==================== design 1
Fig. 1: design 1, signal wires on met3
Bar = 50 µm.
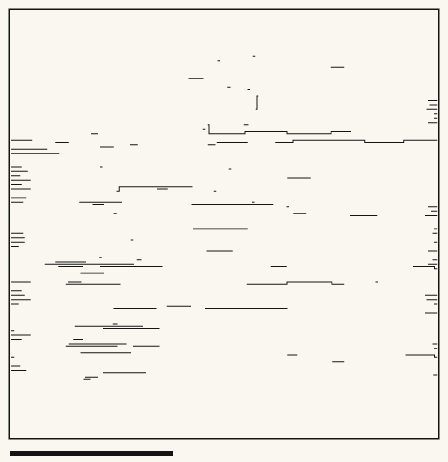
Fig. 2: design 1, sequential cells grouped by signal name
Bar = 50 µm. Other sequential cells in the stronger grey, the rest of the logic in the fainter grey.
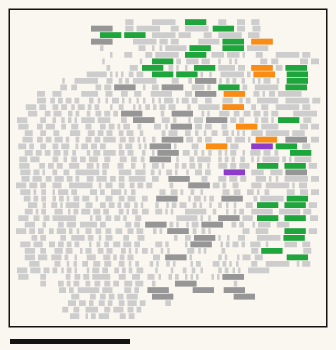
`config.mk`:
```
export PLATFORM = sky130hd
export DESIGN_NAME = int_to_ieee754_normalizer
export DESIGN_NICKNAME = d
export VERILOG_FILES = /design/src/rtl/fp_pkg.sv /design/src/rtl/ieee754_round_rne.sv /design/src/rtl/int_to_ieee754_normalizer.sv
export SDC_FILE = /design/constraint.sdc
export NUM_CORES = 1
export LEC_CHECK = 0
export CELL_PAD_IN_SITES_DETAIL_PLACEMENT = 1
export CELL_PAD_IN_SITES_GLOBAL_PLACEMENT = 2
export CORE_MARGIN = 2
export CORE_UTILIZATION = 35
export CTS_CLUSTER_SIZE = 14
export DETAILED_ROUTE_END_ITERATION = 10
export HOLD_SLACK_MARGIN = 0.08
export PLACE_DENSITY = 0.92
export SKIP_CTS_REPAIR_TIMING = 1
export SYNTH_ARGS = -nofsm -noshare
export SYNTH_HDL_FRONTEND = slang
export SYNTH_SLANG_ARGS = --single-unit
export TNS_END_PERCENT = 10
```
`constraint.sdc`:
```
create_clock -name clk -period 3.3 [get_ports clk]
set_clock_uncertainty 0.2 [all_clocks]
set_input_delay 0.495 -clock clk [delete_from_list [all_inputs] [get_ports clk]]
set_output_delay 0.495 -clock clk [all_outputs]
set_load 0.01 [all_outputs]
```
`src/rtl/fp_pkg.sv`:
```
`default_nettype none
// ============================================================================
//  Module   : fp_pkg
//  Purpose  : Shared IEEE-754 single-precision constants and converter states.
//  Revision : 1.0 - initial release
// ============================================================================
package fp_pkg;

    localparam int EXP_BIAS = 127;
    localparam int EXP_W    = 8;
    localparam int FRAC_W   = 23;

    // Field slices of a packed single-precision word
    localparam int SIGN_BIT = EXP_W + FRAC_W;
    localparam int EXP_MSB  = EXP_W + FRAC_W - 1;
    localparam int EXP_LSB  = FRAC_W;
    localparam int FRAC_MSB = FRAC_W - 1;

    typedef enum logic [1:0] {
        ST_IDLE  = 2'd0,
        ST_SHIFT = 2'd1,
        ST_ROUND = 2'd2,
        ST_DONE  = 2'd3
    } norm_state_t;

endpackage
`default_nettype wire

```
`src/rtl/ieee754_round_rne.sv`:
```
`default_nettype none
// ============================================================================
//  Module   : ieee754_round_rne
//  Purpose  : Round-to-nearest-even on a fraction with guard and sticky bits.
//  Revision : 1.0 - initial release
// ============================================================================
module ieee754_round_rne
    import fp_pkg::*;
(
    input  logic [FRAC_W-1:0] frac_in,
    input  logic              guard,
    input  logic              sticky,
    output logic [FRAC_W-1:0] frac_out,
    output logic              carry,
    output logic              inexact
);

    logic round_up;

    // Ties (guard set, sticky clear) round toward an even fraction
    assign round_up          = guard & (sticky | frac_in[0]);
    assign {carry, frac_out} = {1'b0, frac_in} + {{FRAC_W{1'b0}}, round_up};
    assign inexact           = guard | sticky;

endmodule
`default_nettype wire

```
`src/rtl/int_to_ieee754_normalizer.sv`:
```
`default_nettype none
// ============================================================================
//  Module   : int_to_ieee754_normalizer
//  Purpose  : Bit-serial signed int32 to IEEE-754 single conversion (RNE).
//  Revision : 1.0 - initial release
// ============================================================================
module int_to_ieee754_normalizer #(
    parameter int EXP_BIAS = fp_pkg::EXP_BIAS,
    parameter int INT_W    = 32
) (
    input  logic             clk,
    input  logic             rst,
    input  logic             in_valid,
    output logic             in_ready,
    input  logic [INT_W-1:0] in_int,
    output logic             out_valid,
    input  logic             out_ready,
    output logic [31:0]      out_float,
    output logic             zero,
    output logic             inexact
);

    localparam int EW      = fp_pkg::EXP_W;
    localparam int FW      = fp_pkg::FRAC_W;
    localparam int FLOAT_W = 1 + EW + FW;
    localparam logic [EW-1:0] EXP_START = EW'(EXP_BIAS + INT_W - 1);

    fp_pkg::norm_state_t state_q, state_d;
    logic                sign_q, sign_d;
    logic [INT_W-1:0]    mag_q, mag_d;
    logic [EW-1:0]       exp_q, exp_d;
    logic [FLOAT_W-1:0]  float_q, float_d;
    logic                zero_q, zero_d;
    logic                inexact_q, inexact_d;

    logic [INT_W-1:0]    mag_in;
    logic [FW-1:0]       frac_rnd;
    logic                rnd_carry;
    logic                rnd_inexact;

    // Unsigned negate maps -2^31 onto 0x80000000 without overflow
    assign mag_in = in_int[INT_W-1] ? (~in_int + 1'b1) : in_int;

    ieee754_round_rne u_round (
        .frac_in  (mag_q[INT_W-2 -: FW]),
        .guard    (mag_q[INT_W-2-FW]),
        .sticky   (|mag_q[INT_W-3-FW:0]),
        .frac_out (frac_rnd),
        .carry    (rnd_carry),
        .inexact  (rnd_inexact)
    );

    always_comb begin
        state_d   = state_q;
        sign_d    = sign_q;
        mag_d     = mag_q;
        exp_d     = exp_q;
        float_d   = float_q;
        zero_d    = zero_q;
        inexact_d = inexact_q;
        in_ready  = 1'b0;
        out_valid = 1'b0;

        case (state_q)
            fp_pkg::ST_IDLE: begin
                in_ready = 1'b1;
                if (in_valid) begin
                    sign_d    = in_int[INT_W-1];
                    mag_d     = mag_in;
                    exp_d     = EXP_START;
                    inexact_d = 1'b0;
                    if (mag_in == '0) begin
                        float_d = '0;
                        zero_d  = 1'b1;
                        state_d = fp_pkg::ST_DONE;
                    end else begin
                        zero_d  = 1'b0;
                        state_d = fp_pkg::ST_SHIFT;
                    end
                end
            end

            fp_pkg::ST_SHIFT: begin
                if (mag_q[INT_W-1]) begin
                    state_d = fp_pkg::ST_ROUND;
                end else begin
                    mag_d = mag_q << 1;
                    exp_d = exp_q - 1'b1;
                end
            end

            // Exponent tops out at bias+31, so the rounding carry cannot overflow
            fp_pkg::ST_ROUND: begin
                float_d   = {sign_q, exp_q + EW'(rnd_carry), frac_rnd};
                zero_d    = 1'b0;
                inexact_d = rnd_inexact;
                state_d   = fp_pkg::ST_DONE;
            end

            fp_pkg::ST_DONE: begin
                out_valid = 1'b1;
                if (out_ready) begin
                    state_d = fp_pkg::ST_IDLE;
                end
            end

            default: state_d = fp_pkg::ST_IDLE;
        endcase
    end

    always_ff @(posedge clk or posedge rst) begin
        if (rst) begin
            state_q   <= fp_pkg::ST_IDLE;
            sign_q    <= 1'b0;
            mag_q     <= '0;
            exp_q     <= '0;
            float_q   <= '0;
            zero_q    <= 1'b0;
            inexact_q <= 1'b0;
        end else begin
            state_q   <= state_d;
            sign_q    <= sign_d;
            mag_q     <= mag_d;
            exp_q     <= exp_d;
            float_q   <= float_d;
            zero_q    <= zero_d;
            inexact_q <= inexact_d;
        end
    end

    assign out_float = float_q;
    assign zero      = zero_q;
    assign inexact   = inexact_q;

endmodule
`default_nettype wire

```
==> results.sh <==
# physical design summary
export IMPL_cap_viol_max_count=0
export IMPL_setup_viol=34
export IMPL_slew_violations=0
export IMPL_final_nets=847
export IMPL_grt_antenna_before_repair=0
export IMPL_worstPathRequired_ns=3.33
export IMPL_wl_met1_um=8780
export IMPL_synth_area_leader_cell="dfrtp_1"
export IMPL_powerDensity_nw_per_um2=702.1
export IMPL_slowest_delay_ns=0.57
export IMPL_first_pass_iters=4
export IMPL_warnings=32
export IMPL_hold_path_endpoint="sign_q"
export IMPL_reg2regPathDepth=15
export IMPL_status="finished, violations left"
export IMPL_violations="negative setup slack"
export IMPL_drt_drc_violations_left=0
export IMPL_ios=72
export IMPL_r2r_setup_slack_ns=0.12
export IMPL_gr_max_usage_layer="met2"
export IMPL_ys_warn_count=0
export IMPL_layout_setup_ws_ns=-0.2454
Notes on Fig. 1 above:
- main direction: horizontal
- longest straight run: 27.1 µm
- wire length on this layer: 721 µm
drt total wl: 20510 µm
vias: 5679
met3 Use GR: 2.585%

Notes on Fig. 2 above:
- purple: state_q (sequential cells 2)
- orange: exp_q (sequential cells 8)
- green: out_float (sequential cells 32)

## power groups by stage
stage               sequential, mW  combinational, mW  clock (mW)
CTS                           1.76               2.75       0.968
floorplan                     1.72               1.71           0
finish                        1.80               3.12       0.950
global placement              1.73               2.59           0
detailed placement            1.76               2.73           0
global route                  1.86               3.38       0.998
## cell type report
class	instances	share of cell area, %
multi-input combinational	492	46.88
sequential	77	23.06
timing repair buffer	199	22.35
tap	216	3.234
clock buffer	11	3.024
inverter	22	1.048
clock inverter	5	0.4043

==================== design 2
Fig. 3: design 2, cell area per tile
15 x 15 tiles, from white (low) to dark blue (high), 0 to 100% covered.
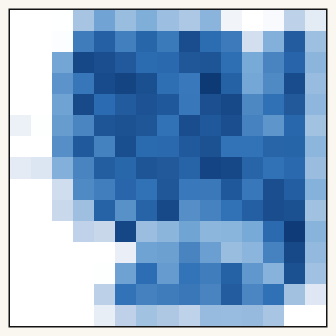
Fig. 4: design 2, sequential cells grouped by signal name
Bar = 50 µm. Other sequential cells in the stronger grey, the rest of the logic in the fainter grey.
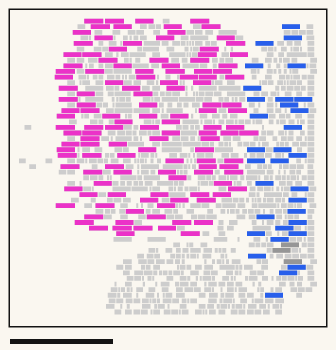
<file path="src/rtl/branch_resolve_bht.sv">
// ---------------------------------------------------------------------------
// branch_resolve_bht
//   Execute-stage branch/jump resolution with a registered outcome, mispredict
//   detection against the fetch-side prediction, and a branch history table
//   of 2-bit saturating counters that fetch reads for its prediction.
//
// Ports
//   clk, reset           : rising-edge clock, asynchronous active-low reset
//   fetch_pc             : fetch PC; pred_taken_o = MSB of its BHT counter
//   ex_valid, flush      : execute instruction valid / kill
//   ex_pc, ex_pred_taken : execute PC and the prediction it carried
//   rs1_val, rs2_val     : compare operands
//   fn3                  : one-hot funct3 (bit0 EQ, 1 NE, 4 LT, 5 GE, 6 LTU, 7 GEU)
//   branch_i, jal_i, jal_r_i, target_i : instruction class and target
//   res_valid_o, pc_next_sel, mispredict_o, redirect_pc_o : registered result
//
// Optional build macro
//   BRANCH_STATS_EN : adds saturating counters stat_branches_o and
//                     stat_mispred_o (accepted control instructions and
//                     accepted mispredicts).
// ---------------------------------------------------------------------------
module branch_resolve_bht #(
  parameter int unsigned XLEN     = 32,
  parameter int unsigned BHT_IDX  = 6,
  parameter logic [1:0]  CNT_INIT = 2'b01
) (
  input  logic            clk,
  input  logic            reset,
  input  logic [XLEN-1:0] fetch_pc,
  output logic            pred_taken_o,
  input  logic            ex_valid,
  input  logic [XLEN-1:0] ex_pc,
  input  logic            ex_pred_taken,
  input  logic [XLEN-1:0] rs1_val,
  input  logic [XLEN-1:0] rs2_val,
  input  logic [7:0]      fn3,
  input  logic            branch_i,
  input  logic            jal_i,
  input  logic            jal_r_i,
  input  logic [XLEN-1:0] target_i,
  input  logic            flush,
  output logic            res_valid_o,
  output logic            pc_next_sel,
  output logic            mispredict_o,
  output logic [XLEN-1:0] redirect_pc_o
`ifdef BRANCH_STATS_EN
  ,
  output logic [31:0]     stat_branches_o,
  output logic [31:0]     stat_mispred_o
`endif
);

  localparam int unsigned BHT_N = 1 << BHT_IDX;

  logic [1:0]         bht_q [BHT_N];
  logic [BHT_IDX-1:0] fetch_idx_s, ex_idx_s;
  logic               acc_s, eq_s, lt_s, ltu_s, cond_s, taken_s, mispred_s;
  logic [XLEN-1:0]    next_pc_s;
  logic [1:0]         cnt_cur_s, cnt_upd_s;
  logic               res_valid_q, res_valid_d;
  logic               taken_q, taken_d;
  logic               mispred_q, mispred_d;
  logic [XLEN-1:0]    redirect_q, redirect_d;
  logic               unused_s;

  assign fetch_idx_s  = fetch_pc[BHT_IDX+1:2];
  assign ex_idx_s     = ex_pc[BHT_IDX+1:2];
  // Read of the registered table: a same-cycle update is seen only next cycle.
  assign pred_taken_o = bht_q[fetch_idx_s][1];
  assign unused_s     = ^{fn3[3:2], fetch_pc[XLEN-1:BHT_IDX+2], fetch_pc[1:0]};

  // Compare, taken, redirect target and mispredict decision.
  always_comb begin
    acc_s   = ex_valid & ~flush;
    eq_s    = (rs1_val == rs2_val);
    lt_s    = ($signed(rs1_val) < $signed(rs2_val));
    ltu_s   = (rs1_val < rs2_val);
    // Non-one-hot fn3 ORs every enabled term; fn3 == 0 yields no condition.
    cond_s  = branch_i & ((fn3[0] & eq_s)  | (fn3[1] & ~eq_s) |
                          (fn3[4] & lt_s)  | (fn3[5] & ~lt_s) |
                          (fn3[6] & ltu_s) | (fn3[7] & ~ltu_s));
    taken_s = jal_i | jal_r_i | cond_s;
    if (jal_r_i) begin
      next_pc_s = {target_i[XLEN-1:1], 1'b0};
    end else if (taken_s) begin
      next_pc_s = target_i;
    end else begin
      next_pc_s = ex_pc + XLEN'(32'd4);
    end
    if (jal_r_i) begin
      mispred_s = 1'b1;
    end else if (jal_i) begin
      mispred_s = ~ex_pred_taken;
    end else if (branch_i) begin
      mispred_s = taken_s ^ ex_pred_taken;
    end else begin
      mispred_s = ex_pred_taken;
    end
  end

  // Saturating counter step for the execute-stage entry.
  always_comb begin
    cnt_cur_s = bht_q[ex_idx_s];
    if (cond_s) begin
      cnt_upd_s = (cnt_cur_s == 2'b11) ? 2'b11 : cnt_cur_s + 2'b01;
    end else begin
      cnt_upd_s = (cnt_cur_s == 2'b00) ? 2'b00 : cnt_cur_s - 2'b01;
    end
  end

  // Next-state of the result registers; redirect holds when nothing accepted.
  always_comb begin
    res_valid_d = acc_s;
    taken_d     = acc_s & taken_s;
    mispred_d   = acc_s & mispred_s;
    if (acc_s) begin
      redirect_d = next_pc_s;
    end else begin
      redirect_d = redirect_q;
    end
  end

  // Result registers.
  always_ff @(posedge clk or negedge reset) begin
    if (!reset) begin
      res_valid_q <= 1'b0;
      taken_q     <= 1'b0;
      mispred_q   <= 1'b0;
      redirect_q  <= '0;
    end else begin
      res_valid_q <= res_valid_d;
      taken_q     <= taken_d;
      mispred_q   <= mispred_d;
      redirect_q  <= redirect_d;
    end
  end

  // Branch history table; only accepted conditional branches train it.
  always_ff @(posedge clk or negedge reset) begin
    if (!reset) begin
      for (int i = 0; i < int'(BHT_N); i++) begin
        bht_q[i] <= CNT_INIT;
      end
    end else if (acc_s && branch_i) begin
      bht_q[ex_idx_s] <= cnt_upd_s;
    end
  end

  assign res_valid_o   = res_valid_q;
  assign pc_next_sel   = taken_q;
  assign mispredict_o  = mispred_q;
  assign redirect_pc_o = redirect_q;

`ifdef BRANCH_STATS_EN
  logic [31:0] stat_br_q, stat_br_d, stat_mp_q, stat_mp_d;

  // Saturating statistics next-state.
  always_comb begin
    if (acc_s && (branch_i || jal_i || jal_r_i) && (stat_br_q != 32'hFFFF_FFFF)) begin
      stat_br_d = stat_br_q + 32'd1;
    end else begin
      stat_br_d = stat_br_q;
    end
    if (acc_s && mispred_s && (stat_mp_q != 32'hFFFF_FFFF)) begin
      stat_mp_d = stat_mp_q + 32'd1;
    end else begin
      stat_mp_d = stat_mp_q;
    end
  end

  // Statistics registers.
  always_ff @(posedge clk or negedge reset) begin
    if (!reset) begin
      stat_br_q <= 32'd0;
      stat_mp_q <= 32'd0;
    end else begin
      stat_br_q <= stat_br_d;
      stat_mp_q <= stat_mp_d;
    end
  end

  assign stat_branches_o = stat_br_q;
  assign stat_mispred_o  = stat_mp_q;
`endif

endmodule
</file>
<file path="config.mk">
export PLATFORM = sky130hd
export DESIGN_NAME = branch_resolve_bht
export DESIGN_NICKNAME = d
export VERILOG_FILES = /design/src/rtl/branch_resolve_bht.sv
export SDC_FILE = /design/constraint.sdc
export NUM_CORES = 1
export LEC_CHECK = 0
export CAP_MARGIN = 40
export CORE_MARGIN = 4
export CORE_UTILIZATION = 45
export DETAILED_ROUTE_END_ITERATION = 6
export GPL_TIMING_DRIVEN = 1
export PLACE_DENSITY = 0.81
export SETUP_SLACK_MARGIN = 0.05
export SLEW_MARGIN = 25
export SYNTH_ARGS = -nofsm -noshare
export SYNTH_HDL_FRONTEND = slang
export SYNTH_SLANG_ARGS = --single-unit
</file>
<file path="constraint.sdc">
create_clock -name clk -period 8.7 [get_ports clk]
set_clock_uncertainty 0.05 [all_clocks]
set_input_delay 1.305 -clock clk [delete_from_list [all_inputs] [get_ports clk]]
set_output_delay 1.305 -clock clk [all_outputs]
set_load 0.01 [all_outputs]
</file>
==> results.sh <==
# physical design summary
export IMPL_status="completed"
export IMPL_ys_cells=864
export IMPL_routed_wl_um=28770
export IMPL_detail_route_antenna_nets=0
export IMPL_cts_resized=0
export IMPL_p_switching_uw=515.5
export IMPL_post_cts_buffers=0
export IMPL_dieHeight_um=153.6
export IMPL_crit_end="pred_taken_o"
export IMPL_clockPowerShare_pct=39.3
export IMPL_drt_iter0_drc=788
export IMPL_ir_worst_vdd_mv=0.1001
export IMPL_setup_tns_ns=0
export IMPL_syn_area_um2=9544
export IMPL_relSlewSlack_pct=45.59
export IMPL_first_pass_iters=5
export IMPL_n_fill_cell=1701
export IMPL_synth_nets=1073
export IMPL_cp_slowest_cell="mux4_2"
export IMPL_route_met2_wl_um=14190
export IMPL_path_buffers=3
export IMPL_largest_register_ff_count=128
export IMPL_largest_cell_class="logic gates"
export IMPL_p_leak_nw=5.038
export IMPL_critical_path_most_common_cell="mux4_2"
export IMPL_ys_sh_simple_pct=11.14
export IMPL_num_multi_input_gates=607
export IMPL_power_frac_seq_pct=43.2
## Picture notes: Fig. 3
- emptiest ninth of the die: south-west
- nearly empty tiles: 19%
- densest ninth of the die: centre
- tiles over 75% full: 31%
- mean over tiles: 51%

## Picture notes: Fig. 4
- blue: redirect_pc_o (sequential cells 32)
- magenta: bht_q (sequential cells 128)
- not coloured: 3
register area: 4159 µm²
Seq group: 828 µW

-- per-stage QoR --
| step | setup slack [ns] | util [%] | power (mW) | instances | hold slack (ns) |
|---|---|---|---|---|---|
| global placement | 3.073 | 55.34 | 1.153 | 1276 | 0.4154 |
| detailed placement | 3.077 | 56.08 | 1.173 | 1283 | 0.4225 |
| CTS | 3.067 | 58.88 | 1.923 | 1315 | 0.4371 |
| floorplan | 3.600 | - | 0.9792 | 864 | 0.4465 |
| global route | 3.134 | 58.99 | 1.987 | 1317 | 0.4699 |
| finish | 3.203 | 58.99 | 1.917 | 1317 | 0.4328 |

==================== design 3
Fig. 5: design 3, sequential cells grouped by signal name
Bar = 20 µm. Other sequential cells in the stronger grey, the rest of the logic in the fainter grey.
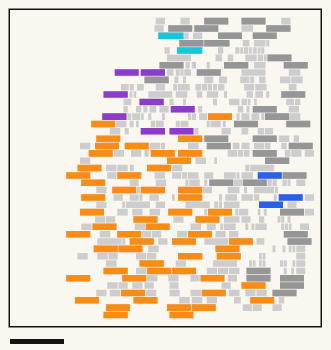
Fig. 6: design 3, placement by cell class
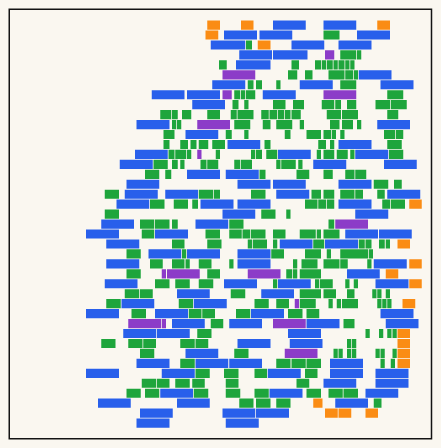
`config.mk`:
```
export PLATFORM = sky130hd
export DESIGN_NAME = spi_slave_regs
export DESIGN_NICKNAME = d
export VERILOG_FILES = /design/src/rtl/spi_slave_regs.sv
export SDC_FILE = /design/constraint.sdc
export NUM_CORES = 1
export LEC_CHECK = 0
export ABC_CLOCK_PERIOD_IN_PS = 8730
export CORE_AREA = 2 2 113 115
export DETAILED_ROUTE_END_ITERATION = 8
export DIE_AREA = 0 0 115 117
export GPL_ROUTABILITY_DRIVEN = 1
export SYNTH_ARGS = -nofsm -noshare
export SYNTH_HDL_FRONTEND = slang
export SYNTH_SLANG_ARGS = --single-unit
```
`constraint.sdc`:
```
create_clock -name spi_wb_clk_i -period 8.73 [get_ports spi_wb_clk_i]
set_clock_uncertainty 0.15 [all_clocks]
set_input_delay 0.873 -clock spi_wb_clk_i [delete_from_list [all_inputs] [get_ports spi_wb_clk_i]]
set_output_delay 0.873 -clock spi_wb_clk_i [all_outputs]
set_load 0.01 [all_outputs]
```
`src/rtl/spi_slave_regs.sv`:
```
// spi_slave_regs: SPI mode-0 responder with an 8 x 8-bit register file.
// SCK, SS_N and MOSI are oversampled on the system clock. Register 7 is a
// read-only ID. Every committed write is echoed on a one-clock strobe port.
module spi_slave_regs #(
    parameter int         SYNC_STAGES = 2,
    parameter logic [7:0] RESET_VAL   = 8'h00,
    parameter logic [7:0] ID_VALUE    = 8'hA5
) (
    input  logic       spi_wb_clk_i,
    input  logic       spi_wb_rst_i,
    input  logic       sck_i,
    input  logic       ss_n_i,
    input  logic       mosi_i,
    output logic       miso_o,
    output logic       miso_oe,
    output logic       wr_strobe_o,
    output logic [2:0] wr_addr_o,
    output logic [7:0] wr_data_o
);

    typedef enum logic [1:0] {
        ST_IDLE = 2'd0,
        ST_CMD  = 2'd1,
        ST_WR   = 2'd2,
        ST_RD   = 2'd3
    } state_t;

    state_t state_r;
    state_t state_next_s;

    logic [SYNC_STAGES-1:0] sck_sync_r;
    logic [SYNC_STAGES-1:0] ss_sync_r;
    logic [SYNC_STAGES-1:0] mosi_sync_r;
    logic                   sck_prev_r;
    logic                   ss_prev_r;

    logic sck_s, ss_s, mosi_s;
    logic sck_rise_s, sck_fall_s, ss_fall_s, ss_rise_s;

    logic [2:0] bit_cnt_r;      // bits received in the current MOSI byte
    logic [7:0] shift_r;        // MOSI shift register
    logic [2:0] addr_r;         // current register address
    logic [7:0] tx_r;           // MISO shift register, MSB is on the wire
    logic [2:0] tx_cnt_r;       // 0 means the next SCK fall loads a new byte
    logic       commit_pend_r;  // full data byte waiting to be written

    logic [7:0] regs_r [7];
    logic [7:0] rd_data_s;
    logic       miso_s;
    logic       miso_oe_s;

    // Synchronizer chains plus the edge-detect flops for SCK and SS_N
    always_ff @(posedge spi_wb_clk_i or posedge spi_wb_rst_i) begin
        if (spi_wb_rst_i) begin
            sck_sync_r  <= '0;
            ss_sync_r   <= '1;
            mosi_sync_r <= '0;
            sck_prev_r  <= 1'b0;
            ss_prev_r   <= 1'b1;
        end else begin
            sck_sync_r  <= {sck_sync_r[SYNC_STAGES-2:0], sck_i};
            ss_sync_r   <= {ss_sync_r[SYNC_STAGES-2:0], ss_n_i};
            mosi_sync_r <= {mosi_sync_r[SYNC_STAGES-2:0], mosi_i};
            sck_prev_r  <= sck_sync_r[SYNC_STAGES-1];
            ss_prev_r   <= ss_sync_r[SYNC_STAGES-1];
        end
    end

    assign sck_s      = sck_sync_r[SYNC_STAGES-1];
    assign ss_s       = ss_sync_r[SYNC_STAGES-1];
    assign mosi_s     = mosi_sync_r[SYNC_STAGES-1];
    assign sck_rise_s = sck_s & ~sck_prev_r;
    assign sck_fall_s = ~sck_s & sck_prev_r;
    assign ss_fall_s  = ~ss_s & ss_prev_r;
    assign ss_rise_s  = ss_s & ~ss_prev_r;

    // Read mux: register 7 always returns the ID constant
    always_comb begin
        rd_data_s = ID_VALUE;
        case (addr_r)
            3'd0:    rd_data_s = regs_r[0];
            3'd1:    rd_data_s = regs_r[1];
            3'd2:    rd_data_s = regs_r[2];
            3'd3:    rd_data_s = regs_r[3];
            3'd4:    rd_data_s = regs_r[4];
            3'd5:    rd_data_s = regs_r[5];
            3'd6:    rd_data_s = regs_r[6];
            default: rd_data_s = ID_VALUE;
        endcase
    end

    // FSM state register
    always_ff @(posedge spi_wb_clk_i or posedge spi_wb_rst_i) begin
        if (spi_wb_rst_i) begin
            state_r <= ST_IDLE;
        end else begin
            state_r <= state_next_s;
        end
    end

    // FSM next-state logic; SS_N rise beats any simultaneous SCK edge
    always_comb begin
        state_next_s = state_r;
        case (state_r)
            ST_IDLE: begin
                if (ss_fall_s) begin
                    state_next_s = ST_CMD;
                end else begin
                    state_next_s = ST_IDLE;
                end
            end
            ST_CMD: begin
                if (ss_rise_s) begin
                    state_next_s = ST_IDLE;
                end else if (sck_rise_s && (bit_cnt_r == 3'd7)) begin
                    state_next_s = shift_r[6] ? ST_RD : ST_WR;
                end else begin
                    state_next_s = ST_CMD;
                end
            end
            ST_WR, ST_RD: begin
                if (ss_rise_s) begin
                    state_next_s = ST_IDLE;
                end else begin
                    state_next_s = state_r;
                end
            end
            default: state_next_s = ST_IDLE;
        endcase
    end

    // FSM output decode: MISO carries tx data only while reading
    always_comb begin
        miso_s    = 1'b0;
        miso_oe_s = 1'b0;
        case (state_r)
            ST_IDLE: begin
                miso_s    = 1'b0;
                miso_oe_s = 1'b0;
            end
            ST_CMD, ST_WR: begin
                miso_s    = 1'b0;
                miso_oe_s = 1'b1;
            end
            ST_RD: begin
                miso_s    = tx_r[7];
                miso_oe_s = 1'b1;
            end
            default: begin
                miso_s    = 1'b0;
                miso_oe_s = 1'b0;
            end
        endcase
    end

    // Registered MISO and its output enable
    always_ff @(posedge spi_wb_clk_i or posedge spi_wb_rst_i) begin
        if (spi_wb_rst_i) begin
            miso_o  <= 1'b0;
            miso_oe <= 1'b0;
        end else begin
            miso_o  <= miso_s;
            miso_oe <= miso_oe_s;
        end
    end

    // Bit counting, shift registers and address sequencing
    always_ff @(posedge spi_wb_clk_i or posedge spi_wb_rst_i) begin
        if (spi_wb_rst_i) begin
            bit_cnt_r     <= 3'd0;
            shift_r       <= 8'h00;
            addr_r        <= 3'd0;
            tx_r          <= 8'h00;
            tx_cnt_r      <= 3'd0;
            commit_pend_r <= 1'b0;
        end else begin
            // A completed byte commits one clock after its 8th bit, even if
            // SS_N rises meanwhile; the address moves on with it.
            if (commit_pend_r) begin
                commit_pend_r <= 1'b0;
                addr_r        <= addr_r + 3'd1;
            end
            if (state_r == ST_IDLE) begin
                if (ss_fall_s) begin
                    bit_cnt_r <= 3'd0;
                    shift_r   <= 8'h00;
                    tx_r      <= 8'h00;
                    tx_cnt_r  <= 3'd0;
                end
            end else if (ss_rise_s) begin
                // Partial byte is simply dropped
                bit_cnt_r <= 3'd0;
                tx_cnt_r  <= 3'd0;
            end else begin
                if (sck_rise_s && ((state_r == ST_CMD) || (state_r == ST_WR))) begin
                    shift_r   <= {shift_r[6:0], mosi_s};
                    bit_cnt_r <= bit_cnt_r + 3'd1;
                    if (bit_cnt_r == 3'd7) begin
                        if (state_r == ST_CMD) begin
                            addr_r <= {shift_r[1:0], mosi_s};
                        end else begin
                            commit_pend_r <= 1'b1;
                        end
                    end
                end
                if (sck_fall_s && (state_r == ST_RD)) begin
                    if (tx_cnt_r == 3'd0) begin
                        tx_r     <= rd_data_s;
                        tx_cnt_r <= 3'd1;
                    end else begin
                        tx_r     <= {tx_r[6:0], 1'b0};
                        tx_cnt_r <= tx_cnt_r + 3'd1;
                        if (tx_cnt_r == 3'd7) begin
                            addr_r <= addr_r + 3'd1;
                        end
                    end
                end
            end
        end
    end

    // Register file write and write-strobe port; address 7 is read-only
    always_ff @(posedge spi_wb_clk_i or posedge spi_wb_rst_i) begin
        if (spi_wb_rst_i) begin
            for (int i = 0; i < 7; i++) begin
                regs_r[i] <= RESET_VAL;
            end
            wr_strobe_o <= 1'b0;
            wr_addr_o   <= 3'd0;
            wr_data_o   <= 8'h00;
        end else begin
            wr_strobe_o <= 1'b0;
            if (commit_pend_r && (addr_r != 3'd7)) begin
                regs_r[addr_r] <= shift_r;
                wr_strobe_o    <= 1'b1;
                wr_addr_o      <= addr_r;
                wr_data_o      <= shift_r;
            end
        end
    end

endmodule
```
==> results.sh <==
# physical design summary
export IMPL_status="completed"
export IMPL_grt_max_degree=69
export IMPL_warnings=35
export IMPL_dieHeight_um=117
export IMPL_adder_share_pct=4.185
export IMPL_grt_pass1_vias=3095
export IMPL_total_power_uw=887.0
export IMPL_holdWs_ns=0.1952
export IMPL_clk_latency_ns=0.35
export IMPL_crit_arrival_ns=2.93
export IMPL_ys_warn_count=0
export IMPL_num_multi_input_gates=247
export IMPL_holdCritPathClass="reg -> reg"
export IMPL_powerDensity_nw_per_um2=166.4
export IMPL_seq_cell_count=106
export IMPL_p_leak_nw=2.464
Notes on Fig. 5 above:
- purple: tx_r (sequential cells 8)
- orange: regs_r (sequential cells 56)
- blue: wr_addr_o (sequential cells 3)
- cyan: ss_sync_r (sequential cells 2)
- not coloured: 37

Notes on Fig. 6 above:
- green: all other logic (cells 259; share of their area 40%)
- purple: clock drivers and dummy loads (cells 15; share of their area 5.0%)
- blue: flip-flops (cells 106; share of their area 52%)
- orange: other buffers and delay cells (cells 19; share of their area 3.7%)
post-route cell area: 5329 µm²
core area: 12310 µm²

-- where the power goes --
part | total, mW | internal (mW) | switching, mW
sequential | 0.500 | 0.495 | 0.00451
clock | 0.360 | 0.192 | 0.168
combinational | 0.0270 | 0.00698 | 0.0200
-- worst max-delay path: stages, from the launching register on --
cell and delay, ns:
dfrtp_1 0.48, ha_1 0.27, ha_1 0.17, nand2b_1 0.46, inv_6 0.24, nand2_2 0.13, nor3_4 0.42, mux2_2 0.39

==================== design 4
Fig. 7: design 4, sequential cells grouped by signal name
Bar = 100 µm. Other sequential cells in the stronger grey, the rest of the logic in the fainter grey.
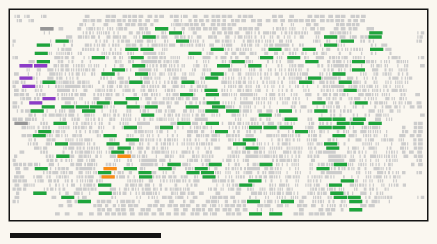
`src/rtl/signed_digit_decompose_pkg.sv`:
```
// Shared sizing, types and the centring helper for the signed digit decomposer.
package signed_digit_decompose_pkg;

  localparam int DATA_W         = 16;
  localparam int LANES          = 8;
  localparam int Q              = 12289;
  localparam int LOG_B          = 3;
  localparam int DIGITS         = 5;
  localparam int BEATS_PER_POLY = 64;

  localparam int B       = 1 << LOG_B;
  localparam int HALF_Q  = (Q - 1) / 2;
  localparam int RES_W   = DATA_W + 1;
  localparam int DIGIT_W = $clog2(DIGITS);
  localparam int BEAT_W  = $clog2(BEATS_PER_POLY);

  typedef logic signed [RES_W-1:0] residual_t;

  typedef enum logic {
    IDLE,
    EMIT
  } state_e;

  // Map a coefficient in [0,Q) onto the symmetric range [-(Q-1)/2, (Q-1)/2].
  function automatic residual_t center(input logic [DATA_W-1:0] x);
    residual_t xe;
    xe = residual_t'({1'b0, x});
    if (x <= DATA_W'(HALF_Q)) begin
      return xe;
    end
    return xe - residual_t'(Q);
  endfunction

endpackage

```
`src/rtl/signed_digit_decompose_lane.sv`:
```
// One lane of digit extraction: balanced low digit, its mod-Q encoding, and
// the residual left for the next digit.
module sdd_lane
  import signed_digit_decompose_pkg::*;
(
  input  residual_t         res_i,
  output logic [DATA_W-1:0] digit_o,
  output residual_t         res_next_o
);

  residual_t d;
  residual_t d_modq;

  // Balanced digit in [-B/2, B/2), re-encoded mod Q, then strip it off the residual.
  always_comb begin
    d = residual_t'({{(RES_W-LOG_B){1'b0}}, res_i[LOG_B-1:0]});
    if (res_i[LOG_B-1]) begin
      d = d - residual_t'(B);
    end
    d_modq     = d[RES_W-1] ? (d + residual_t'(Q)) : d;
    digit_o    = d_modq[DATA_W-1:0];
    res_next_o = (res_i - d) >>> LOG_B;
  end

endmodule

```
`src/rtl/signed_digit_decompose.sv`:
```
// Signed digit decomposer: centres each lane mod Q and emits DIGITS balanced
// base-B digit-planes per input beat, least-significant digit first.
module signed_digit_decompose
  import signed_digit_decompose_pkg::*;
(
  input  logic                    clk,
  input  logic                    reset_n,
  input  logic                    in_valid,
  output logic                    in_ready,
  input  logic [LANES*DATA_W-1:0] in_data,
  output logic                    out_valid,
  input  logic                    out_ready,
  output logic [LANES*DATA_W-1:0] out_data,
  output logic [DIGIT_W-1:0]      out_digit,
  output logic                    out_poly_last,
  output logic                    ovf
);

  state_e              state_q, state_d;
  logic [DIGIT_W-1:0]  digit_q, digit_d;
  logic [BEAT_W-1:0]   beat_q, beat_d;
  logic                ovf_q, ovf_d;
  residual_t           res_q    [LANES];
  residual_t           res_d    [LANES];
  residual_t           res_next [LANES];

  logic plane_accept;
  logic last_digit;
  logic last_beat;
  logic capture;
  logic any_nonzero;

  assign out_valid     = (state_q == EMIT);
  assign last_digit    = (digit_q == DIGIT_W'(DIGITS - 1));
  assign last_beat     = (beat_q == BEAT_W'(BEATS_PER_POLY - 1));
  assign plane_accept  = out_valid & out_ready;
  assign in_ready      = (state_q == IDLE) | (plane_accept & last_digit);
  assign capture       = in_valid & in_ready;
  assign out_digit     = digit_q;
  assign out_poly_last = out_valid & last_digit & last_beat;
  assign ovf           = ovf_q;

  genvar g;
  generate
    for (g = 0; g < LANES; g++) begin : g_lane
      sdd_lane u_lane (
        .res_i      (res_q[g]),
        .digit_o    (out_data[g*DATA_W +: DATA_W]),
        .res_next_o (res_next[g])
      );
    end
  endgenerate

  // Flag any lane whose residual is still nonzero after stripping the current digit.
  always_comb begin
    any_nonzero = 1'b0;
    for (int i = 0; i < LANES; i++) begin
      any_nonzero = any_nonzero | (res_next[i] != '0);
    end
  end

  // Next-state: advance residuals on accept, close a beat on its last digit, capture new beats.
  always_comb begin
    state_d = state_q;
    digit_d = digit_q;
    beat_d  = beat_q;
    ovf_d   = ovf_q;
    for (int i = 0; i < LANES; i++) begin
      res_d[i] = res_q[i];
    end

    if (plane_accept) begin
      for (int i = 0; i < LANES; i++) begin
        res_d[i] = res_next[i];
      end
      if (last_digit) begin
        digit_d = '0;
        state_d = IDLE;
        beat_d  = last_beat ? '0 : beat_q + 1'b1;
        if (any_nonzero) begin
          ovf_d = 1'b1;
        end
      end else begin
        digit_d = digit_q + 1'b1;
      end
    end

    if (capture) begin
      for (int i = 0; i < LANES; i++) begin
        res_d[i] = center(in_data[i*DATA_W +: DATA_W]);
      end
      state_d = EMIT;
      digit_d = '0;
    end
  end

  // State, counters, sticky overflow and residual registers.
  always_ff @(posedge clk or negedge reset_n) begin
    if (!reset_n) begin
      state_q <= IDLE;
      digit_q <= '0;
      beat_q  <= '0;
      ovf_q   <= 1'b0;
      for (int i = 0; i < LANES; i++) begin
        res_q[i] <= '0;
      end
    end else begin
      state_q <= state_d;
      digit_q <= digit_d;
      beat_q  <= beat_d;
      ovf_q   <= ovf_d;
      for (int i = 0; i < LANES; i++) begin
        res_q[i] <= res_d[i];
      end
    end
  end

endmodule

```
`config.mk`:
```
export PLATFORM = sky130hd
export DESIGN_NAME = signed_digit_decompose
export DESIGN_NICKNAME = d
export VERILOG_FILES = /design/src/rtl/signed_digit_decompose_pkg.sv /design/src/rtl/signed_digit_decompose_lane.sv /design/src/rtl/signed_digit_decompose.sv
export SDC_FILE = /design/constraint.sdc
export NUM_CORES = 1
export LEC_CHECK = 0
export ABC_AREA = 1
export CORE_ASPECT_RATIO = 0.5
export CORE_UTILIZATION = 45
export CTS_CLUSTER_SIZE = 16
export DETAILED_ROUTE_END_ITERATION = 6
export GPL_ROUTABILITY_DRIVEN = 0
export GPL_TIMING_DRIVEN = 0
export PLACE_DENSITY = 0.68
export SLEW_MARGIN = 20
export SYNTH_ARGS = -nofsm -noshare
export SYNTH_HDL_FRONTEND = slang
export SYNTH_SLANG_ARGS = --single-unit
```
`constraint.sdc`:
```
create_clock -name clk -period 4.04 [get_ports clk]
set_input_delay 1.212 -clock clk [delete_from_list [all_inputs] [get_ports clk]]
set_output_delay 1.212 -clock clk [all_outputs]
set_load 0.05 [all_outputs]
```
==> results.sh <==
# physical design summary
export IMPL_grt_pass1_wl_um=94920
export IMPL_die_w_um=275.8
export IMPL_grt_antenna_before_repair=1
export IMPL_ys_sh_simple_pct=32.92
export IMPL_path_buffers=3
export IMPL_cts_hold_buf=0
export IMPL_cp_end_kind="output port"
export IMPL_finalCoreUtilization_pct=57.16
export IMPL_rows=49
export IMPL_hp_start="ovf"
export IMPL_fin_skew_ns=0.01060
export IMPL_period_used_pct=97.64
export IMPL_ys_types=65
export IMPL_worstPathRequired_ns=2.83
export IMPL_finalCriticalPeriod_ns=3.945
export IMPL_layout_cells_non_filler=3444
export IMPL_slew_violations=0
export IMPL_wl_met3_um=5634
export IMPL_post_cts_buffers=1
export IMPL_wl_met1_um=27490
export IMPL_ys_sh_aoi_pct=15.95
export IMPL_status="completed"
export IMPL_root_buffer="clkbuf_16"
export IMPL_reg2regPathDepth=19
export IMPL_cap_viol_max_count=0
export IMPL_cp_top_family="buffers and inverters"
export IMPL_common_cells="nand2_1 (733), inv_1 (320), nor2_1 (260)"
## Picture notes: Fig. 7
- orange: out_digit (sequential cells 3)
- green: res_q (sequential cells 136; where spread over the die)
- purple: beat_q (sequential cells 6)
- not coloured: 2
register area: 3679 µm²

## area by class of cell
| class | count | area share, % |
|---|---|---|
| antenna | 2 | 0.02404 |
| buffer | 142 | 4.334 |
| clock buffer | 19 | 2.128 |
| clock inverter | 13 | 0.9978 |
| inverter | 333 | 6.089 |
| multi-input combinational | 2045 | 53.38 |
| sequential | 147 | 17.67 |
| tap | 484 | 2.909 |
| timing repair buffer | 259 | 12.46 |
## per-layer routing
metal / up-vias / global-route usage [%]
met2: 832 / 50.76
met5: - / 1.629
met1: 8667 / 44.24
li1: 9170 / -
met4: 2 / 10.18
met3: 133 / 6.215

==================== design 5
**config.mk**
```make
export PLATFORM = sky130hd
export DESIGN_NAME = mem_copy_engine
export DESIGN_NICKNAME = d
export VERILOG_FILES = /design/src/rtl/mem_copy_engine.sv
export SDC_FILE = /design/constraint.sdc
export NUM_CORES = 1
export LEC_CHECK = 0
export CORE_MARGIN = 1.5
export CORE_UTILIZATION = 30
export DETAILED_ROUTE_END_ITERATION = 10
export GPL_TIMING_DRIVEN = 0
export SETUP_SLACK_MARGIN = 0.2
export SLEW_MARGIN = 15
export SYNTH_ARGS = -nofsm -noshare
export SYNTH_HDL_FRONTEND = slang
export SYNTH_SLANG_ARGS = --single-unit
```
**constraint.sdc**
```tcl
create_clock -name clk -period 2.9 [get_ports clk]
set_input_delay 0.725 -clock clk [delete_from_list [all_inputs] [get_ports clk]]
set_output_delay 0.725 -clock clk [all_outputs]
set_load 0.1 [all_outputs]
```
**src/rtl/mem_copy_engine.sv**
```systemverilog
// Block-copy initiator for the single-port memory: RD/WAIT/WR per word, one-cycle read latency.
// Optional MEMCPY_FILL_EN adds a constant-fill mode that writes one word per cycle.
`ifndef ISIZE
`define ISIZE 16
`endif
`ifndef DSIZE
`define DSIZE 16
`endif

module mem_copy_engine #(
  parameter int AW = `ISIZE,
  parameter int DW = `DSIZE
) (
  input  logic          clk,
  input  logic          rst,
  input  logic          start,
  input  logic [AW-1:0] src_addr,
  input  logic [AW-1:0] dst_addr,
  input  logic [AW-1:0] len,
`ifdef MEMCPY_FILL_EN
  input  logic          fill_en,
  input  logic [DW-1:0] fill_data,
`endif
  input  logic          abort,
  output logic          busy,
  output logic          done,
  output logic [AW-1:0] count,
  output logic          mem_read,
  output logic          mem_wen,
  output logic [AW-1:0] mem_addr,
  output logic [DW-1:0] mem_wdata,
  input  logic [DW-1:0] mem_rdata
);

  typedef enum logic [2:0] {S_IDLE, S_RD, S_WAIT, S_WR, S_DONE} state_t;

  state_t        state_q, state_d;
  logic [AW-1:0] src_q, src_d;
  logic [AW-1:0] dst_q, dst_d;
  logic [AW-1:0] rem_q, rem_d;
  logic [AW-1:0] count_q, count_d;
  logic [DW-1:0] data_q, data_d;
  logic          fill_q, fill_d;
  logic          start_fill;
  logic [DW-1:0] start_data;

`ifdef MEMCPY_FILL_EN
  assign start_fill = fill_en;
  assign start_data = fill_data;
`else
  assign start_fill = 1'b0;
  assign start_data = '0;
`endif

  always_ff @(posedge clk or negedge rst) begin
    if (!rst) begin
      state_q <= S_IDLE;
      src_q   <= '0;
      dst_q   <= '0;
      rem_q   <= '0;
      count_q <= '0;
      data_q  <= '0;
      fill_q  <= 1'b0;
    end else begin
      state_q <= state_d;
      src_q   <= src_d;
      dst_q   <= dst_d;
      rem_q   <= rem_d;
      count_q <= count_d;
      data_q  <= data_d;
      fill_q  <= fill_d;
    end
  end

  always_comb begin
    state_d = state_q;
    src_d   = src_q;
    dst_d   = dst_q;
    rem_d   = rem_q;
    count_d = count_q;
    data_d  = data_q;
    fill_d  = fill_q;
    case (state_q)
      S_IDLE: begin
        if (start) begin
          src_d   = src_addr;
          dst_d   = dst_addr;
          rem_d   = len;
          count_d = '0;
          fill_d  = start_fill;
          if (start_fill) data_d = start_data;
          if (len == '0)      state_d = S_DONE;
          else if (start_fill) state_d = S_WR;
          else                state_d = S_RD;
        end
      end
      S_RD:   state_d = S_WAIT;
      S_WAIT: begin
        data_d  = mem_rdata;
        state_d = S_WR;
      end
      S_WR: begin
        // The write in this cycle commits even if abort is also high.
        src_d   = src_q + AW'(1);
        dst_d   = dst_q + AW'(1);
        rem_d   = rem_q - AW'(1);
        count_d = count_q + AW'(1);
        if (rem_q == AW'(1)) state_d = S_DONE;
        else if (fill_q)     state_d = S_WR;
        else                 state_d = S_RD;
      end
      S_DONE: state_d = S_IDLE;
      default: state_d = S_IDLE;
    endcase
    if (abort && state_q != S_IDLE) state_d = S_IDLE;
  end

  assign busy      = (state_q != S_IDLE);
  assign done      = (state_q == S_DONE);
  assign mem_read  = (state_q == S_RD) || (state_q == S_WAIT);
  assign mem_wen   = (state_q == S_WR);
  assign mem_addr  = (state_q == S_WR) ? dst_q : src_q;
  assign mem_wdata = data_q;
  assign count     = count_q;

endmodule

```
Fig. 8: design 5, placement view
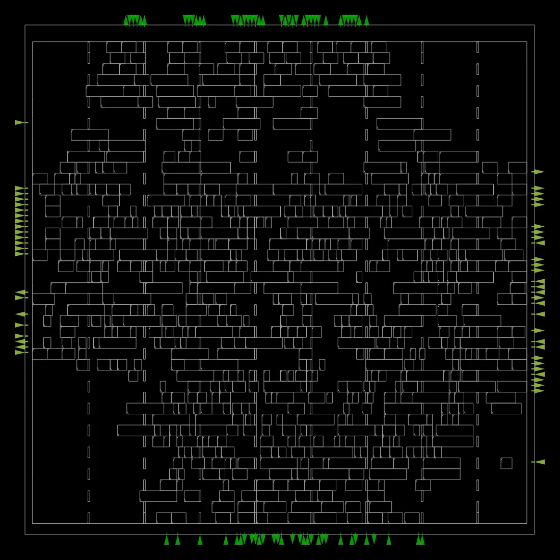
post-layout util: 46.49%
core area: 14700 µm²
Tapcells: 184
row count: 44

Fig. 9: design 5, signal wires on met3
Bar = 50 µm.
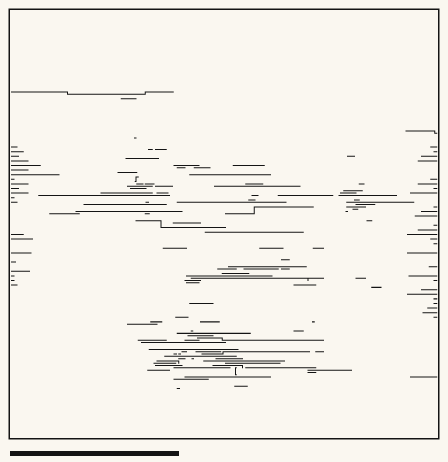
- share of all routed wire: 7.8%
- wire length on this layer: 1270 µm
- nets with wire on the layer: 131
- main direction: horizontal
- longest straight run: 39.1 µm

Fig. 10: design 5, placement by cell class
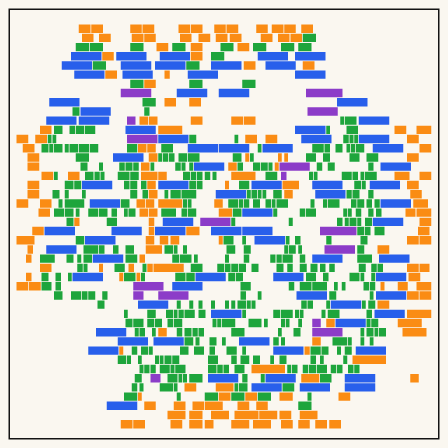
- orange: other buffers and delay cells (cells 173; share of their area 26%)
- purple: clock drivers and dummy loads (cells 16; share of their area 4.9%)
- green: all other logic (cells 398; share of their area 37%)
- blue: flip-flops (cells 83; share of their area 31%)
post-route cell area: 6834 µm²
Seq area share: 30.39%

==> results.sh <==
# physical design summary
export IMPL_ys_sh_aoi_pct=19.18
export IMPL_crit_end="count[4]"
export IMPL_routed_wl_um=16300
export IMPL_place_area_um2=6115
export IMPL_p_switching_mw=4.921
export IMPL_status="completed"
export IMPL_synthTopCellsByArea="dfrtp_1 (45%), nand2_1 (8.0%), mux2_2 (3.9%)"
export IMPL_warnings=29
export IMPL_cts_htree_levels=3
export IMPL_die_w_um=126.6
export IMPL_drive_above_1_share_pct=17.91
export IMPL_clk_latency_ns=0.34
export IMPL_most_common_cell="nand2_1"
export IMPL_crit_arrival_ns=1.94
export IMPL_first_pass_iters=5
export IMPL_most_common_layout_cells="clkdlybuf4s50_1 (90), nand2_1 (85), dfrtp_1 (83)"
-- registers in the layout (all words and copies together) (netlist names) --
name / flops
src_q: 16
state_q: 3
dst_q: 16
mem_wdata: 16
rem_q: 16
count: 16
-- routing by layer --
metal	track usage (%)	up-vias	wire (µm)
met5	0	-	0
met4	6.018	0	175
met3	2.784	20	1267
met2	33.53	252	7729
met1	29.05	2414	7130
li1	-	2237	-
-- repair_timing --
item / 4_1_cts / 5_1_grt
gates resized: 176 / 28
buffers inserted: 20 / 0
endpoints found under the setup margin: 36 / 36
hold buffers: 0 / 0
cloned: 1 / 0
pin swaps: 1 / 0

==================== design 6
File: config.mk
export PLATFORM = sky130hd
export DESIGN_NAME = btn_debounce
export DESIGN_NICKNAME = d
export VERILOG_FILES = /design/src/rtl/btn_debounce.sv
export SDC_FILE = /design/constraint.sdc
export NUM_CORES = 1
export LEC_CHECK = 0
export CAP_MARGIN = 10
export CORE_MARGIN = 2
export CORE_UTILIZATION = 63
export DETAILED_ROUTE_END_ITERATION = 10
export PLACE_DENSITY = 0.81
export SETUP_SLACK_MARGIN = 0.2
export SLEW_MARGIN = 10
export SYNTH_ARGS = -nofsm -noshare
export SYNTH_HDL_FRONTEND = slang
export SYNTH_SLANG_ARGS = --single-unit
File: constraint.sdc
create_clock -name clk -period 4.2 [get_ports clk]
set_clock_uncertainty 0.15 [all_clocks]
set_input_delay 1.26 -clock clk [delete_from_list [all_inputs] [get_ports clk]]
set_output_delay 1.26 -clock clk [all_outputs]
set_load 0.1 [all_outputs]
File: src/rtl/btn_debounce.sv
// Two-flop synchroniser plus bounce-rejecting level qualifier for the four direction buttons.
// Each channel also emits a registered one-cycle pulse when its debounced level rises.
module btn_debounce #(
    parameter int unsigned CNT_W         = 20,
    parameter int unsigned STABLE_CYCLES = 500000
) (
    input  logic       clk,
    input  logic       rst_n,
    input  logic       btn_l_pin_i,
    input  logic       btn_r_pin_i,
    input  logic       btn_u_pin_i,
    input  logic       btn_d_pin_i,
    output logic       btn_l_o,
    output logic       btn_r_o,
    output logic       btn_u_o,
    output logic       btn_d_o,
    output logic [3:0] btn_press_o
);

    localparam logic [CNT_W-1:0] StableCnt = CNT_W'(STABLE_CYCLES);
    localparam logic [CNT_W-1:0] CntOne    = CNT_W'(1);

    typedef enum logic [1:0] {
        StIdleLow,
        StCheckHigh,
        StIdleHigh,
        StCheckLow
    } state_e;

    logic [3:0] pin;
    logic [3:0] level;
    logic [3:0] press;

    assign pin = {btn_l_pin_i, btn_r_pin_i, btn_u_pin_i, btn_d_pin_i};

    for (genvar i = 0; i < 4; i++) begin : g_ch
        logic             s1_q, s2_q;
        state_e           state_q, state_d;
        logic [CNT_W-1:0] cnt_q, cnt_d;
        logic             out_q, out_d;
        logic             press_q, press_d;

        always_ff @(posedge clk or negedge rst_n) begin
            if (!rst_n) begin
                s1_q    <= 1'b0;
                s2_q    <= 1'b0;
                state_q <= StIdleLow;
                cnt_q   <= '0;
                out_q   <= 1'b0;
                press_q <= 1'b0;
            end else begin
                s1_q    <= pin[i];
                s2_q    <= s1_q;
                state_q <= state_d;
                cnt_q   <= cnt_d;
                out_q   <= out_d;
                press_q <= press_d;
            end
        end

        // The counter holds how many consecutive s2 samples have shown the new level;
        // the level is accepted on the sample that would make it StableCnt.
        always_comb begin
            state_d = state_q;
            cnt_d   = cnt_q;
            out_d   = out_q;
            press_d = 1'b0;
            unique case (state_q)
                StIdleLow: begin
                    if (s2_q) begin
                        if (StableCnt == CntOne) begin
                            state_d = StIdleHigh;
                            out_d   = 1'b1;
                            press_d = 1'b1;
                        end else begin
                            state_d = StCheckHigh;
                            cnt_d   = CntOne;
                        end
                    end
                end
                StCheckHigh: begin
                    if (!s2_q) begin
                        state_d = StIdleLow;
                        cnt_d   = '0;
                    end else if (cnt_q == StableCnt - CntOne) begin
                        state_d = StIdleHigh;
                        cnt_d   = '0;
                        out_d   = 1'b1;
                        press_d = 1'b1;
                    end else begin
                        cnt_d = cnt_q + CntOne;
                    end
                end
                StIdleHigh: begin
                    if (!s2_q) begin
                        if (StableCnt == CntOne) begin
                            state_d = StIdleLow;
                            out_d   = 1'b0;
                        end else begin
                            state_d = StCheckLow;
                            cnt_d   = CntOne;
                        end
                    end
                end
                StCheckLow: begin
                    if (s2_q) begin
                        state_d = StIdleHigh;
                        cnt_d   = '0;
                    end else if (cnt_q == StableCnt - CntOne) begin
                        state_d = StIdleLow;
                        cnt_d   = '0;
                        out_d   = 1'b0;
                    end else begin
                        cnt_d = cnt_q + CntOne;
                    end
                end
                default: begin
                    state_d = StIdleLow;
                    cnt_d   = '0;
                    out_d   = 1'b0;
                end
            endcase
        end

        assign level[i] = out_q;
        assign press[i] = press_q;
    end

    assign btn_l_o     = level[3];
    assign btn_r_o     = level[2];
    assign btn_u_o     = level[1];
    assign btn_d_o     = level[0];
    assign btn_press_o = press;

endmodule

Fig. 11: design 6, placement by cell class
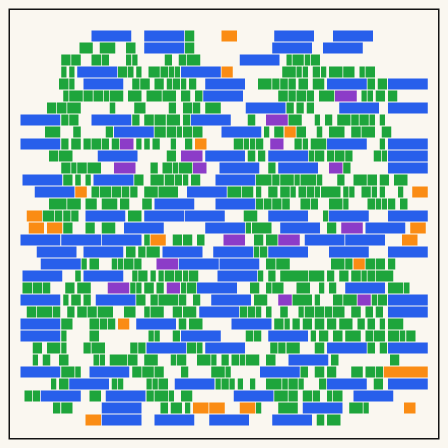
- orange: other buffers and delay cells (cells 20; share of their area 3.5%)
- green: all other logic (cells 458; share of their area 48%)
- purple: clock drivers and dummy loads (cells 16; share of their area 3.2%)
- blue: flip-flops (cells 104; share of their area 46%)

==> results.sh <==
# physical design summary
export IMPL_status="completed"
export IMPL_layout_setup_ws_ns=0.8540
export IMPL_slew_violations=0
export IMPL_dp_cells=686
export IMPL_reg2regPathDepth=7
export IMPL_edf_count=0
export IMPL_crit_arrival_ns=1.94
export IMPL_path_max_fanout=3
export IMPL_min_path_cells=0
export IMPL_die_w_um=97.01
export IMPL_post_place_ws_ns=1.285
export IMPL_finalHoldViolations=0
export IMPL_ys_sh_aoi_pct=20.64
export IMPL_synth_top_area_share_pct=47.75
export IMPL_critPathLaunchType="register"
export IMPL_total_power_mw=2.004
export IMPL_num_multi_input_gates=444
Fig. 12: design 6, placement view
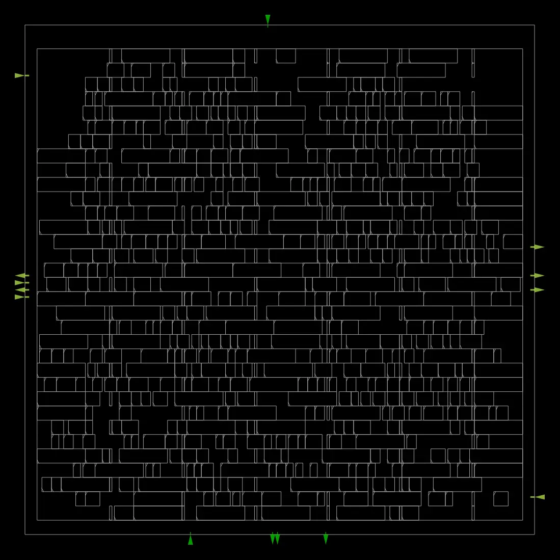
Layout fillers: 621
row count: 33
Tapcells: 105
final cell count without fillers: 703
Seq area share: 44.63%

==> where the power goes <==
part / internal, mW / total [mW] / switching [mW]
Clock: 0.229 / 0.599 / 0.370
Sequential: 1.04 / 1.09 / 0.0483
Combinational: 0.103 / 0.316 / 0.213
Total: 1.37 / 2.00 / 0.631
==> per-layer routing <==
metal / wire, µm / GRT usage [%] / vias to the layer above
met3: 499 / 5.419 / 11
met4: 99 / 6.826 / 0
li1: - / - / 2249
met1: 5174 / 33.30 / 2239
met5: 0 / 0 / -
met2: 5664 / 41.35 / 118

==================== design 7
Fig. 13: design 7, cell area per tile
11 x 11 tiles, from white (low) to dark blue (high), 0 to 100% covered.
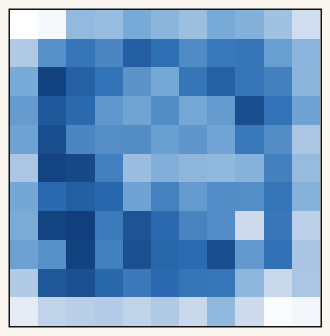
Fig. 14: design 7, signal wires on met3
Bar = 20 µm.
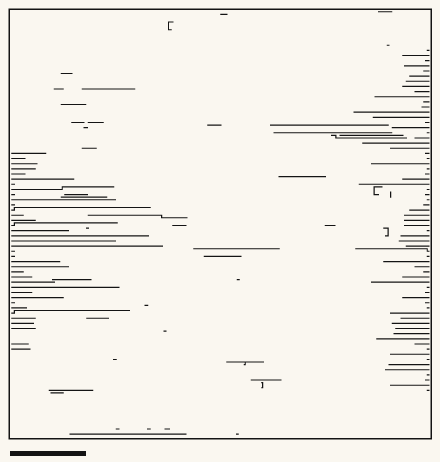
**config.mk**
```make
export PLATFORM = sky130hd
export DESIGN_NAME = mem_access_ctrl
export DESIGN_NICKNAME = d
export VERILOG_FILES = /design/src/rtl/mem_ctrl_pkg.sv /design/src/rtl/mem_arb_pick.sv /design/src/rtl/mem_access_ctrl.sv
export SDC_FILE = /design/constraint.sdc
export NUM_CORES = 1
export LEC_CHECK = 0
export ABC_AREA = 1
export ABC_CLOCK_PERIOD_IN_PS = 3370
export CORE_AREA = 3 3 108 110
export DETAILED_ROUTE_END_ITERATION = 10
export DIE_AREA = 0 0 111 113
export GPL_TIMING_DRIVEN = 0
export PLACE_DENSITY = 0.79
export RECOVER_POWER = 100
export SYNTH_ARGS = -nofsm -noshare
export SYNTH_HDL_FRONTEND = slang
export SYNTH_HIERARCHICAL = 1
export SYNTH_SLANG_ARGS = --single-unit
export TNS_END_PERCENT = 5
```
**constraint.sdc**
```tcl
create_clock -name clk -period 3.37 [get_ports clk]
set_input_delay 0.5055 -clock clk [delete_from_list [all_inputs] [get_ports clk]]
set_output_delay 0.5055 -clock clk [all_outputs]
set_load 0.1 [all_outputs]
```
**src/rtl/mem_ctrl_pkg.sv**
```systemverilog
// Shared types and default sizes for the memory access controller.
package mem_ctrl_pkg;

  localparam int unsigned ADDR_W_DEF     = 28;
  localparam int unsigned DATA_W_DEF     = 32;
  localparam int unsigned DEPTH_DEF      = 256;
  localparam int unsigned STARVE_MAX_DEF = 4;

  typedef enum logic {
    RUN,
    CLEAR
  } state_t;

  typedef enum logic [1:0] {
    SEL_NONE,
    SEL_IF,
    SEL_D
  } sel_t;

endpackage

```
**src/rtl/mem_arb_pick.sv**
```systemverilog
// Combinational IF/D arbiter.
//   if_req, d_req : pending requests
//   starve_cnt    : contended IF losses so far (D-priority build)
//   last_d        : 1 when D was granted last (MEM_ARB_RR_EN build)
//   sel           : winning port
// MEM_ARB_RR_EN selects strict round-robin instead of D priority.
module mem_arb_pick
  import mem_ctrl_pkg::*;
#(
  parameter int unsigned SW         = 3,
  parameter int unsigned STARVE_MAX = 4
) (
  input  logic          if_req,
  input  logic          d_req,
`ifdef MEM_ARB_RR_EN
  input  logic          last_d,
`else
  input  logic [SW-1:0] starve_cnt,
`endif
  output sel_t          sel
);

  always_comb begin
    sel = SEL_NONE;
    if (if_req && d_req) begin
`ifdef MEM_ARB_RR_EN
      sel = last_d ? SEL_IF : SEL_D;
`else
      sel = (starve_cnt == SW'(STARVE_MAX)) ? SEL_IF : SEL_D;
`endif
    end else if (if_req) begin
      sel = SEL_IF;
    end else if (d_req) begin
      sel = SEL_D;
    end
  end

endmodule

```
**src/rtl/mem_access_ctrl.sv**
```systemverilog
// Shares a single-ported memory between instruction fetch (IF) and the
// load/store port (D), and sweeps the array to zero on clr_req.
//   clr_req/clr_busy              : clear command / sweep in progress
//   if_req/if_addr/if_gnt/...     : IF read port, registered response
//   d_req/d_we/d_addr/d_wdata/... : D load/store port, registered response
//   d_err                         : out-of-range D access, response slot
//   mem_*                         : memory strobes, mem_data1 read data
// MEM_ARB_RR_EN selects round-robin arbitration instead of D priority
// with IF starvation guard.
module mem_access_ctrl
  import mem_ctrl_pkg::*;
#(
  parameter int unsigned ADDR_W     = ADDR_W_DEF,
  parameter int unsigned DATA_W     = DATA_W_DEF,
  parameter int unsigned DEPTH      = DEPTH_DEF,
  parameter int unsigned STARVE_MAX = STARVE_MAX_DEF
) (
  input  logic              clk,
  input  logic              rst,
  input  logic              clr_req,
  output logic              clr_busy,
  input  logic              if_req,
  input  logic [ADDR_W-1:0] if_addr,
  output logic              if_gnt,
  output logic              if_rvalid,
  output logic [DATA_W-1:0] if_rdata,
  input  logic              d_req,
  input  logic              d_we,
  input  logic [ADDR_W-1:0] d_addr,
  input  logic [DATA_W-1:0] d_wdata,
  output logic              d_gnt,
  output logic              d_rvalid,
  output logic [DATA_W-1:0] d_rdata,
  output logic              d_err,
  output logic [ADDR_W-1:0] mem_address,
  output logic [DATA_W-1:0] mem_data,
  output logic              mem_wr,
  output logic              mem_rd,
  output logic              mem_rst,
  input  logic [DATA_W-1:0] mem_data1
);

  localparam int unsigned       CW      = $clog2(DEPTH);
  localparam int unsigned       SW      = $clog2(STARVE_MAX + 1);
  localparam logic [ADDR_W-1:0] DEPTH_A = ADDR_W'(DEPTH);

  state_t          state;
  logic [CW-1:0]   clr_cnt;
  sel_t            pick;
  sel_t            sel;
  logic            run_ok;
  logic            if_oor;
  logic            d_oor;

  assign if_oor = (if_addr >= DEPTH_A);
  assign d_oor  = (d_addr >= DEPTH_A);

  // No grant in the clr_req cycle, during the sweep, or while in reset.
  assign run_ok   = (state == RUN) && !clr_req && !rst;
  assign sel      = run_ok ? pick : SEL_NONE;
  assign if_gnt   = (sel == SEL_IF);
  assign d_gnt    = (sel == SEL_D);
  assign clr_busy = (state == CLEAR);

`ifdef MEM_ARB_RR_EN
  logic last_d;

  always_ff @(posedge clk or posedge rst) begin
    if (rst) begin
      last_d <= 1'b0;
    end else if (sel == SEL_IF) begin
      last_d <= 1'b0;
    end else if (sel == SEL_D) begin
      last_d <= 1'b1;
    end
  end

  mem_arb_pick #(.SW(SW), .STARVE_MAX(STARVE_MAX)) u_arb (
    .if_req (if_req),
    .d_req  (d_req),
    .last_d (last_d),
    .sel    (pick)
  );
`else
  logic [SW-1:0] starve_cnt;

  always_ff @(posedge clk or posedge rst) begin
    if (rst) begin
      starve_cnt <= '0;
    end else if (sel == SEL_IF) begin
      starve_cnt <= '0;
    end else if (sel == SEL_D && if_req) begin
      starve_cnt <= starve_cnt + SW'(1);
    end
  end

  mem_arb_pick #(.SW(SW), .STARVE_MAX(STARVE_MAX)) u_arb (
    .if_req     (if_req),
    .d_req      (d_req),
    .starve_cnt (starve_cnt),
    .sel        (pick)
  );
`endif

  always_comb begin
    mem_address = '0;
    mem_data    = '0;
    mem_wr      = 1'b0;
    mem_rd      = 1'b0;
    mem_rst     = 1'b0;
    if (!rst) begin
      if (state == CLEAR) begin
        mem_rst     = 1'b1;
        mem_address = ADDR_W'(clr_cnt);
      end else begin
        case (sel)
          SEL_IF: begin
            mem_address = if_addr;
            mem_rd      = !if_oor;
          end
          SEL_D: begin
            mem_address = d_addr;
            if (d_we) begin
              mem_data = d_wdata;
            end
            if (!d_oor) begin
              mem_wr = d_we;
              mem_rd = !d_we;
            end
          end
          default: ;
        endcase
      end
    end
  end

  always_ff @(posedge clk or posedge rst) begin
    if (rst) begin
      state   <= RUN;
      clr_cnt <= '0;
    end else begin
      case (state)
        RUN: begin
          if (clr_req) begin
            state <= CLEAR;
          end
        end
        CLEAR: begin
          if (clr_cnt == CW'(DEPTH - 1)) begin
            state   <= RUN;
            clr_cnt <= '0;
          end else begin
            clr_cnt <= clr_cnt + CW'(1);
          end
        end
        default: state <= RUN;
      endcase
    end
  end

  always_ff @(posedge clk or posedge rst) begin
    if (rst) begin
      if_rvalid <= 1'b0;
      if_rdata  <= '0;
      d_rvalid  <= 1'b0;
      d_rdata   <= '0;
      d_err     <= 1'b0;
    end else begin
      if_rvalid <= (sel == SEL_IF);
      if (sel == SEL_IF) begin
        if_rdata <= if_oor ? '0 : mem_data1;
      end
      d_rvalid <= (sel == SEL_D) && !d_we;
      if (sel == SEL_D && !d_we) begin
        d_rdata <= d_oor ? '0 : mem_data1;
      end
      d_err <= (sel == SEL_D) && d_oor;
    end
  end

endmodule

```
==> results.sh <==
# physical design summary
export IMPL_status="finished, violations left"
export IMPL_violations="max-capacitance violations, max-slew violations"
export IMPL_path_max_fanout=10
export IMPL_warnings=28
export IMPL_grt_antenna_before_repair=0
export IMPL_layout_setup_ws_ns=0.1621
export IMPL_reg2regPathDepth=13
export IMPL_powerComb_uw=243
export IMPL_clk_pin_slew_ns=0.08
export IMPL_synth_chip_area_um2=3995
export IMPL_power_internal_mw=1.361
export IMPL_slew_violations=71
export IMPL_synth_area_leader_cell="dfrtp_1"
export IMPL_cap_viol_max_count=1
export IMPL_clock_path_buffers=2
Notes on Fig. 13 above:
- densest ninth of the die: west
- mean over tiles: 57%
- fullest tile: 94%
- nearly empty tiles: 0.80%
- emptiest ninth of the die: south-east
- tiles over 75% full: 22%

Notes on Fig. 14 above:
- nets with wire on the layer: 134
- main direction: horizontal
drt total wl: 15760 µm
met3 Use GR: 7.273%
vias: 4581

-- routing by layer --
metal	share of wire, %	GRT usage, %	vias to the layer above
met3	7.6	7.273	22
met1	39	29.27	2167
met5	0	0	-
met2	51	43.81	175
li1	-	-	2217
met4	2.0	7.718	0
-- path summary, 6_finish.rpt --
kind | from | to | slack (ns)
worst max-delay path | clr_busy | mem_address[20] | 0.16
worst min-delay path | rst | clr_cnt[1] | 0.43
worst max register to register | clr_busy | if_rdata[17] | 0.78
worst min register to register | starve_cnt[2] | starve_cnt[2] | 0.48
max in group asynchronous | rst | clr_busy | 0.92
min in group clk | starve_cnt[2] | starve_cnt[2] | 0.48

==================== design 8
==> src/rtl/cpu_pkg.sv <==
// Shared definitions for the 16-bit RISC core control path.
// Contents:
//   - opcode values
//   - sequencer state encodings, which are also the o_state debug values
//   - fault codes
//   - watchdog counter width
//   - illegal-opcode helper function
package cpu_pkg;

  localparam logic [3:0] OP_ADD   = 4'd0;
  localparam logic [3:0] OP_SUB   = 4'd1;
  localparam logic [3:0] OP_OR    = 4'd2;
  localparam logic [3:0] OP_AND   = 4'd3;
  localparam logic [3:0] OP_XOR   = 4'd4;
  localparam logic [3:0] OP_NOT   = 4'd5;
  localparam logic [3:0] OP_RDMEM = 4'd6;
  localparam logic [3:0] OP_WRMEM = 4'd7;
  localparam logic [3:0] OP_LOAD  = 4'd8;
  localparam logic [3:0] OP_CMP   = 4'd9;
  localparam logic [3:0] OP_SHL   = 4'd10;
  localparam logic [3:0] OP_SHR   = 4'd11;
  localparam logic [3:0] OP_JMPA  = 4'd12;
  localparam logic [3:0] OP_JMPR  = 4'd13;

  // Wide enough for any MEM_TIMEOUT in 1..255.
  localparam int WD_W = 8;

  typedef enum logic [3:0] {
    S_IDLE      = 4'd0,
    S_FETCH     = 4'd1,
    S_DECODE    = 4'd2,
    S_REGREAD   = 4'd3,
    S_EXECUTE   = 4'd4,
    S_MEMORY    = 4'd5,
    S_WRITEBACK = 4'd6,
    S_BRANCH    = 4'd7,
    S_HALT      = 4'd8,
    S_FAULT     = 4'd9
  } state_t;

  typedef enum logic [1:0] {
    FC_NONE    = 2'b00,
    FC_TIMEOUT = 2'b01,
    FC_ILLEGAL = 2'b10
  } fault_code_t;

  // Opcodes 14 and 15 are unassigned and trap.
  function automatic logic is_illegal(input logic [3:0] op);
    return (op > OP_JMPR);
  endfunction

endpackage

==> src/rtl/ctrl_wdog.sv <==
// Memory-handshake watchdog for the sequencer.
// The counter is cleared on every state change and otherwise advances
// while i_count is high.
// Ports:
//   i_clk     - clock
//   i_rst     - synchronous active-high reset
//   i_clear   - zero the counter (state change)
//   i_count   - count this cycle (sequencer is waiting on memory)
//   o_expire  - this is the MEM_TIMEOUT-th cycle spent waiting
module ctrl_wdog
  import cpu_pkg::*;
#(
  parameter int MEM_TIMEOUT = 15
) (
  input  logic i_clk,
  input  logic i_rst,
  input  logic i_clear,
  input  logic i_count,
  output logic o_expire
);

  logic [WD_W-1:0] cnt_q;
  logic [WD_W-1:0] cnt_d;

  // cnt_q holds the number of cycles already spent in the state.
  // Expiry therefore fires during the MEM_TIMEOUT-th cycle, so a ready in
  // that same cycle still wins in the sequencer.
  assign o_expire = i_count && (cnt_q == WD_W'(MEM_TIMEOUT - 1));

  always_comb begin
    cnt_d = cnt_q;
    if (i_clear) begin
      cnt_d = '0;
    end else if (i_count) begin
      cnt_d = cnt_q + WD_W'(1);
    end
  end

  always_ff @(posedge i_clk) begin
    if (i_rst) begin
      cnt_q <= '0;
    end else begin
      cnt_q <= cnt_d;
    end
  end

endmodule

==> src/rtl/alu_seq_ctrl.sv <==
// Multi-cycle instruction sequencer for the 16-bit RISC core.
// Each instruction steps through:
//   FETCH -> DECODE -> REGREAD -> EXECUTE -> (MEMORY | BRANCH | WRITEBACK)
// Ports:
//   i_clk, i_rst      - clock, synchronous active-high reset
//   i_opcode          - decoder opcode, latched at the end of DECODE
//   i_shldBranch      - ALU branch decision, used in BRANCH
//   i_mem_ready       - memory handshake done (fetch or data access)
//   i_halt            - stop at the next instruction boundary
//   o_en_*            - per-stage enables
//   o_mem_we          - data memory write, qualifies o_en_mem
//   o_pc_inc          - PC increment pulse
//   o_pc_load         - PC load pulse (from the ALU result)
//   o_state           - current state (debug)
//   o_fault           - fault flag (sticky until reset)
//   o_fault_code      - fault reason
//   o_retired         - retired-instruction count, wraps to 0
module alu_seq_ctrl
  import cpu_pkg::*;
#(
  parameter int MEM_TIMEOUT = 15,
  parameter int CNT_W       = 16
) (
  input  logic             i_clk,
  input  logic             i_rst,
  input  logic [3:0]       i_opcode,
  input  logic             i_shldBranch,
  input  logic             i_mem_ready,
  input  logic             i_halt,
  output logic             o_en_fetch,
  output logic             o_en_decode,
  output logic             o_en_regread,
  output logic             o_en_alu,
  output logic             o_en_mem,
  output logic             o_mem_we,
  output logic             o_en_regwrite,
  output logic             o_pc_inc,
  output logic             o_pc_load,
  output logic [3:0]       o_state,
  output logic             o_fault,
  output logic [1:0]       o_fault_code,
  output logic [CNT_W-1:0] o_retired
);

  state_t            state_q, state_d;
  fault_code_t       code_q, code_d;
  logic [3:0]        opcode_q;
  logic [CNT_W-1:0]  retired_q;
  logic              retire;
  logic              wd_expire;
  logic              wd_count;
  logic              wd_clear;

  assign wd_count = (state_q == S_FETCH) || (state_q == S_MEMORY);
  assign wd_clear = (state_d != state_q);

  ctrl_wdog #(
    .MEM_TIMEOUT(MEM_TIMEOUT)
  ) u_wdog (
    .i_clk   (i_clk),
    .i_rst   (i_rst),
    .i_clear (wd_clear),
    .i_count (wd_count),
    .o_expire(wd_expire)
  );

  // Next state and outputs.
  // Outputs are a Moore decode of state_q and opcode_q, with two
  // exceptions that follow the inputs combinationally:
  //   - o_pc_inc on a completing store (follows i_mem_ready in MEMORY)
  //   - o_pc_inc / o_pc_load in BRANCH (follow i_shldBranch)
  always_comb begin
    state_d       = state_q;
    code_d        = code_q;
    retire        = 1'b0;
    o_en_fetch    = 1'b0;
    o_en_decode   = 1'b0;
    o_en_regread  = 1'b0;
    o_en_alu      = 1'b0;
    o_en_mem      = 1'b0;
    o_mem_we      = 1'b0;
    o_en_regwrite = 1'b0;
    o_pc_inc      = 1'b0;
    o_pc_load     = 1'b0;

    case (state_q)
      S_IDLE: begin
        state_d = i_halt ? S_HALT : S_FETCH;
      end

      S_FETCH: begin
        o_en_fetch = 1'b1;
        if (i_mem_ready) begin
          state_d = S_DECODE;
        end else if (wd_expire) begin
          state_d = S_FAULT;
          code_d  = FC_TIMEOUT;
        end
      end

      S_DECODE: begin
        o_en_decode = 1'b1;
        if (is_illegal(i_opcode)) begin
          state_d = S_FAULT;
          code_d  = FC_ILLEGAL;
        end else begin
          state_d = S_REGREAD;
        end
      end

      S_REGREAD: begin
        o_en_regread = 1'b1;
        state_d      = S_EXECUTE;
      end

      S_EXECUTE: begin
        o_en_alu = 1'b1;
        case (opcode_q)
          OP_RDMEM, OP_WRMEM: state_d = S_MEMORY;
          OP_JMPA, OP_JMPR:   state_d = S_BRANCH;
          default:            state_d = S_WRITEBACK;
        endcase
      end

      S_MEMORY: begin
        o_en_mem = 1'b1;
        o_mem_we = (opcode_q == OP_WRMEM);
        if (i_mem_ready) begin
          // A store has nothing to write back, so it retires here.
          if (opcode_q == OP_WRMEM) begin
            o_pc_inc = 1'b1;
            retire   = 1'b1;
          end else begin
            state_d = S_WRITEBACK;
          end
        end else if (wd_expire) begin
          state_d = S_FAULT;
          code_d  = FC_TIMEOUT;
        end
      end

      S_WRITEBACK: begin
        o_en_regwrite = 1'b1;
        o_pc_inc      = 1'b1;
        retire        = 1'b1;
      end

      S_BRANCH: begin
        o_pc_load = i_shldBranch;
        o_pc_inc  = !i_shldBranch;
        retire    = 1'b1;
      end

      S_HALT: begin
        if (!i_halt) begin
          state_d = S_FETCH;
        end
      end

      S_FAULT: begin
        state_d = S_FAULT;
      end

      default: begin
        state_d = S_IDLE;
      end
    endcase

    // Instruction boundary: a completed instruction heads back to FETCH
    // unless a halt is pending. Leaving IDLE or HALT retires nothing.
    if (retire) begin
      state_d = i_halt ? S_HALT : S_FETCH;
    end
  end

  always_ff @(posedge i_clk) begin
    if (i_rst) begin
      state_q   <= S_IDLE;
      code_q    <= FC_NONE;
      opcode_q  <= '0;
      retired_q <= '0;
    end else begin
      state_q <= state_d;
      code_q  <= code_d;
      if (state_q == S_DECODE) begin
        opcode_q <= i_opcode;
      end
      if (retire) begin
        retired_q <= retired_q + CNT_W'(1);
      end
    end
  end

  assign o_state      = state_q;
  assign o_fault      = (state_q == S_FAULT);
  assign o_fault_code = code_q;
  assign o_retired    = retired_q;

endmodule

==> config.mk <==
export PLATFORM = sky130hd
export DESIGN_NAME = alu_seq_ctrl
export DESIGN_NICKNAME = d
export VERILOG_FILES = /design/src/rtl/cpu_pkg.sv /design/src/rtl/ctrl_wdog.sv /design/src/rtl/alu_seq_ctrl.sv
export SDC_FILE = /design/constraint.sdc
export NUM_CORES = 1
export LEC_CHECK = 0
export ABC_CLOCK_PERIOD_IN_PS = 2600
export CORE_MARGIN = 2
export CORE_UTILIZATION = 45
export DETAILED_ROUTE_END_ITERATION = 6
export GPL_ROUTABILITY_DRIVEN = 0
export HOLD_SLACK_MARGIN = 0.15
export PLACE_DENSITY = 0.73
export RECOVER_POWER = 25
export SETUP_SLACK_MARGIN = 0.3
export SKIP_CTS_REPAIR_TIMING = 1
export SLEW_MARGIN = 20
export SYNTH_ARGS = -nofsm -noshare
export SYNTH_HDL_FRONTEND = slang
export SYNTH_HIERARCHICAL = 1
export SYNTH_SLANG_ARGS = --single-unit
==> constraint.sdc <==
create_clock -name i_clk -period 2.6 [get_ports i_clk]
set_input_delay 0.39 -clock i_clk [delete_from_list [all_inputs] [get_ports i_clk]]
set_output_delay 0.39 -clock i_clk [all_outputs]
set_load 0.01 [all_outputs]
Fig. 15: design 8, placement by cell class
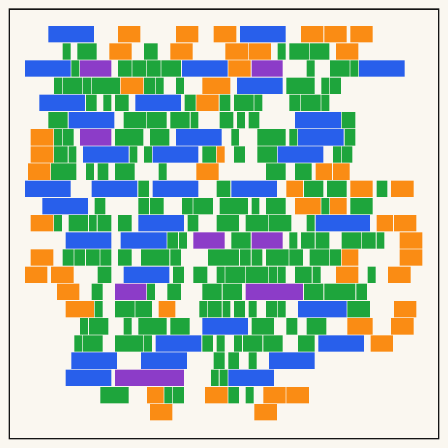
- orange: other buffers and delay cells (cells 51; share of their area 20%)
- green: all other logic (cells 173; share of their area 46%)
- blue: flip-flops (cells 34; share of their area 28%)
- purple: clock drivers and dummy loads (cells 8; share of their area 5.7%)

Fig. 16: design 8, signal wires on met3
Bar = 20 µm.
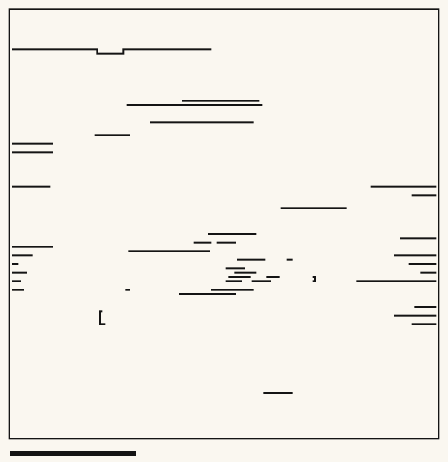
- nets with wire on the layer: 37
- wire length on this layer: 258 µm
- main direction: horizontal
- longest straight run: 21.2 µm
- share of all routed wire: 5.8%

-- cell usage in the layout (no fill, tap or decap), drive strengths merged, types with 3 or more instances in the layout --
cell type      Yosys  layout
dfxtp             34      34
and3               3       3
nor4               3       3
ha                 3       3
o21ai              7       7
nand2             21      21
a21oi             14      14
xor2               7       7
dlygate4sd3        0       7
and2               3       3
xnor2             11      11
buf                7      10
clkdlybuf4s50      0      31
clkbuf             7       8
nand2b             4       4
inv                8       7
nand4              7       7
nand3              8       8
nor2              26      26
or3                4       4
nor3              10      10
==> results.sh <==
# physical design summary
export IMPL_cp_top_family="AND-OR/OR-AND gates"
export IMPL_die_w_um=67.76
export IMPL_status="completed"
export IMPL_synth_area_leader_cell="dfxtp_1"
export IMPL_synthFlopType="dfxtp_1"
export IMPL_n_fill_cell=327
export IMPL_clock_area_share_pct=5.553
export IMPL_dieHeight_um=67.76
export IMPL_met1_usage_pct=29.07
export IMPL_core_um2=3943
export IMPL_async_reset_ff_share_pct=0
export IMPL_detail_route_antenna_nets=0
export IMPL_drt_iter0_drc=153
export IMPL_root_buffer="clkbuf_8"
export IMPL_well_tap_count=50
export IMPL_worst_pin_slew_ns=0.5009
export IMPL_post_drt_via_cell_ratio=5.440
export IMPL_num_antenna_cells=0
export IMPL_drt_drc_violations_left=0
export IMPL_hp_start="o_retired[1]"

==================== design 9
Fig. 17: design 9, cell area per tile
8 x 8 tiles, from white (low) to dark blue (high), 0 to 100% covered.
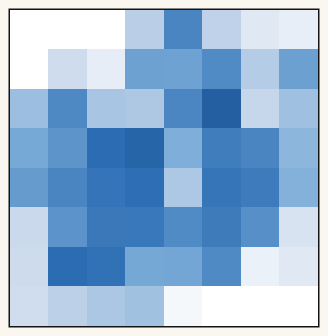
Fig. 18: design 9, sequential cells grouped by signal name
Bar = 20 µm. Other sequential cells in the stronger grey, the rest of the logic in the fainter grey.
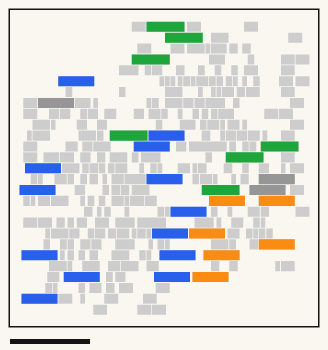
===== src/rtl/gpfc_pause_generator_if.sv =====
// GPFC pause source interface: enqueue/dequeue events in, pause rank and occupancy status out.
interface gpfc_pause_generator_if #(
    parameter int unsigned BUFFER_ADDR_WIDTH = 12,
    parameter int unsigned PIFO_RANK_WIDTH   = 18
);
    logic                         s_axis_enq_valid;
    logic                         s_axis_deq_valid;
    logic                         m_axis_gpfc_valid;
    logic [PIFO_RANK_WIDTH-1:0]   m_axis_gpfc_pause_rank;
    logic [BUFFER_ADDR_WIDTH:0]   m_axis_occupancy;
    logic                         m_axis_occ_error;

    modport master (
        output s_axis_enq_valid,
        output s_axis_deq_valid,
        input  m_axis_gpfc_valid,
        input  m_axis_gpfc_pause_rank,
        input  m_axis_occupancy,
        input  m_axis_occ_error
    );

    modport slave (
        input  s_axis_enq_valid,
        input  s_axis_deq_valid,
        output m_axis_gpfc_valid,
        output m_axis_gpfc_pause_rank,
        output m_axis_occupancy,
        output m_axis_occ_error
    );
endinterface


===== src/rtl/gpfc_pause_generator.sv =====
// Buffer occupancy tracker that issues a GPFC pause rank, tightened/relaxed stepwise
// on a fixed update interval with XOFF/XON hysteresis.
module gpfc_pause_generator #(
    parameter int unsigned BUFFER_ADDR_WIDTH = 12,
    parameter int unsigned PIFO_RANK_WIDTH   = 18,
    parameter int unsigned XOFF_THRESH       = 3072,
    parameter int unsigned XON_THRESH        = 2048,
    parameter int unsigned PAUSE_RANK_INIT   = 196608,
    parameter int unsigned PAUSE_RANK_MIN    = 0,
    parameter int unsigned RANK_STEP         = 4096,
    parameter int unsigned UPDATE_INTERVAL   = 64
) (
    input  logic                  clk,
    input  logic                  rst,
    gpfc_pause_generator_if.slave bus
);
    localparam int unsigned OCC_W = BUFFER_ADDR_WIDTH + 1;
    localparam int unsigned EXT_W = PIFO_RANK_WIDTH + 1;
    localparam int unsigned CNT_W = (UPDATE_INTERVAL > 1) ? $clog2(UPDATE_INTERVAL) : 1;

    localparam logic [OCC_W-1:0] OCC_FULL = {1'b1, {BUFFER_ADDR_WIDTH{1'b0}}};
    localparam logic [OCC_W-1:0] XOFF_OCC = OCC_W'(XOFF_THRESH);
    localparam logic [OCC_W-1:0] XON_OCC  = OCC_W'(XON_THRESH);
    localparam logic [EXT_W-1:0] MIN_X    = EXT_W'(PAUSE_RANK_MIN);
    localparam logic [EXT_W-1:0] STEP_X   = EXT_W'(RANK_STEP);
    localparam logic [EXT_W-1:0] INIT_X   = EXT_W'(PAUSE_RANK_INIT);
    localparam logic [PIFO_RANK_WIDTH-1:0] RANK_INIT = PIFO_RANK_WIDTH'(PAUSE_RANK_INIT);
    localparam logic [CNT_W-1:0] CNT_LAST = CNT_W'(UPDATE_INTERVAL - 1);

    typedef enum logic [0:0] {IDLE, PAUSE} state_t;

    state_t                      state;
    logic [CNT_W-1:0]            cnt;
    logic                        gpfc_valid;
    logic [PIFO_RANK_WIDTH-1:0]  pause_rank;
    logic [OCC_W-1:0]            occ;
    logic                        occ_error;

    logic                        tick;
    logic                        over_xoff;
    logic                        under_xon;
    logic [EXT_W-1:0]            rank_x;
    logic [EXT_W-1:0]            dec_x;
    logic [EXT_W-1:0]            inc_x;

    // Occupancy counter; a lone enq at full or lone deq at empty is refused and flagged.
    always_ff @(posedge clk or posedge rst) begin
        if (rst) begin
            occ       <= '0;
            occ_error <= 1'b0;
        end else begin
            case ({bus.s_axis_enq_valid, bus.s_axis_deq_valid})
                2'b10: begin
                    if (occ == OCC_FULL) occ_error <= 1'b1;
                    else                 occ       <= occ + OCC_W'(1);
                end
                2'b01: begin
                    if (occ == '0) occ_error <= 1'b1;
                    else           occ       <= occ - OCC_W'(1);
                end
                default: ;
            endcase
        end
    end

    // Next tightened/relaxed rank, computed one bit wider so neither direction wraps.
    always_comb begin
        rank_x = {1'b0, pause_rank};
        dec_x  = (rank_x < MIN_X + STEP_X) ? MIN_X : rank_x - STEP_X;
        inc_x  = rank_x + STEP_X;
        if (inc_x > INIT_X) inc_x = INIT_X;
    end

    assign tick      = (cnt == CNT_LAST);
    assign over_xoff = (occ >= XOFF_OCC);
    assign under_xon = (occ < XON_OCC);

    always_ff @(posedge clk or posedge rst) begin
        if (rst) begin
            state      <= IDLE;
            cnt        <= '0;
            gpfc_valid <= 1'b0;
            pause_rank <= '1;
        end else begin
            case (state)
                IDLE: begin
                    cnt        <= '0;
                    gpfc_valid <= 1'b0;
                    pause_rank <= '1;
                    if (over_xoff) begin
                        state      <= PAUSE;
                        gpfc_valid <= 1'b1;
                        pause_rank <= RANK_INIT;
                    end
                end
                PAUSE: begin
                    if (tick) begin
                        cnt <= '0;
                        if (over_xoff) begin
                            pause_rank <= PIFO_RANK_WIDTH'(dec_x);
                        end else if (under_xon) begin
                            // Fully relaxed back to the entry rank: release the pause.
                            if (pause_rank == RANK_INIT) begin
                                state      <= IDLE;
                                gpfc_valid <= 1'b0;
                                pause_rank <= '1;
                            end else begin
                                pause_rank <= PIFO_RANK_WIDTH'(inc_x);
                            end
                        end
                    end else begin
                        cnt <= cnt + CNT_W'(1);
                    end
                end
                default: state <= IDLE;
            endcase
        end
    end

    assign bus.m_axis_gpfc_valid      = gpfc_valid;
    assign bus.m_axis_gpfc_pause_rank = pause_rank;
    assign bus.m_axis_occupancy       = occ;
    assign bus.m_axis_occ_error       = occ_error;
endmodule


===== src/flat_wrapper.sv =====
// flat-port wrapper written by rule: the top's interface ports become plain ports
module gpfc_pause_generator_flat 
#(
    parameter int unsigned BUFFER_ADDR_WIDTH = 12,
    parameter int unsigned PIFO_RANK_WIDTH   = 18,
    parameter int unsigned XOFF_THRESH       = 3072,
    parameter int unsigned XON_THRESH        = 2048,
    parameter int unsigned PAUSE_RANK_INIT   = 196608,
    parameter int unsigned PAUSE_RANK_MIN    = 0,
    parameter int unsigned RANK_STEP         = 4096,
    parameter int unsigned UPDATE_INTERVAL   = 64
)
  (clk, rst, bus_s_axis_enq_valid, bus_s_axis_deq_valid, bus_m_axis_gpfc_valid, bus_m_axis_gpfc_pause_rank, bus_m_axis_occupancy, bus_m_axis_occ_error);
  gpfc_pause_generator_if #(.BUFFER_ADDR_WIDTH(BUFFER_ADDR_WIDTH), .PIFO_RANK_WIDTH(PIFO_RANK_WIDTH)) bus_i ();
  input  logic clk;
  input  logic rst;
  input wire logic [$bits(bus_i.s_axis_enq_valid)-1:0] bus_s_axis_enq_valid;
  input wire logic [$bits(bus_i.s_axis_deq_valid)-1:0] bus_s_axis_deq_valid;
  output wire logic [$bits(bus_i.m_axis_gpfc_valid)-1:0] bus_m_axis_gpfc_valid;
  output wire logic [$bits(bus_i.m_axis_gpfc_pause_rank)-1:0] bus_m_axis_gpfc_pause_rank;
  output wire logic [$bits(bus_i.m_axis_occupancy)-1:0] bus_m_axis_occupancy;
  output wire logic [$bits(bus_i.m_axis_occ_error)-1:0] bus_m_axis_occ_error;
  assign bus_i.s_axis_enq_valid = bus_s_axis_enq_valid;
  assign bus_i.s_axis_deq_valid = bus_s_axis_deq_valid;
  assign bus_m_axis_gpfc_valid = bus_i.m_axis_gpfc_valid;
  assign bus_m_axis_gpfc_pause_rank = bus_i.m_axis_gpfc_pause_rank;
  assign bus_m_axis_occupancy = bus_i.m_axis_occupancy;
  assign bus_m_axis_occ_error = bus_i.m_axis_occ_error;
  gpfc_pause_generator #(.BUFFER_ADDR_WIDTH(BUFFER_ADDR_WIDTH), .PIFO_RANK_WIDTH(PIFO_RANK_WIDTH), .XOFF_THRESH(XOFF_THRESH), .XON_THRESH(XON_THRESH), .PAUSE_RANK_INIT(PAUSE_RANK_INIT), .PAUSE_RANK_MIN(PAUSE_RANK_MIN), .RANK_STEP(RANK_STEP), .UPDATE_INTERVAL(UPDATE_INTERVAL)) u_core (.clk(clk), .rst(rst), .bus(bus_i));
endmodule

===== config.mk =====
export PLATFORM = sky130hd
export DESIGN_NAME = gpfc_pause_generator_flat
export DESIGN_NICKNAME = d
export VERILOG_FILES = /design/src/rtl/gpfc_pause_generator_if.sv /design/src/rtl/gpfc_pause_generator.sv /design/src/flat_wrapper.sv
export SDC_FILE = /design/constraint.sdc
export NUM_CORES = 1
export LEC_CHECK = 0
export CAP_MARGIN = 20
export CORE_AREA = 2 2 75 77
export DETAILED_ROUTE_END_ITERATION = 8
export DIE_AREA = 0 0 77 79
export PLACE_DENSITY = 0.63
export SLEW_MARGIN = 20
export SYNTH_ARGS = -nofsm -noshare
export SYNTH_HDL_FRONTEND = slang
export SYNTH_SLANG_ARGS = --single-unit
export TNS_END_PERCENT = 1

===== constraint.sdc =====
create_clock -name clk -period 4.75 [get_ports clk]
set_input_delay 1.1875 -clock clk [delete_from_list [all_inputs] [get_ports clk]]
set_output_delay 1.1875 -clock clk [all_outputs]
set_load 0.05 [all_outputs]

==> results.sh <==
# physical design summary
export IMPL_cts_buffers=5
export IMPL_gr_usage_met3_pct=4.205
export IMPL_wl_met3_um=207
export IMPL_ys_warn_count=0
export IMPL_warnings=30
export IMPL_nNonClkBuffers=38
export IMPL_detail_route_antenna_nets=0
export IMPL_cp_top_family="adder cells"
export IMPL_critPathLaunch="bus_s_axis_deq_valid"
export IMPL_status="completed"
export IMPL_edf_count=0
export IMPL_grt_max_degree=25
export IMPL_min_path_cells=1
export IMPL_slowest_delay_ns=0.52
export IMPL_setup_tns_ns=0
export IMPL_async_reset_ff_share_pct=100.0
export IMPL_synth_chip_area_um2=2271
export IMPL_cts_htree_levels=2
export IMPL_synth_nets=278
export IMPL_relSlewSlack_pct=38.36
export IMPL_layout_setup_ws_ns=1.115
export IMPL_path_buffers=1
## Picture notes: Fig. 17
- tiles over 75% full: 6.2%
- fullest tile: 81%
- mean over tiles: 43%
- emptiest ninth of the die: north-west
core area: 5338 µm²
post-layout util: 50.12%
Initial Util: 42.55%

## Picture notes: Fig. 18
- orange: u_core.cnt (sequential cells 6)
- blue: u_core.bus.m_axis_occupancy (sequential cells 13)
- green: u_core.bus.m_axis_gpfc_pause_rank (sequential cells 7)
- not coloured: 3
register area: 734.5 µm²
Seq area share: 27.46%

[per-stage QoR]
step	util [%]
4_1_cts	50.12
3_5_place_dp	48.31
2_1_floorplan	-
6_report	50.12
3_3_place_gp	48.31
5_1_grt	50.12
[registers in the layout (all words and copies together) (netlist names)]
name                               count
u_core.bus.m_axis_gpfc_pause_rank      7
u_core.bus.m_axis_occupancy           13
u_core.bus.m_axis_gpfc_valid           1
u_core.cnt                             6
u_core.state                           1
u_core.bus.m_axis_occ_error            1

==================== design 10
==> config.mk <==
export PLATFORM = sky130hd
export DESIGN_NAME = regfile_wb_sched
export DESIGN_NICKNAME = d
export VERILOG_FILES = /design/src/rtl/regfile_wb_sched.sv
export SDC_FILE = /design/constraint.sdc
export NUM_CORES = 1
export LEC_CHECK = 0
export CAP_MARGIN = 5
export CORE_UTILIZATION = 51
export DETAILED_ROUTE_END_ITERATION = 10
export MAX_ROUTING_LAYER = met4
export PLACE_DENSITY = 0.95
export SLEW_MARGIN = 5
export SYNTH_ARGS = -nofsm -noshare
export SYNTH_HDL_FRONTEND = slang
export SYNTH_SLANG_ARGS = --single-unit
==> constraint.sdc <==
create_clock -name clk_in -period 5.1 [get_ports clk_in]
set_input_delay 0.51 -clock clk_in [delete_from_list [all_inputs] [get_ports clk_in]]
set_output_delay 0.51 -clock clk_in [all_outputs]
set_load 0.1 [all_outputs]
==> src/rtl/regfile_wb_sched.sv <==
// Writeback scheduler and scoreboard for the register file's single write port.
// Arbitrates ALU and load writebacks into one registered write per cycle and tracks
// in-flight destinations for RAW stall / WAW issue refusal.
// Optional feature: define WB_ROUND_ROBIN_EN for alternating priority on conflicts;
// otherwise mem has fixed priority with an ALU starvation guard.
module regfile_wb_sched #(
  parameter int unsigned ADDR_W     = 5,
  parameter int unsigned DATA_W     = 32,
  parameter int unsigned STARVE_MAX = 3
) (
  input  logic              clk_in,
  input  logic              rst_in,
  input  logic              rdy_in,
  input  logic              issue_valid,
  input  logic [ADDR_W-1:0] issue_addr,
  output logic              issue_ready,
  input  logic              rd_en1,
  input  logic [ADDR_W-1:0] rd_addr1,
  input  logic              rd_en2,
  input  logic [ADDR_W-1:0] rd_addr2,
  output logic              hazard_stall,
  input  logic              alu_valid,
  input  logic [ADDR_W-1:0] alu_addr,
  input  logic [DATA_W-1:0] alu_data,
  output logic              alu_ready,
  input  logic              mem_valid,
  input  logic [ADDR_W-1:0] mem_addr,
  input  logic [DATA_W-1:0] mem_data,
  output logic              mem_ready,
  output logic              we,
  output logic [ADDR_W-1:0] w_addr,
  output logic [DATA_W-1:0] w_data
);

  localparam int unsigned NumRegs = 1 << ADDR_W;

  logic [NumRegs-1:0] pending_q, pending_d;
  logic               we_q, we_d;
  logic [ADDR_W-1:0]  w_addr_q, w_addr_d;
  logic [DATA_W-1:0]  w_data_q, w_data_d;
  logic               alu_win;
  logic               alu_fire, mem_fire;
  logic               haz1, haz2;

`ifdef WB_ROUND_ROBIN_EN
  // 1: ALU has priority on the next conflict, 0: mem has priority.
  logic rr_q, rr_d;
`else
  localparam int unsigned StarveW = $clog2(STARVE_MAX + 1);
  logic [StarveW-1:0] starve_q, starve_d;
`endif

  assign we     = we_q;
  assign w_addr = w_addr_q;
  assign w_data = w_data_q;

  // Arbitration, handshakes and decode-side hazard/issue checks.
  always_comb begin
`ifdef WB_ROUND_ROBIN_EN
    alu_win = rr_q;
`else
    alu_win = (starve_q == StarveW'(STARVE_MAX));
`endif
    // Readys depend only on valids and arbitration state, never on each other.
    alu_ready = rdy_in && alu_valid && (!mem_valid || alu_win);
    mem_ready = rdy_in && mem_valid && (!alu_valid || !alu_win);
    alu_fire  = alu_valid && alu_ready;
    mem_fire  = mem_valid && mem_ready;

    // The register file bypasses a same-cycle write, so that write hides the hazard.
    haz1 = rd_en1 && (rd_addr1 != '0) && pending_q[rd_addr1] && !(we_q && w_addr_q == rd_addr1);
    haz2 = rd_en2 && (rd_addr2 != '0) && pending_q[rd_addr2] && !(we_q && w_addr_q == rd_addr2);
    hazard_stall = rdy_in && (haz1 || haz2);

    issue_ready = rdy_in && (!pending_q[issue_addr] || (we_q && w_addr_q == issue_addr));
  end

  // Next-state: write pipeline, scoreboard and arbitration history; all held when !rdy_in.
  always_comb begin
    we_d      = we_q;
    w_addr_d  = w_addr_q;
    w_data_d  = w_data_q;
    pending_d = pending_q;
`ifdef WB_ROUND_ROBIN_EN
    rr_d      = rr_q;
`else
    starve_d  = starve_q;
`endif
    if (rdy_in) begin
      we_d = 1'b0;
      if (alu_fire) begin
        we_d     = (alu_addr != '0);
        w_addr_d = alu_addr;
        w_data_d = alu_data;
      end else if (mem_fire) begin
        we_d     = (mem_addr != '0);
        w_addr_d = mem_addr;
        w_data_d = mem_data;
      end

      // Clear first so a same-cycle set to the same address wins.
      if (we_q) pending_d[w_addr_q] = 1'b0;
      if (issue_valid && issue_ready) pending_d[issue_addr] = 1'b1;
      pending_d[0] = 1'b0;

`ifdef WB_ROUND_ROBIN_EN
      if (alu_valid && mem_valid) rr_d = !alu_fire;
`else
      if (alu_valid && !alu_fire) begin
        starve_d = (starve_q == StarveW'(STARVE_MAX)) ? starve_q : starve_q + 1'b1;
      end else begin
        starve_d = '0;
      end
`endif
    end
  end

  // State registers with synchronous reset; reset drops any accepted-but-unwritten write.
  always_ff @(posedge clk_in) begin
    if (rst_in) begin
      pending_q <= '0;
      we_q      <= 1'b0;
      w_addr_q  <= '0;
      w_data_q  <= '0;
`ifdef WB_ROUND_ROBIN_EN
      rr_q      <= 1'b1;
`else
      starve_q  <= '0;
`endif
    end else begin
      pending_q <= pending_d;
      we_q      <= we_d;
      w_addr_q  <= w_addr_d;
      w_data_q  <= w_data_d;
`ifdef WB_ROUND_ROBIN_EN
      rr_q      <= rr_d;
`else
      starve_q  <= starve_d;
`endif
    end
  end

endmodule
Fig. 19: design 10, cell area per tile
9 x 9 tiles, from white (low) to dark blue (high), 0 to 100% covered.
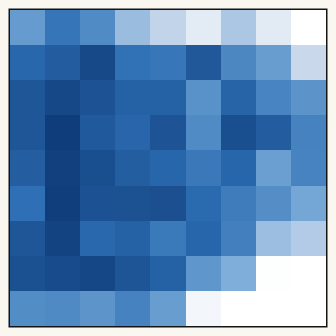
- tiles over 75% full: 47%
- densest ninth of the die: west
- emptiest ninth of the die: south-east
- nearly empty tiles: 7.4%
- mean over tiles: 64%
Initial Util: 53.21%
core area: 8258 µm²
post-layout util: 71.59%

==> results.sh <==
# physical design summary
export IMPL_die_area_um2=8991
export IMPL_cp_slowest_cell="clkdlybuf4s50_1"
export IMPL_swShare_pct=36.56
export IMPL_grt_pass1_wl_um=21950
export IMPL_synth_chip_area_um2=4394
export IMPL_async_reset_ff_share_pct=0
export IMPL_xor_share_pct=2.990
export IMPL_worstPathRequired_ns=4.59
export IMPL_post_cts_buffers=0
export IMPL_cp_end_kind="output port"
export IMPL_n_fill_cell=597
export IMPL_cts_buffers=9
export IMPL_post_place_ws_ns=1.017
export IMPL_hp_start="w_data[28]"
export IMPL_use_met2_pct=54.02
export IMPL_layout_setup_ws_ns=1.046
export IMPL_met1_usage_pct=37.56
export IMPL_route_met2_wl_um=6796
export IMPL_place_congestion=1.028
export IMPL_comb_area_share_pct=46.69
export IMPL_ys_sh_aoi_pct=19.11
export IMPL_max_clock_freq_ghz=0.2466
export IMPL_n_clock_buffer=13
export IMPL_adder_share_pct=0.2847
export IMPL_status="completed"
export IMPL_synth_nets=588
export IMPL_cts_tree="built"
export IMPL_reg2regPathDepth=5
Fig. 20: design 10, placement by cell class
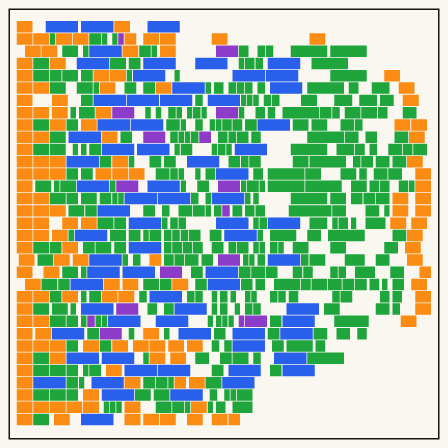
- orange: other buffers and delay cells (cells 142; share of their area 24%)
- purple: clock drivers and dummy loads (cells 16; share of their area 3.1%)
- green: all other logic (cells 373; share of their area 48%)
- blue: flip-flops (cells 71; share of their area 25%)
row count: 33
post-route cell area: 5912 µm²
Seq area share: 24.04%

stage by stage:
step / power [mW] / area (µm²) / hold slack [ns] / utilization [%]
5_1_grt: 1.542 / 5909 / 0.5253 / 71.56
4_1_cts: 1.486 / 5909 / 0.5004 / 71.56
6_report: 1.490 / 5912 / 0.5007 / 71.59
3_5_place_dp: 1.091 / 5733 / 0.4906 / 69.42
3_3_place_gp: 1.079 / 5733 / 0.4758 / 69.42
2_1_floorplan: 0.9303 / 4394 / 0.4645 / -
critical path: cells and delay by family:
family	cells	cell delay, ns
multiplexers	2	0.85
buffers and inverters	2	1.80
AND-OR/OR-AND	2	0.38

==================== design 11
==> src/rtl/mips_ctrl_pkg.sv <==
// Shared encodings for the multi-cycle MIPS-subset control sequencer:
// opcodes, FSM states, datapath select codes, halt causes and the control word.
package mips_ctrl_pkg;

  localparam logic [5:0] OP_RFMT = 6'h00;
  localparam logic [5:0] OP_LW   = 6'h31;
  localparam logic [5:0] OP_SW   = 6'h35;
  localparam logic [5:0] OP_BEQ  = 6'h08;
  localparam logic [5:0] OP_BNE  = 6'h37;
  localparam logic [5:0] OP_JMP  = 6'h21;

  typedef enum logic [3:0] {
    ST_FETCH,
    ST_DECODE,
    ST_EXEC_R,
    ST_R_WB,
    ST_MEM_ADDR,
    ST_MEM_RD,
    ST_MEM_WB,
    ST_MEM_WR,
    ST_BRANCH,
    ST_JUMP,
    ST_HALT
  } state_t;

  localparam logic [1:0] ALU_ADD   = 2'b00;
  localparam logic [1:0] ALU_SUB   = 2'b01;
  localparam logic [1:0] ALU_FUNCT = 2'b10;
  localparam logic [1:0] ALU_JUMP  = 2'b11;

  localparam logic [1:0] PCSRC_ALU    = 2'b00;
  localparam logic [1:0] PCSRC_ALUOUT = 2'b01;
  localparam logic [1:0] PCSRC_JUMP   = 2'b10;

  localparam logic [1:0] SRCB_REGB    = 2'b00;
  localparam logic [1:0] SRCB_FOUR    = 2'b01;
  localparam logic [1:0] SRCB_IMM     = 2'b10;
  localparam logic [1:0] SRCB_IMM_SH2 = 2'b11;

  localparam logic [1:0] HALT_NONE    = 2'b00;
  localparam logic [1:0] HALT_ILLEGAL = 2'b01;
  localparam logic [1:0] HALT_TIMEOUT = 2'b10;

  typedef struct packed {
    logic r;
    logic lw;
    logic sw;
    logic beq;
    logic bne;
    logic jmp;
  } op_class_t;

  typedef struct packed {
    logic       mem_read;
    logic       mem_write;
    logic       i_or_d;
    logic       ir_write;
    logic       pc_write;
    logic       pc_write_beq;
    logic       pc_write_bne;
    logic [1:0] pc_source;
    logic       alu_src_a;
    logic [1:0] alu_src_b;
    logic [1:0] alu_op;
    logic       reg_dst;
    logic       mem_to_reg;
    logic       reg_write;
  } ctrl_t;

endpackage

==> src/rtl/multicycle_control_fsm_if.sv <==
// Control bus between the sequencer and the shared datapath/memory.
// master = sequencer side, slave = datapath side.
interface multicycle_control_fsm_if #(
  parameter int CNT_W = 32
);
  logic [5:0]       opcode;
  logic             mem_ready;
  logic             mem_read;
  logic             mem_write;
  logic             i_or_d;
  logic             ir_write;
  logic             pc_write;
  logic             pc_write_beq;
  logic             pc_write_bne;
  logic [1:0]       pc_source;
  logic             alu_src_a;
  logic [1:0]       alu_src_b;
  logic [1:0]       alu_op;
  logic             reg_dst;
  logic             mem_to_reg;
  logic             reg_write;
  logic             halted;
  logic [1:0]       halt_cause;
  logic [CNT_W-1:0] instr_count;

  modport master (
    input  opcode, mem_ready,
    output mem_read, mem_write, i_or_d, ir_write, pc_write, pc_write_beq,
           pc_write_bne, pc_source, alu_src_a, alu_src_b, alu_op, reg_dst,
           mem_to_reg, reg_write, halted, halt_cause, instr_count
  );

  modport slave (
    output opcode, mem_ready,
    input  mem_read, mem_write, i_or_d, ir_write, pc_write, pc_write_beq,
           pc_write_bne, pc_source, alu_src_a, alu_src_b, alu_op, reg_dst,
           mem_to_reg, reg_write, halted, halt_cause, instr_count
  );
endinterface

==> src/rtl/opcode_class_decode.sv <==
// Maps the 6-bit opcode onto a one-hot instruction class; no class hit means illegal.
module opcode_class_decode
  import mips_ctrl_pkg::*;
(
  input  logic [5:0] opcode,
  output op_class_t  cls,
  output logic       illegal
);

  always_comb begin
    cls = '0;
    case (opcode)
      OP_RFMT: cls.r   = 1'b1;
      OP_LW:   cls.lw  = 1'b1;
      OP_SW:   cls.sw  = 1'b1;
      OP_BEQ:  cls.beq = 1'b1;
      OP_BNE:  cls.bne = 1'b1;
      OP_JMP:  cls.jmp = 1'b1;
      default: cls = '0;
    endcase
    illegal = (cls == '0);
  end

endmodule

==> src/rtl/multicycle_control_fsm.sv <==
// Multi-cycle fetch/decode/execute/memory/writeback sequencer with a bounded
// memory handshake wait, sticky halt and a retired-instruction counter.
module multicycle_control_fsm
  import mips_ctrl_pkg::*;
#(
  parameter int WAIT_MAX = 16,
  parameter int CNT_W    = 32
) (
  input  logic                     clk,
  input  logic                     reset,
  multicycle_control_fsm_if.master bus
);

  localparam int                WCNT_W    = $clog2(WAIT_MAX + 1);
  localparam logic [WCNT_W-1:0] WAIT_LAST = WCNT_W'(WAIT_MAX - 1);

  state_t            state_q, state_d;
  logic [WCNT_W-1:0] wait_cnt_q, wait_cnt_d;
  logic [CNT_W-1:0]  instr_count_q, instr_count_d;
  logic [1:0]        halt_cause_q, halt_cause_d;

  op_class_t dec_cls;
  logic      dec_illegal;
  ctrl_t     ctrl;
  ctrl_t     ctrl_o;
  logic      mem_wait;
  logic      retire;

  opcode_class_decode u_opcode_class_decode (
    .opcode  (bus.opcode),
    .cls     (dec_cls),
    .illegal (dec_illegal)
  );

  always_ff @(posedge clk) begin
    if (reset) begin
      state_q       <= ST_FETCH;
      wait_cnt_q    <= '0;
      instr_count_q <= '0;
      halt_cause_q  <= HALT_NONE;
    end else begin
      state_q       <= state_d;
      wait_cnt_q    <= wait_cnt_d;
      instr_count_q <= instr_count_d;
      halt_cause_q  <= halt_cause_d;
    end
  end

  always_comb begin
    state_d      = state_q;
    wait_cnt_d   = wait_cnt_q;
    halt_cause_d = halt_cause_q;
    ctrl         = '0;
    mem_wait     = 1'b0;
    retire       = 1'b0;

    case (state_q)
      ST_FETCH: begin
        ctrl.mem_read  = 1'b1;
        ctrl.alu_src_b = SRCB_FOUR;
        ctrl.alu_op    = ALU_ADD;
        ctrl.pc_source = PCSRC_ALU;
        mem_wait       = 1'b1;
        if (bus.mem_ready) begin
          ctrl.ir_write = 1'b1;
          ctrl.pc_write = 1'b1;
          state_d       = ST_DECODE;
        end
      end
      ST_DECODE: begin
        // Speculatively form the branch target while the opcode is decoded.
        ctrl.alu_src_b = SRCB_IMM_SH2;
        ctrl.alu_op    = ALU_ADD;
        if (dec_illegal) begin
          state_d      = ST_HALT;
          halt_cause_d = HALT_ILLEGAL;
        end else if (dec_cls.r) begin
          state_d = ST_EXEC_R;
        end else if (dec_cls.lw || dec_cls.sw) begin
          state_d = ST_MEM_ADDR;
        end else if (dec_cls.beq || dec_cls.bne) begin
          state_d = ST_BRANCH;
        end else if (dec_cls.jmp) begin
          state_d = ST_JUMP;
        end
      end
      ST_EXEC_R: begin
        ctrl.alu_src_a = 1'b1;
        ctrl.alu_src_b = SRCB_REGB;
        ctrl.alu_op    = ALU_FUNCT;
        state_d        = ST_R_WB;
      end
      ST_R_WB: begin
        ctrl.reg_dst   = 1'b1;
        ctrl.reg_write = 1'b1;
        retire         = 1'b1;
        state_d        = ST_FETCH;
      end
      ST_MEM_ADDR: begin
        ctrl.alu_src_a = 1'b1;
        ctrl.alu_src_b = SRCB_IMM;
        ctrl.alu_op    = ALU_ADD;
        state_d        = dec_cls.sw ? ST_MEM_WR : ST_MEM_RD;
      end
      ST_MEM_RD: begin
        ctrl.mem_read = 1'b1;
        ctrl.i_or_d   = 1'b1;
        mem_wait      = 1'b1;
        if (bus.mem_ready) state_d = ST_MEM_WB;
      end
      ST_MEM_WB: begin
        ctrl.mem_to_reg = 1'b1;
        ctrl.reg_dst    = 1'b0;
        ctrl.reg_write  = 1'b1;
        retire          = 1'b1;
        state_d         = ST_FETCH;
      end
      ST_MEM_WR: begin
        ctrl.mem_write = 1'b1;
        ctrl.i_or_d    = 1'b1;
        mem_wait       = 1'b1;
        if (bus.mem_ready) begin
          retire  = 1'b1;
          state_d = ST_FETCH;
        end
      end
      ST_BRANCH: begin
        ctrl.alu_src_a    = 1'b1;
        ctrl.alu_src_b    = SRCB_REGB;
        ctrl.alu_op       = ALU_SUB;
        ctrl.pc_source    = PCSRC_ALUOUT;
        ctrl.pc_write_beq = dec_cls.beq;
        ctrl.pc_write_bne = dec_cls.bne;
        retire            = 1'b1;
        state_d           = ST_FETCH;
      end
      ST_JUMP: begin
        ctrl.alu_op    = ALU_JUMP;
        ctrl.pc_source = PCSRC_JUMP;
        ctrl.pc_write  = 1'b1;
        retire         = 1'b1;
        state_d        = ST_FETCH;
      end
      ST_HALT: begin
        state_d = ST_HALT;
      end
      default: begin
        state_d = ST_HALT;
      end
    endcase

    // A ready in the final allowed wait cycle still completes the access.
    if (mem_wait && !bus.mem_ready) begin
      if (wait_cnt_q == WAIT_LAST) begin
        state_d      = ST_HALT;
        halt_cause_d = HALT_TIMEOUT;
      end else begin
        wait_cnt_d = wait_cnt_q + WCNT_W'(1);
      end
    end

    if ((state_d != state_q) &&
        (state_d == ST_FETCH || state_d == ST_MEM_RD || state_d == ST_MEM_WR)) begin
      wait_cnt_d = '0;
    end

    instr_count_d = instr_count_q + CNT_W'(retire);
  end

  assign ctrl_o = reset ? '0 : ctrl;

  assign bus.mem_read     = ctrl_o.mem_read;
  assign bus.mem_write    = ctrl_o.mem_write;
  assign bus.i_or_d       = ctrl_o.i_or_d;
  assign bus.ir_write     = ctrl_o.ir_write;
  assign bus.pc_write     = ctrl_o.pc_write;
  assign bus.pc_write_beq = ctrl_o.pc_write_beq;
  assign bus.pc_write_bne = ctrl_o.pc_write_bne;
  assign bus.pc_source    = ctrl_o.pc_source;
  assign bus.alu_src_a    = ctrl_o.alu_src_a;
  assign bus.alu_src_b    = ctrl_o.alu_src_b;
  assign bus.alu_op       = ctrl_o.alu_op;
  assign bus.reg_dst      = ctrl_o.reg_dst;
  assign bus.mem_to_reg   = ctrl_o.mem_to_reg;
  assign bus.reg_write    = ctrl_o.reg_write;
  assign bus.halted       = !reset && (state_q == ST_HALT);
  assign bus.halt_cause   = reset ? HALT_NONE : halt_cause_q;
  assign bus.instr_count  = reset ? '0 : instr_count_q;

endmodule
==> src/flat_wrapper.sv <==
// flat-port wrapper written by rule: the top's interface ports become plain ports
module multicycle_control_fsm_flat import mips_ctrl_pkg::*;
#(
  parameter int WAIT_MAX = 16,
  parameter int CNT_W    = 32
)
  (clk, reset, bus_opcode, bus_mem_ready, bus_mem_read, bus_mem_write, bus_i_or_d, bus_ir_write, bus_pc_write, bus_pc_write_beq, bus_pc_write_bne, bus_pc_source, bus_alu_src_a, bus_alu_src_b, bus_alu_op, bus_reg_dst, bus_mem_to_reg, bus_reg_write, bus_halted, bus_halt_cause, bus_instr_count);
  multicycle_control_fsm_if #(.CNT_W(CNT_W)) bus_i ();
  input  logic clk;
  input  logic reset;
  input wire logic [$bits(bus_i.opcode)-1:0] bus_opcode;
  input wire logic [$bits(bus_i.mem_ready)-1:0] bus_mem_ready;
  output wire logic [$bits(bus_i.mem_read)-1:0] bus_mem_read;
  output wire logic [$bits(bus_i.mem_write)-1:0] bus_mem_write;
  output wire logic [$bits(bus_i.i_or_d)-1:0] bus_i_or_d;
  output wire logic [$bits(bus_i.ir_write)-1:0] bus_ir_write;
  output wire logic [$bits(bus_i.pc_write)-1:0] bus_pc_write;
  output wire logic [$bits(bus_i.pc_write_beq)-1:0] bus_pc_write_beq;
  output wire logic [$bits(bus_i.pc_write_bne)-1:0] bus_pc_write_bne;
  output wire logic [$bits(bus_i.pc_source)-1:0] bus_pc_source;
  output wire logic [$bits(bus_i.alu_src_a)-1:0] bus_alu_src_a;
  output wire logic [$bits(bus_i.alu_src_b)-1:0] bus_alu_src_b;
  output wire logic [$bits(bus_i.alu_op)-1:0] bus_alu_op;
  output wire logic [$bits(bus_i.reg_dst)-1:0] bus_reg_dst;
  output wire logic [$bits(bus_i.mem_to_reg)-1:0] bus_mem_to_reg;
  output wire logic [$bits(bus_i.reg_write)-1:0] bus_reg_write;
  output wire logic [$bits(bus_i.halted)-1:0] bus_halted;
  output wire logic [$bits(bus_i.halt_cause)-1:0] bus_halt_cause;
  output wire logic [$bits(bus_i.instr_count)-1:0] bus_instr_count;
  assign bus_i.opcode = bus_opcode;
  assign bus_i.mem_ready = bus_mem_ready;
  assign bus_mem_read = bus_i.mem_read;
  assign bus_mem_write = bus_i.mem_write;
  assign bus_i_or_d = bus_i.i_or_d;
  assign bus_ir_write = bus_i.ir_write;
  assign bus_pc_write = bus_i.pc_write;
  assign bus_pc_write_beq = bus_i.pc_write_beq;
  assign bus_pc_write_bne = bus_i.pc_write_bne;
  assign bus_pc_source = bus_i.pc_source;
  assign bus_alu_src_a = bus_i.alu_src_a;
  assign bus_alu_src_b = bus_i.alu_src_b;
  assign bus_alu_op = bus_i.alu_op;
  assign bus_reg_dst = bus_i.reg_dst;
  assign bus_mem_to_reg = bus_i.mem_to_reg;
  assign bus_reg_write = bus_i.reg_write;
  assign bus_halted = bus_i.halted;
  assign bus_halt_cause = bus_i.halt_cause;
  assign bus_instr_count = bus_i.instr_count;
  multicycle_control_fsm #(.WAIT_MAX(WAIT_MAX), .CNT_W(CNT_W)) u_core (.clk(clk), .reset(reset), .bus(bus_i));
endmodule
==> config.mk <==
export PLATFORM = sky130hd
export DESIGN_NAME = multicycle_control_fsm_flat
export DESIGN_NICKNAME = d
export VERILOG_FILES = /design/src/rtl/mips_ctrl_pkg.sv /design/src/rtl/multicycle_control_fsm_if.sv /design/src/rtl/opcode_class_decode.sv /design/src/rtl/multicycle_control_fsm.sv /design/src/flat_wrapper.sv
export SDC_FILE = /design/constraint.sdc
export NUM_CORES = 1
export LEC_CHECK = 0
export CELL_PAD_IN_SITES_DETAIL_PLACEMENT = 0
export CELL_PAD_IN_SITES_GLOBAL_PLACEMENT = 1
export CORE_MARGIN = 1
export CORE_UTILIZATION = 37
export CTS_BUF_LIST = sky130_fd_sc_hd__clkbuf_8
export DETAILED_ROUTE_END_ITERATION = 7
export HOLD_SLACK_MARGIN = 0.08
export PLACE_DENSITY = 0.78
export SETUP_SLACK_MARGIN = 0.1
export SLEW_MARGIN = 20
export SYNTH_ARGS = -nofsm -noshare
export SYNTH_HDL_FRONTEND = slang
export SYNTH_SLANG_ARGS = --single-unit
==> constraint.sdc <==
create_clock -name clk -period 3.8 [get_ports clk]
set_input_delay 1.14 -clock clk [delete_from_list [all_inputs] [get_ports clk]]
set_output_delay 1.14 -clock clk [all_outputs]
set_load 0.05 [all_outputs]
Fig. 21: design 11, placement by cell class
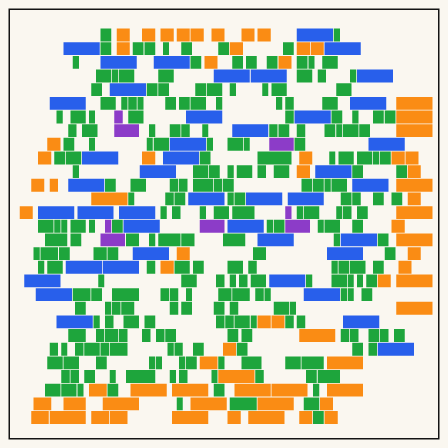
- blue: flip-flops (cells 43; share of their area 25%)
- orange: other buffers and delay cells (cells 69; share of their area 24%)
- green: all other logic (cells 262; share of their area 48%)
- purple: clock drivers and dummy loads (cells 8; share of their area 2.4%)

Fig. 22: design 11, signal wires on met3
Bar = 20 µm.
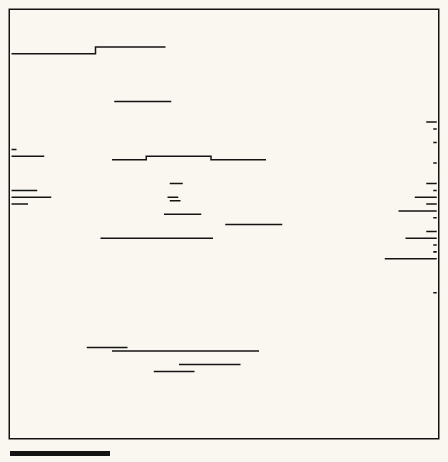
- nets with wire on the layer: 31
- share of all routed wire: 4.1%
- longest straight run: 29.0 µm
- main direction: horizontal
- wire length on this layer: 237 µm

-- kinds of logic (layout without fill, tap and decap cells) --
group                      Yosys count  in the layout  synth area share, %
DFF                                 43             43                33.59
AOI/OAI and AO/OA                   36             36                8.692
muxes                                2              2               0.8301
buffers and inverters               23             81                4.052
xor gates and xnor gates            30             30                10.25
adders and majority gates            4              4                1.953
and+or+nand+nor                    186            186                40.63
-- layout make-up --
class                      instances  area share, %
multi-input combinational        258          46.45
sequential                        43          24.56
inverter                           4         0.4284
clock inverter                     3         0.3570
tap                               77          2.749
timing repair buffer              69          23.49
clock buffer                       5          1.964
==> results.sh <==
# physical design summary
export IMPL_status="completed"
export IMPL_place_area_um2=3421
export IMPL_wl_met1_um=2959
export IMPL_area_growth_pct=36.77
export IMPL_crit_end="bus_pc_write_beq"
export IMPL_cp_depth=4
export IMPL_gr_usage_met3_pct=3.405
export IMPL_r2r_setup_slack_ns=0.95
export IMPL_max_clock_freq_ghz=0.2805
export IMPL_crit_type="in -> out"
export IMPL_post_cts_buffers=0
export IMPL_grt_pass1_vias=2155
export IMPL_io_buffers=60
export IMPL_cp_cell_sequence="clkdlybuf4s50_1 > nor3_1 > and4_1 > buf_12"
export IMPL_cts_sinks=43
export IMPL_die_area_um2=7262
export IMPL_ys_ff=43
export IMPL_cts_resized=0
export IMPL_grt_max_degree=70
export IMPL_cp_slowest_cell="clkdlybuf4s50_1"


## Gallery

Signal wires on met3.
picture 1
Bar = 20 µm.
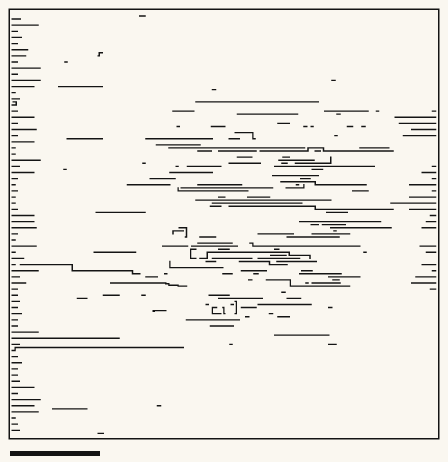
picture 2
Bar = 50 µm.
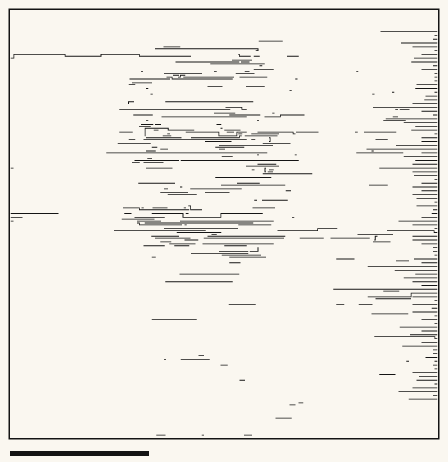
picture 3
Bar = 20 µm.
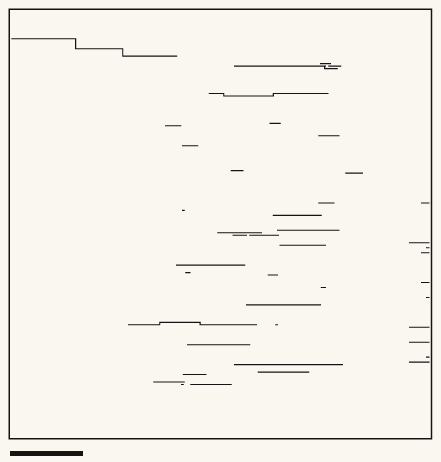
picture 4
Bar = 100 µm.
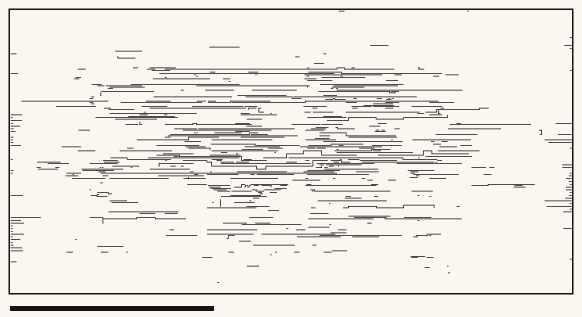
picture 5
Bar = 20 µm.
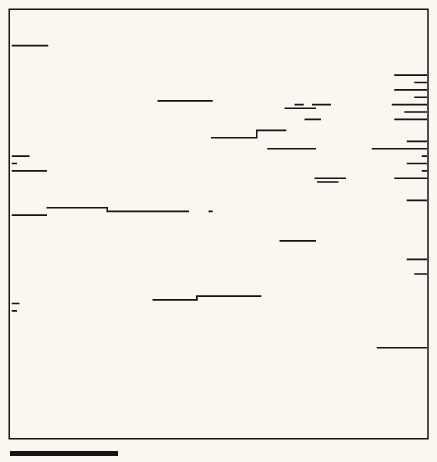
picture 6
Bar = 20 µm.
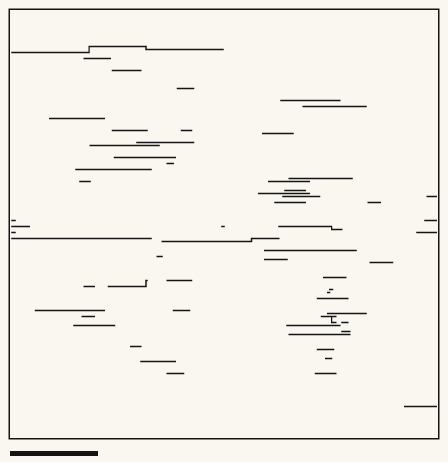
| picture | from |
|---|---|
| picture 5 | design 9 |
| picture 1 | design 10 |
| picture 6 | design 6 |
| picture 3 | design 3 |
| picture 2 | design 2 |
| picture 4 | design 4 |
The one with the largest die is picture 4.
The one with the smallest die is picture 5.

Key to picture 3:
- longest straight run: 29.4 µm
- main direction: horizontal
- wire length on this layer: 409 µm
- nets with wire on the layer: 31
- share of all routed wire: 3.9%


==> layout pictures side by side <==
Cell area per tile.
image #1
12 x 12 tiles, from white (low) to dark blue (high), 0 to 100% covered.
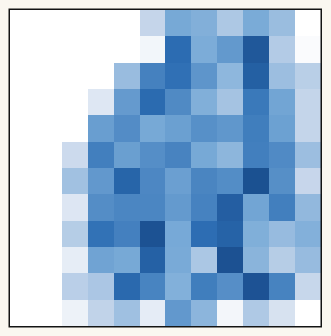
image #2
10 x 10 tiles, from white (low) to dark blue (high), 0 to 100% covered.
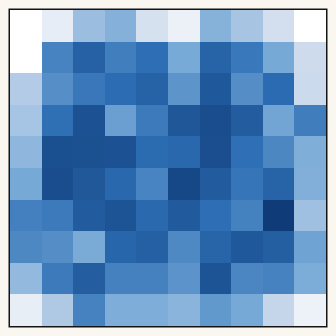
image #3
13 x 13 tiles, from white (low) to dark blue (high), 0 to 100% covered.
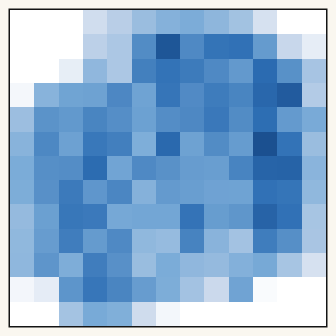
image #4
7 x 7 tiles, from white (low) to dark blue (high), 0 to 100% covered.
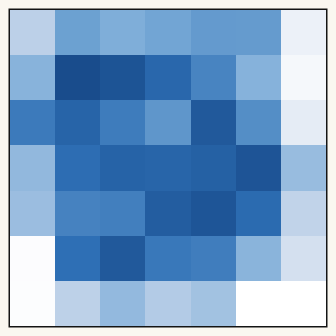
image #5
13 x 13 tiles, from white (low) to dark blue (high), 0 to 100% covered.
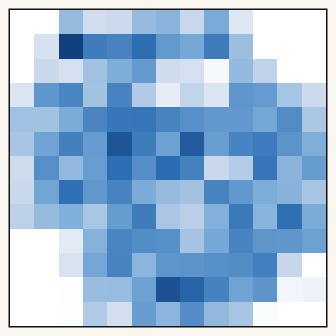
image #6
9 x 9 tiles, from white (low) to dark blue (high), 0 to 100% covered.
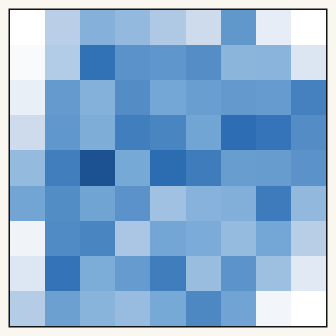
Design 11 is image #6.
Design 6 is image #2.
Design 1 is image #3.
Design 8 is image #4.
Design 5 is image #5.
Design 3 is image #1.

Key to image #6:
- mean over tiles: 47%
- nearly empty tiles: 3.7%
- fullest tile: 87%

Power is estimated from default activity; no workload was simulated.
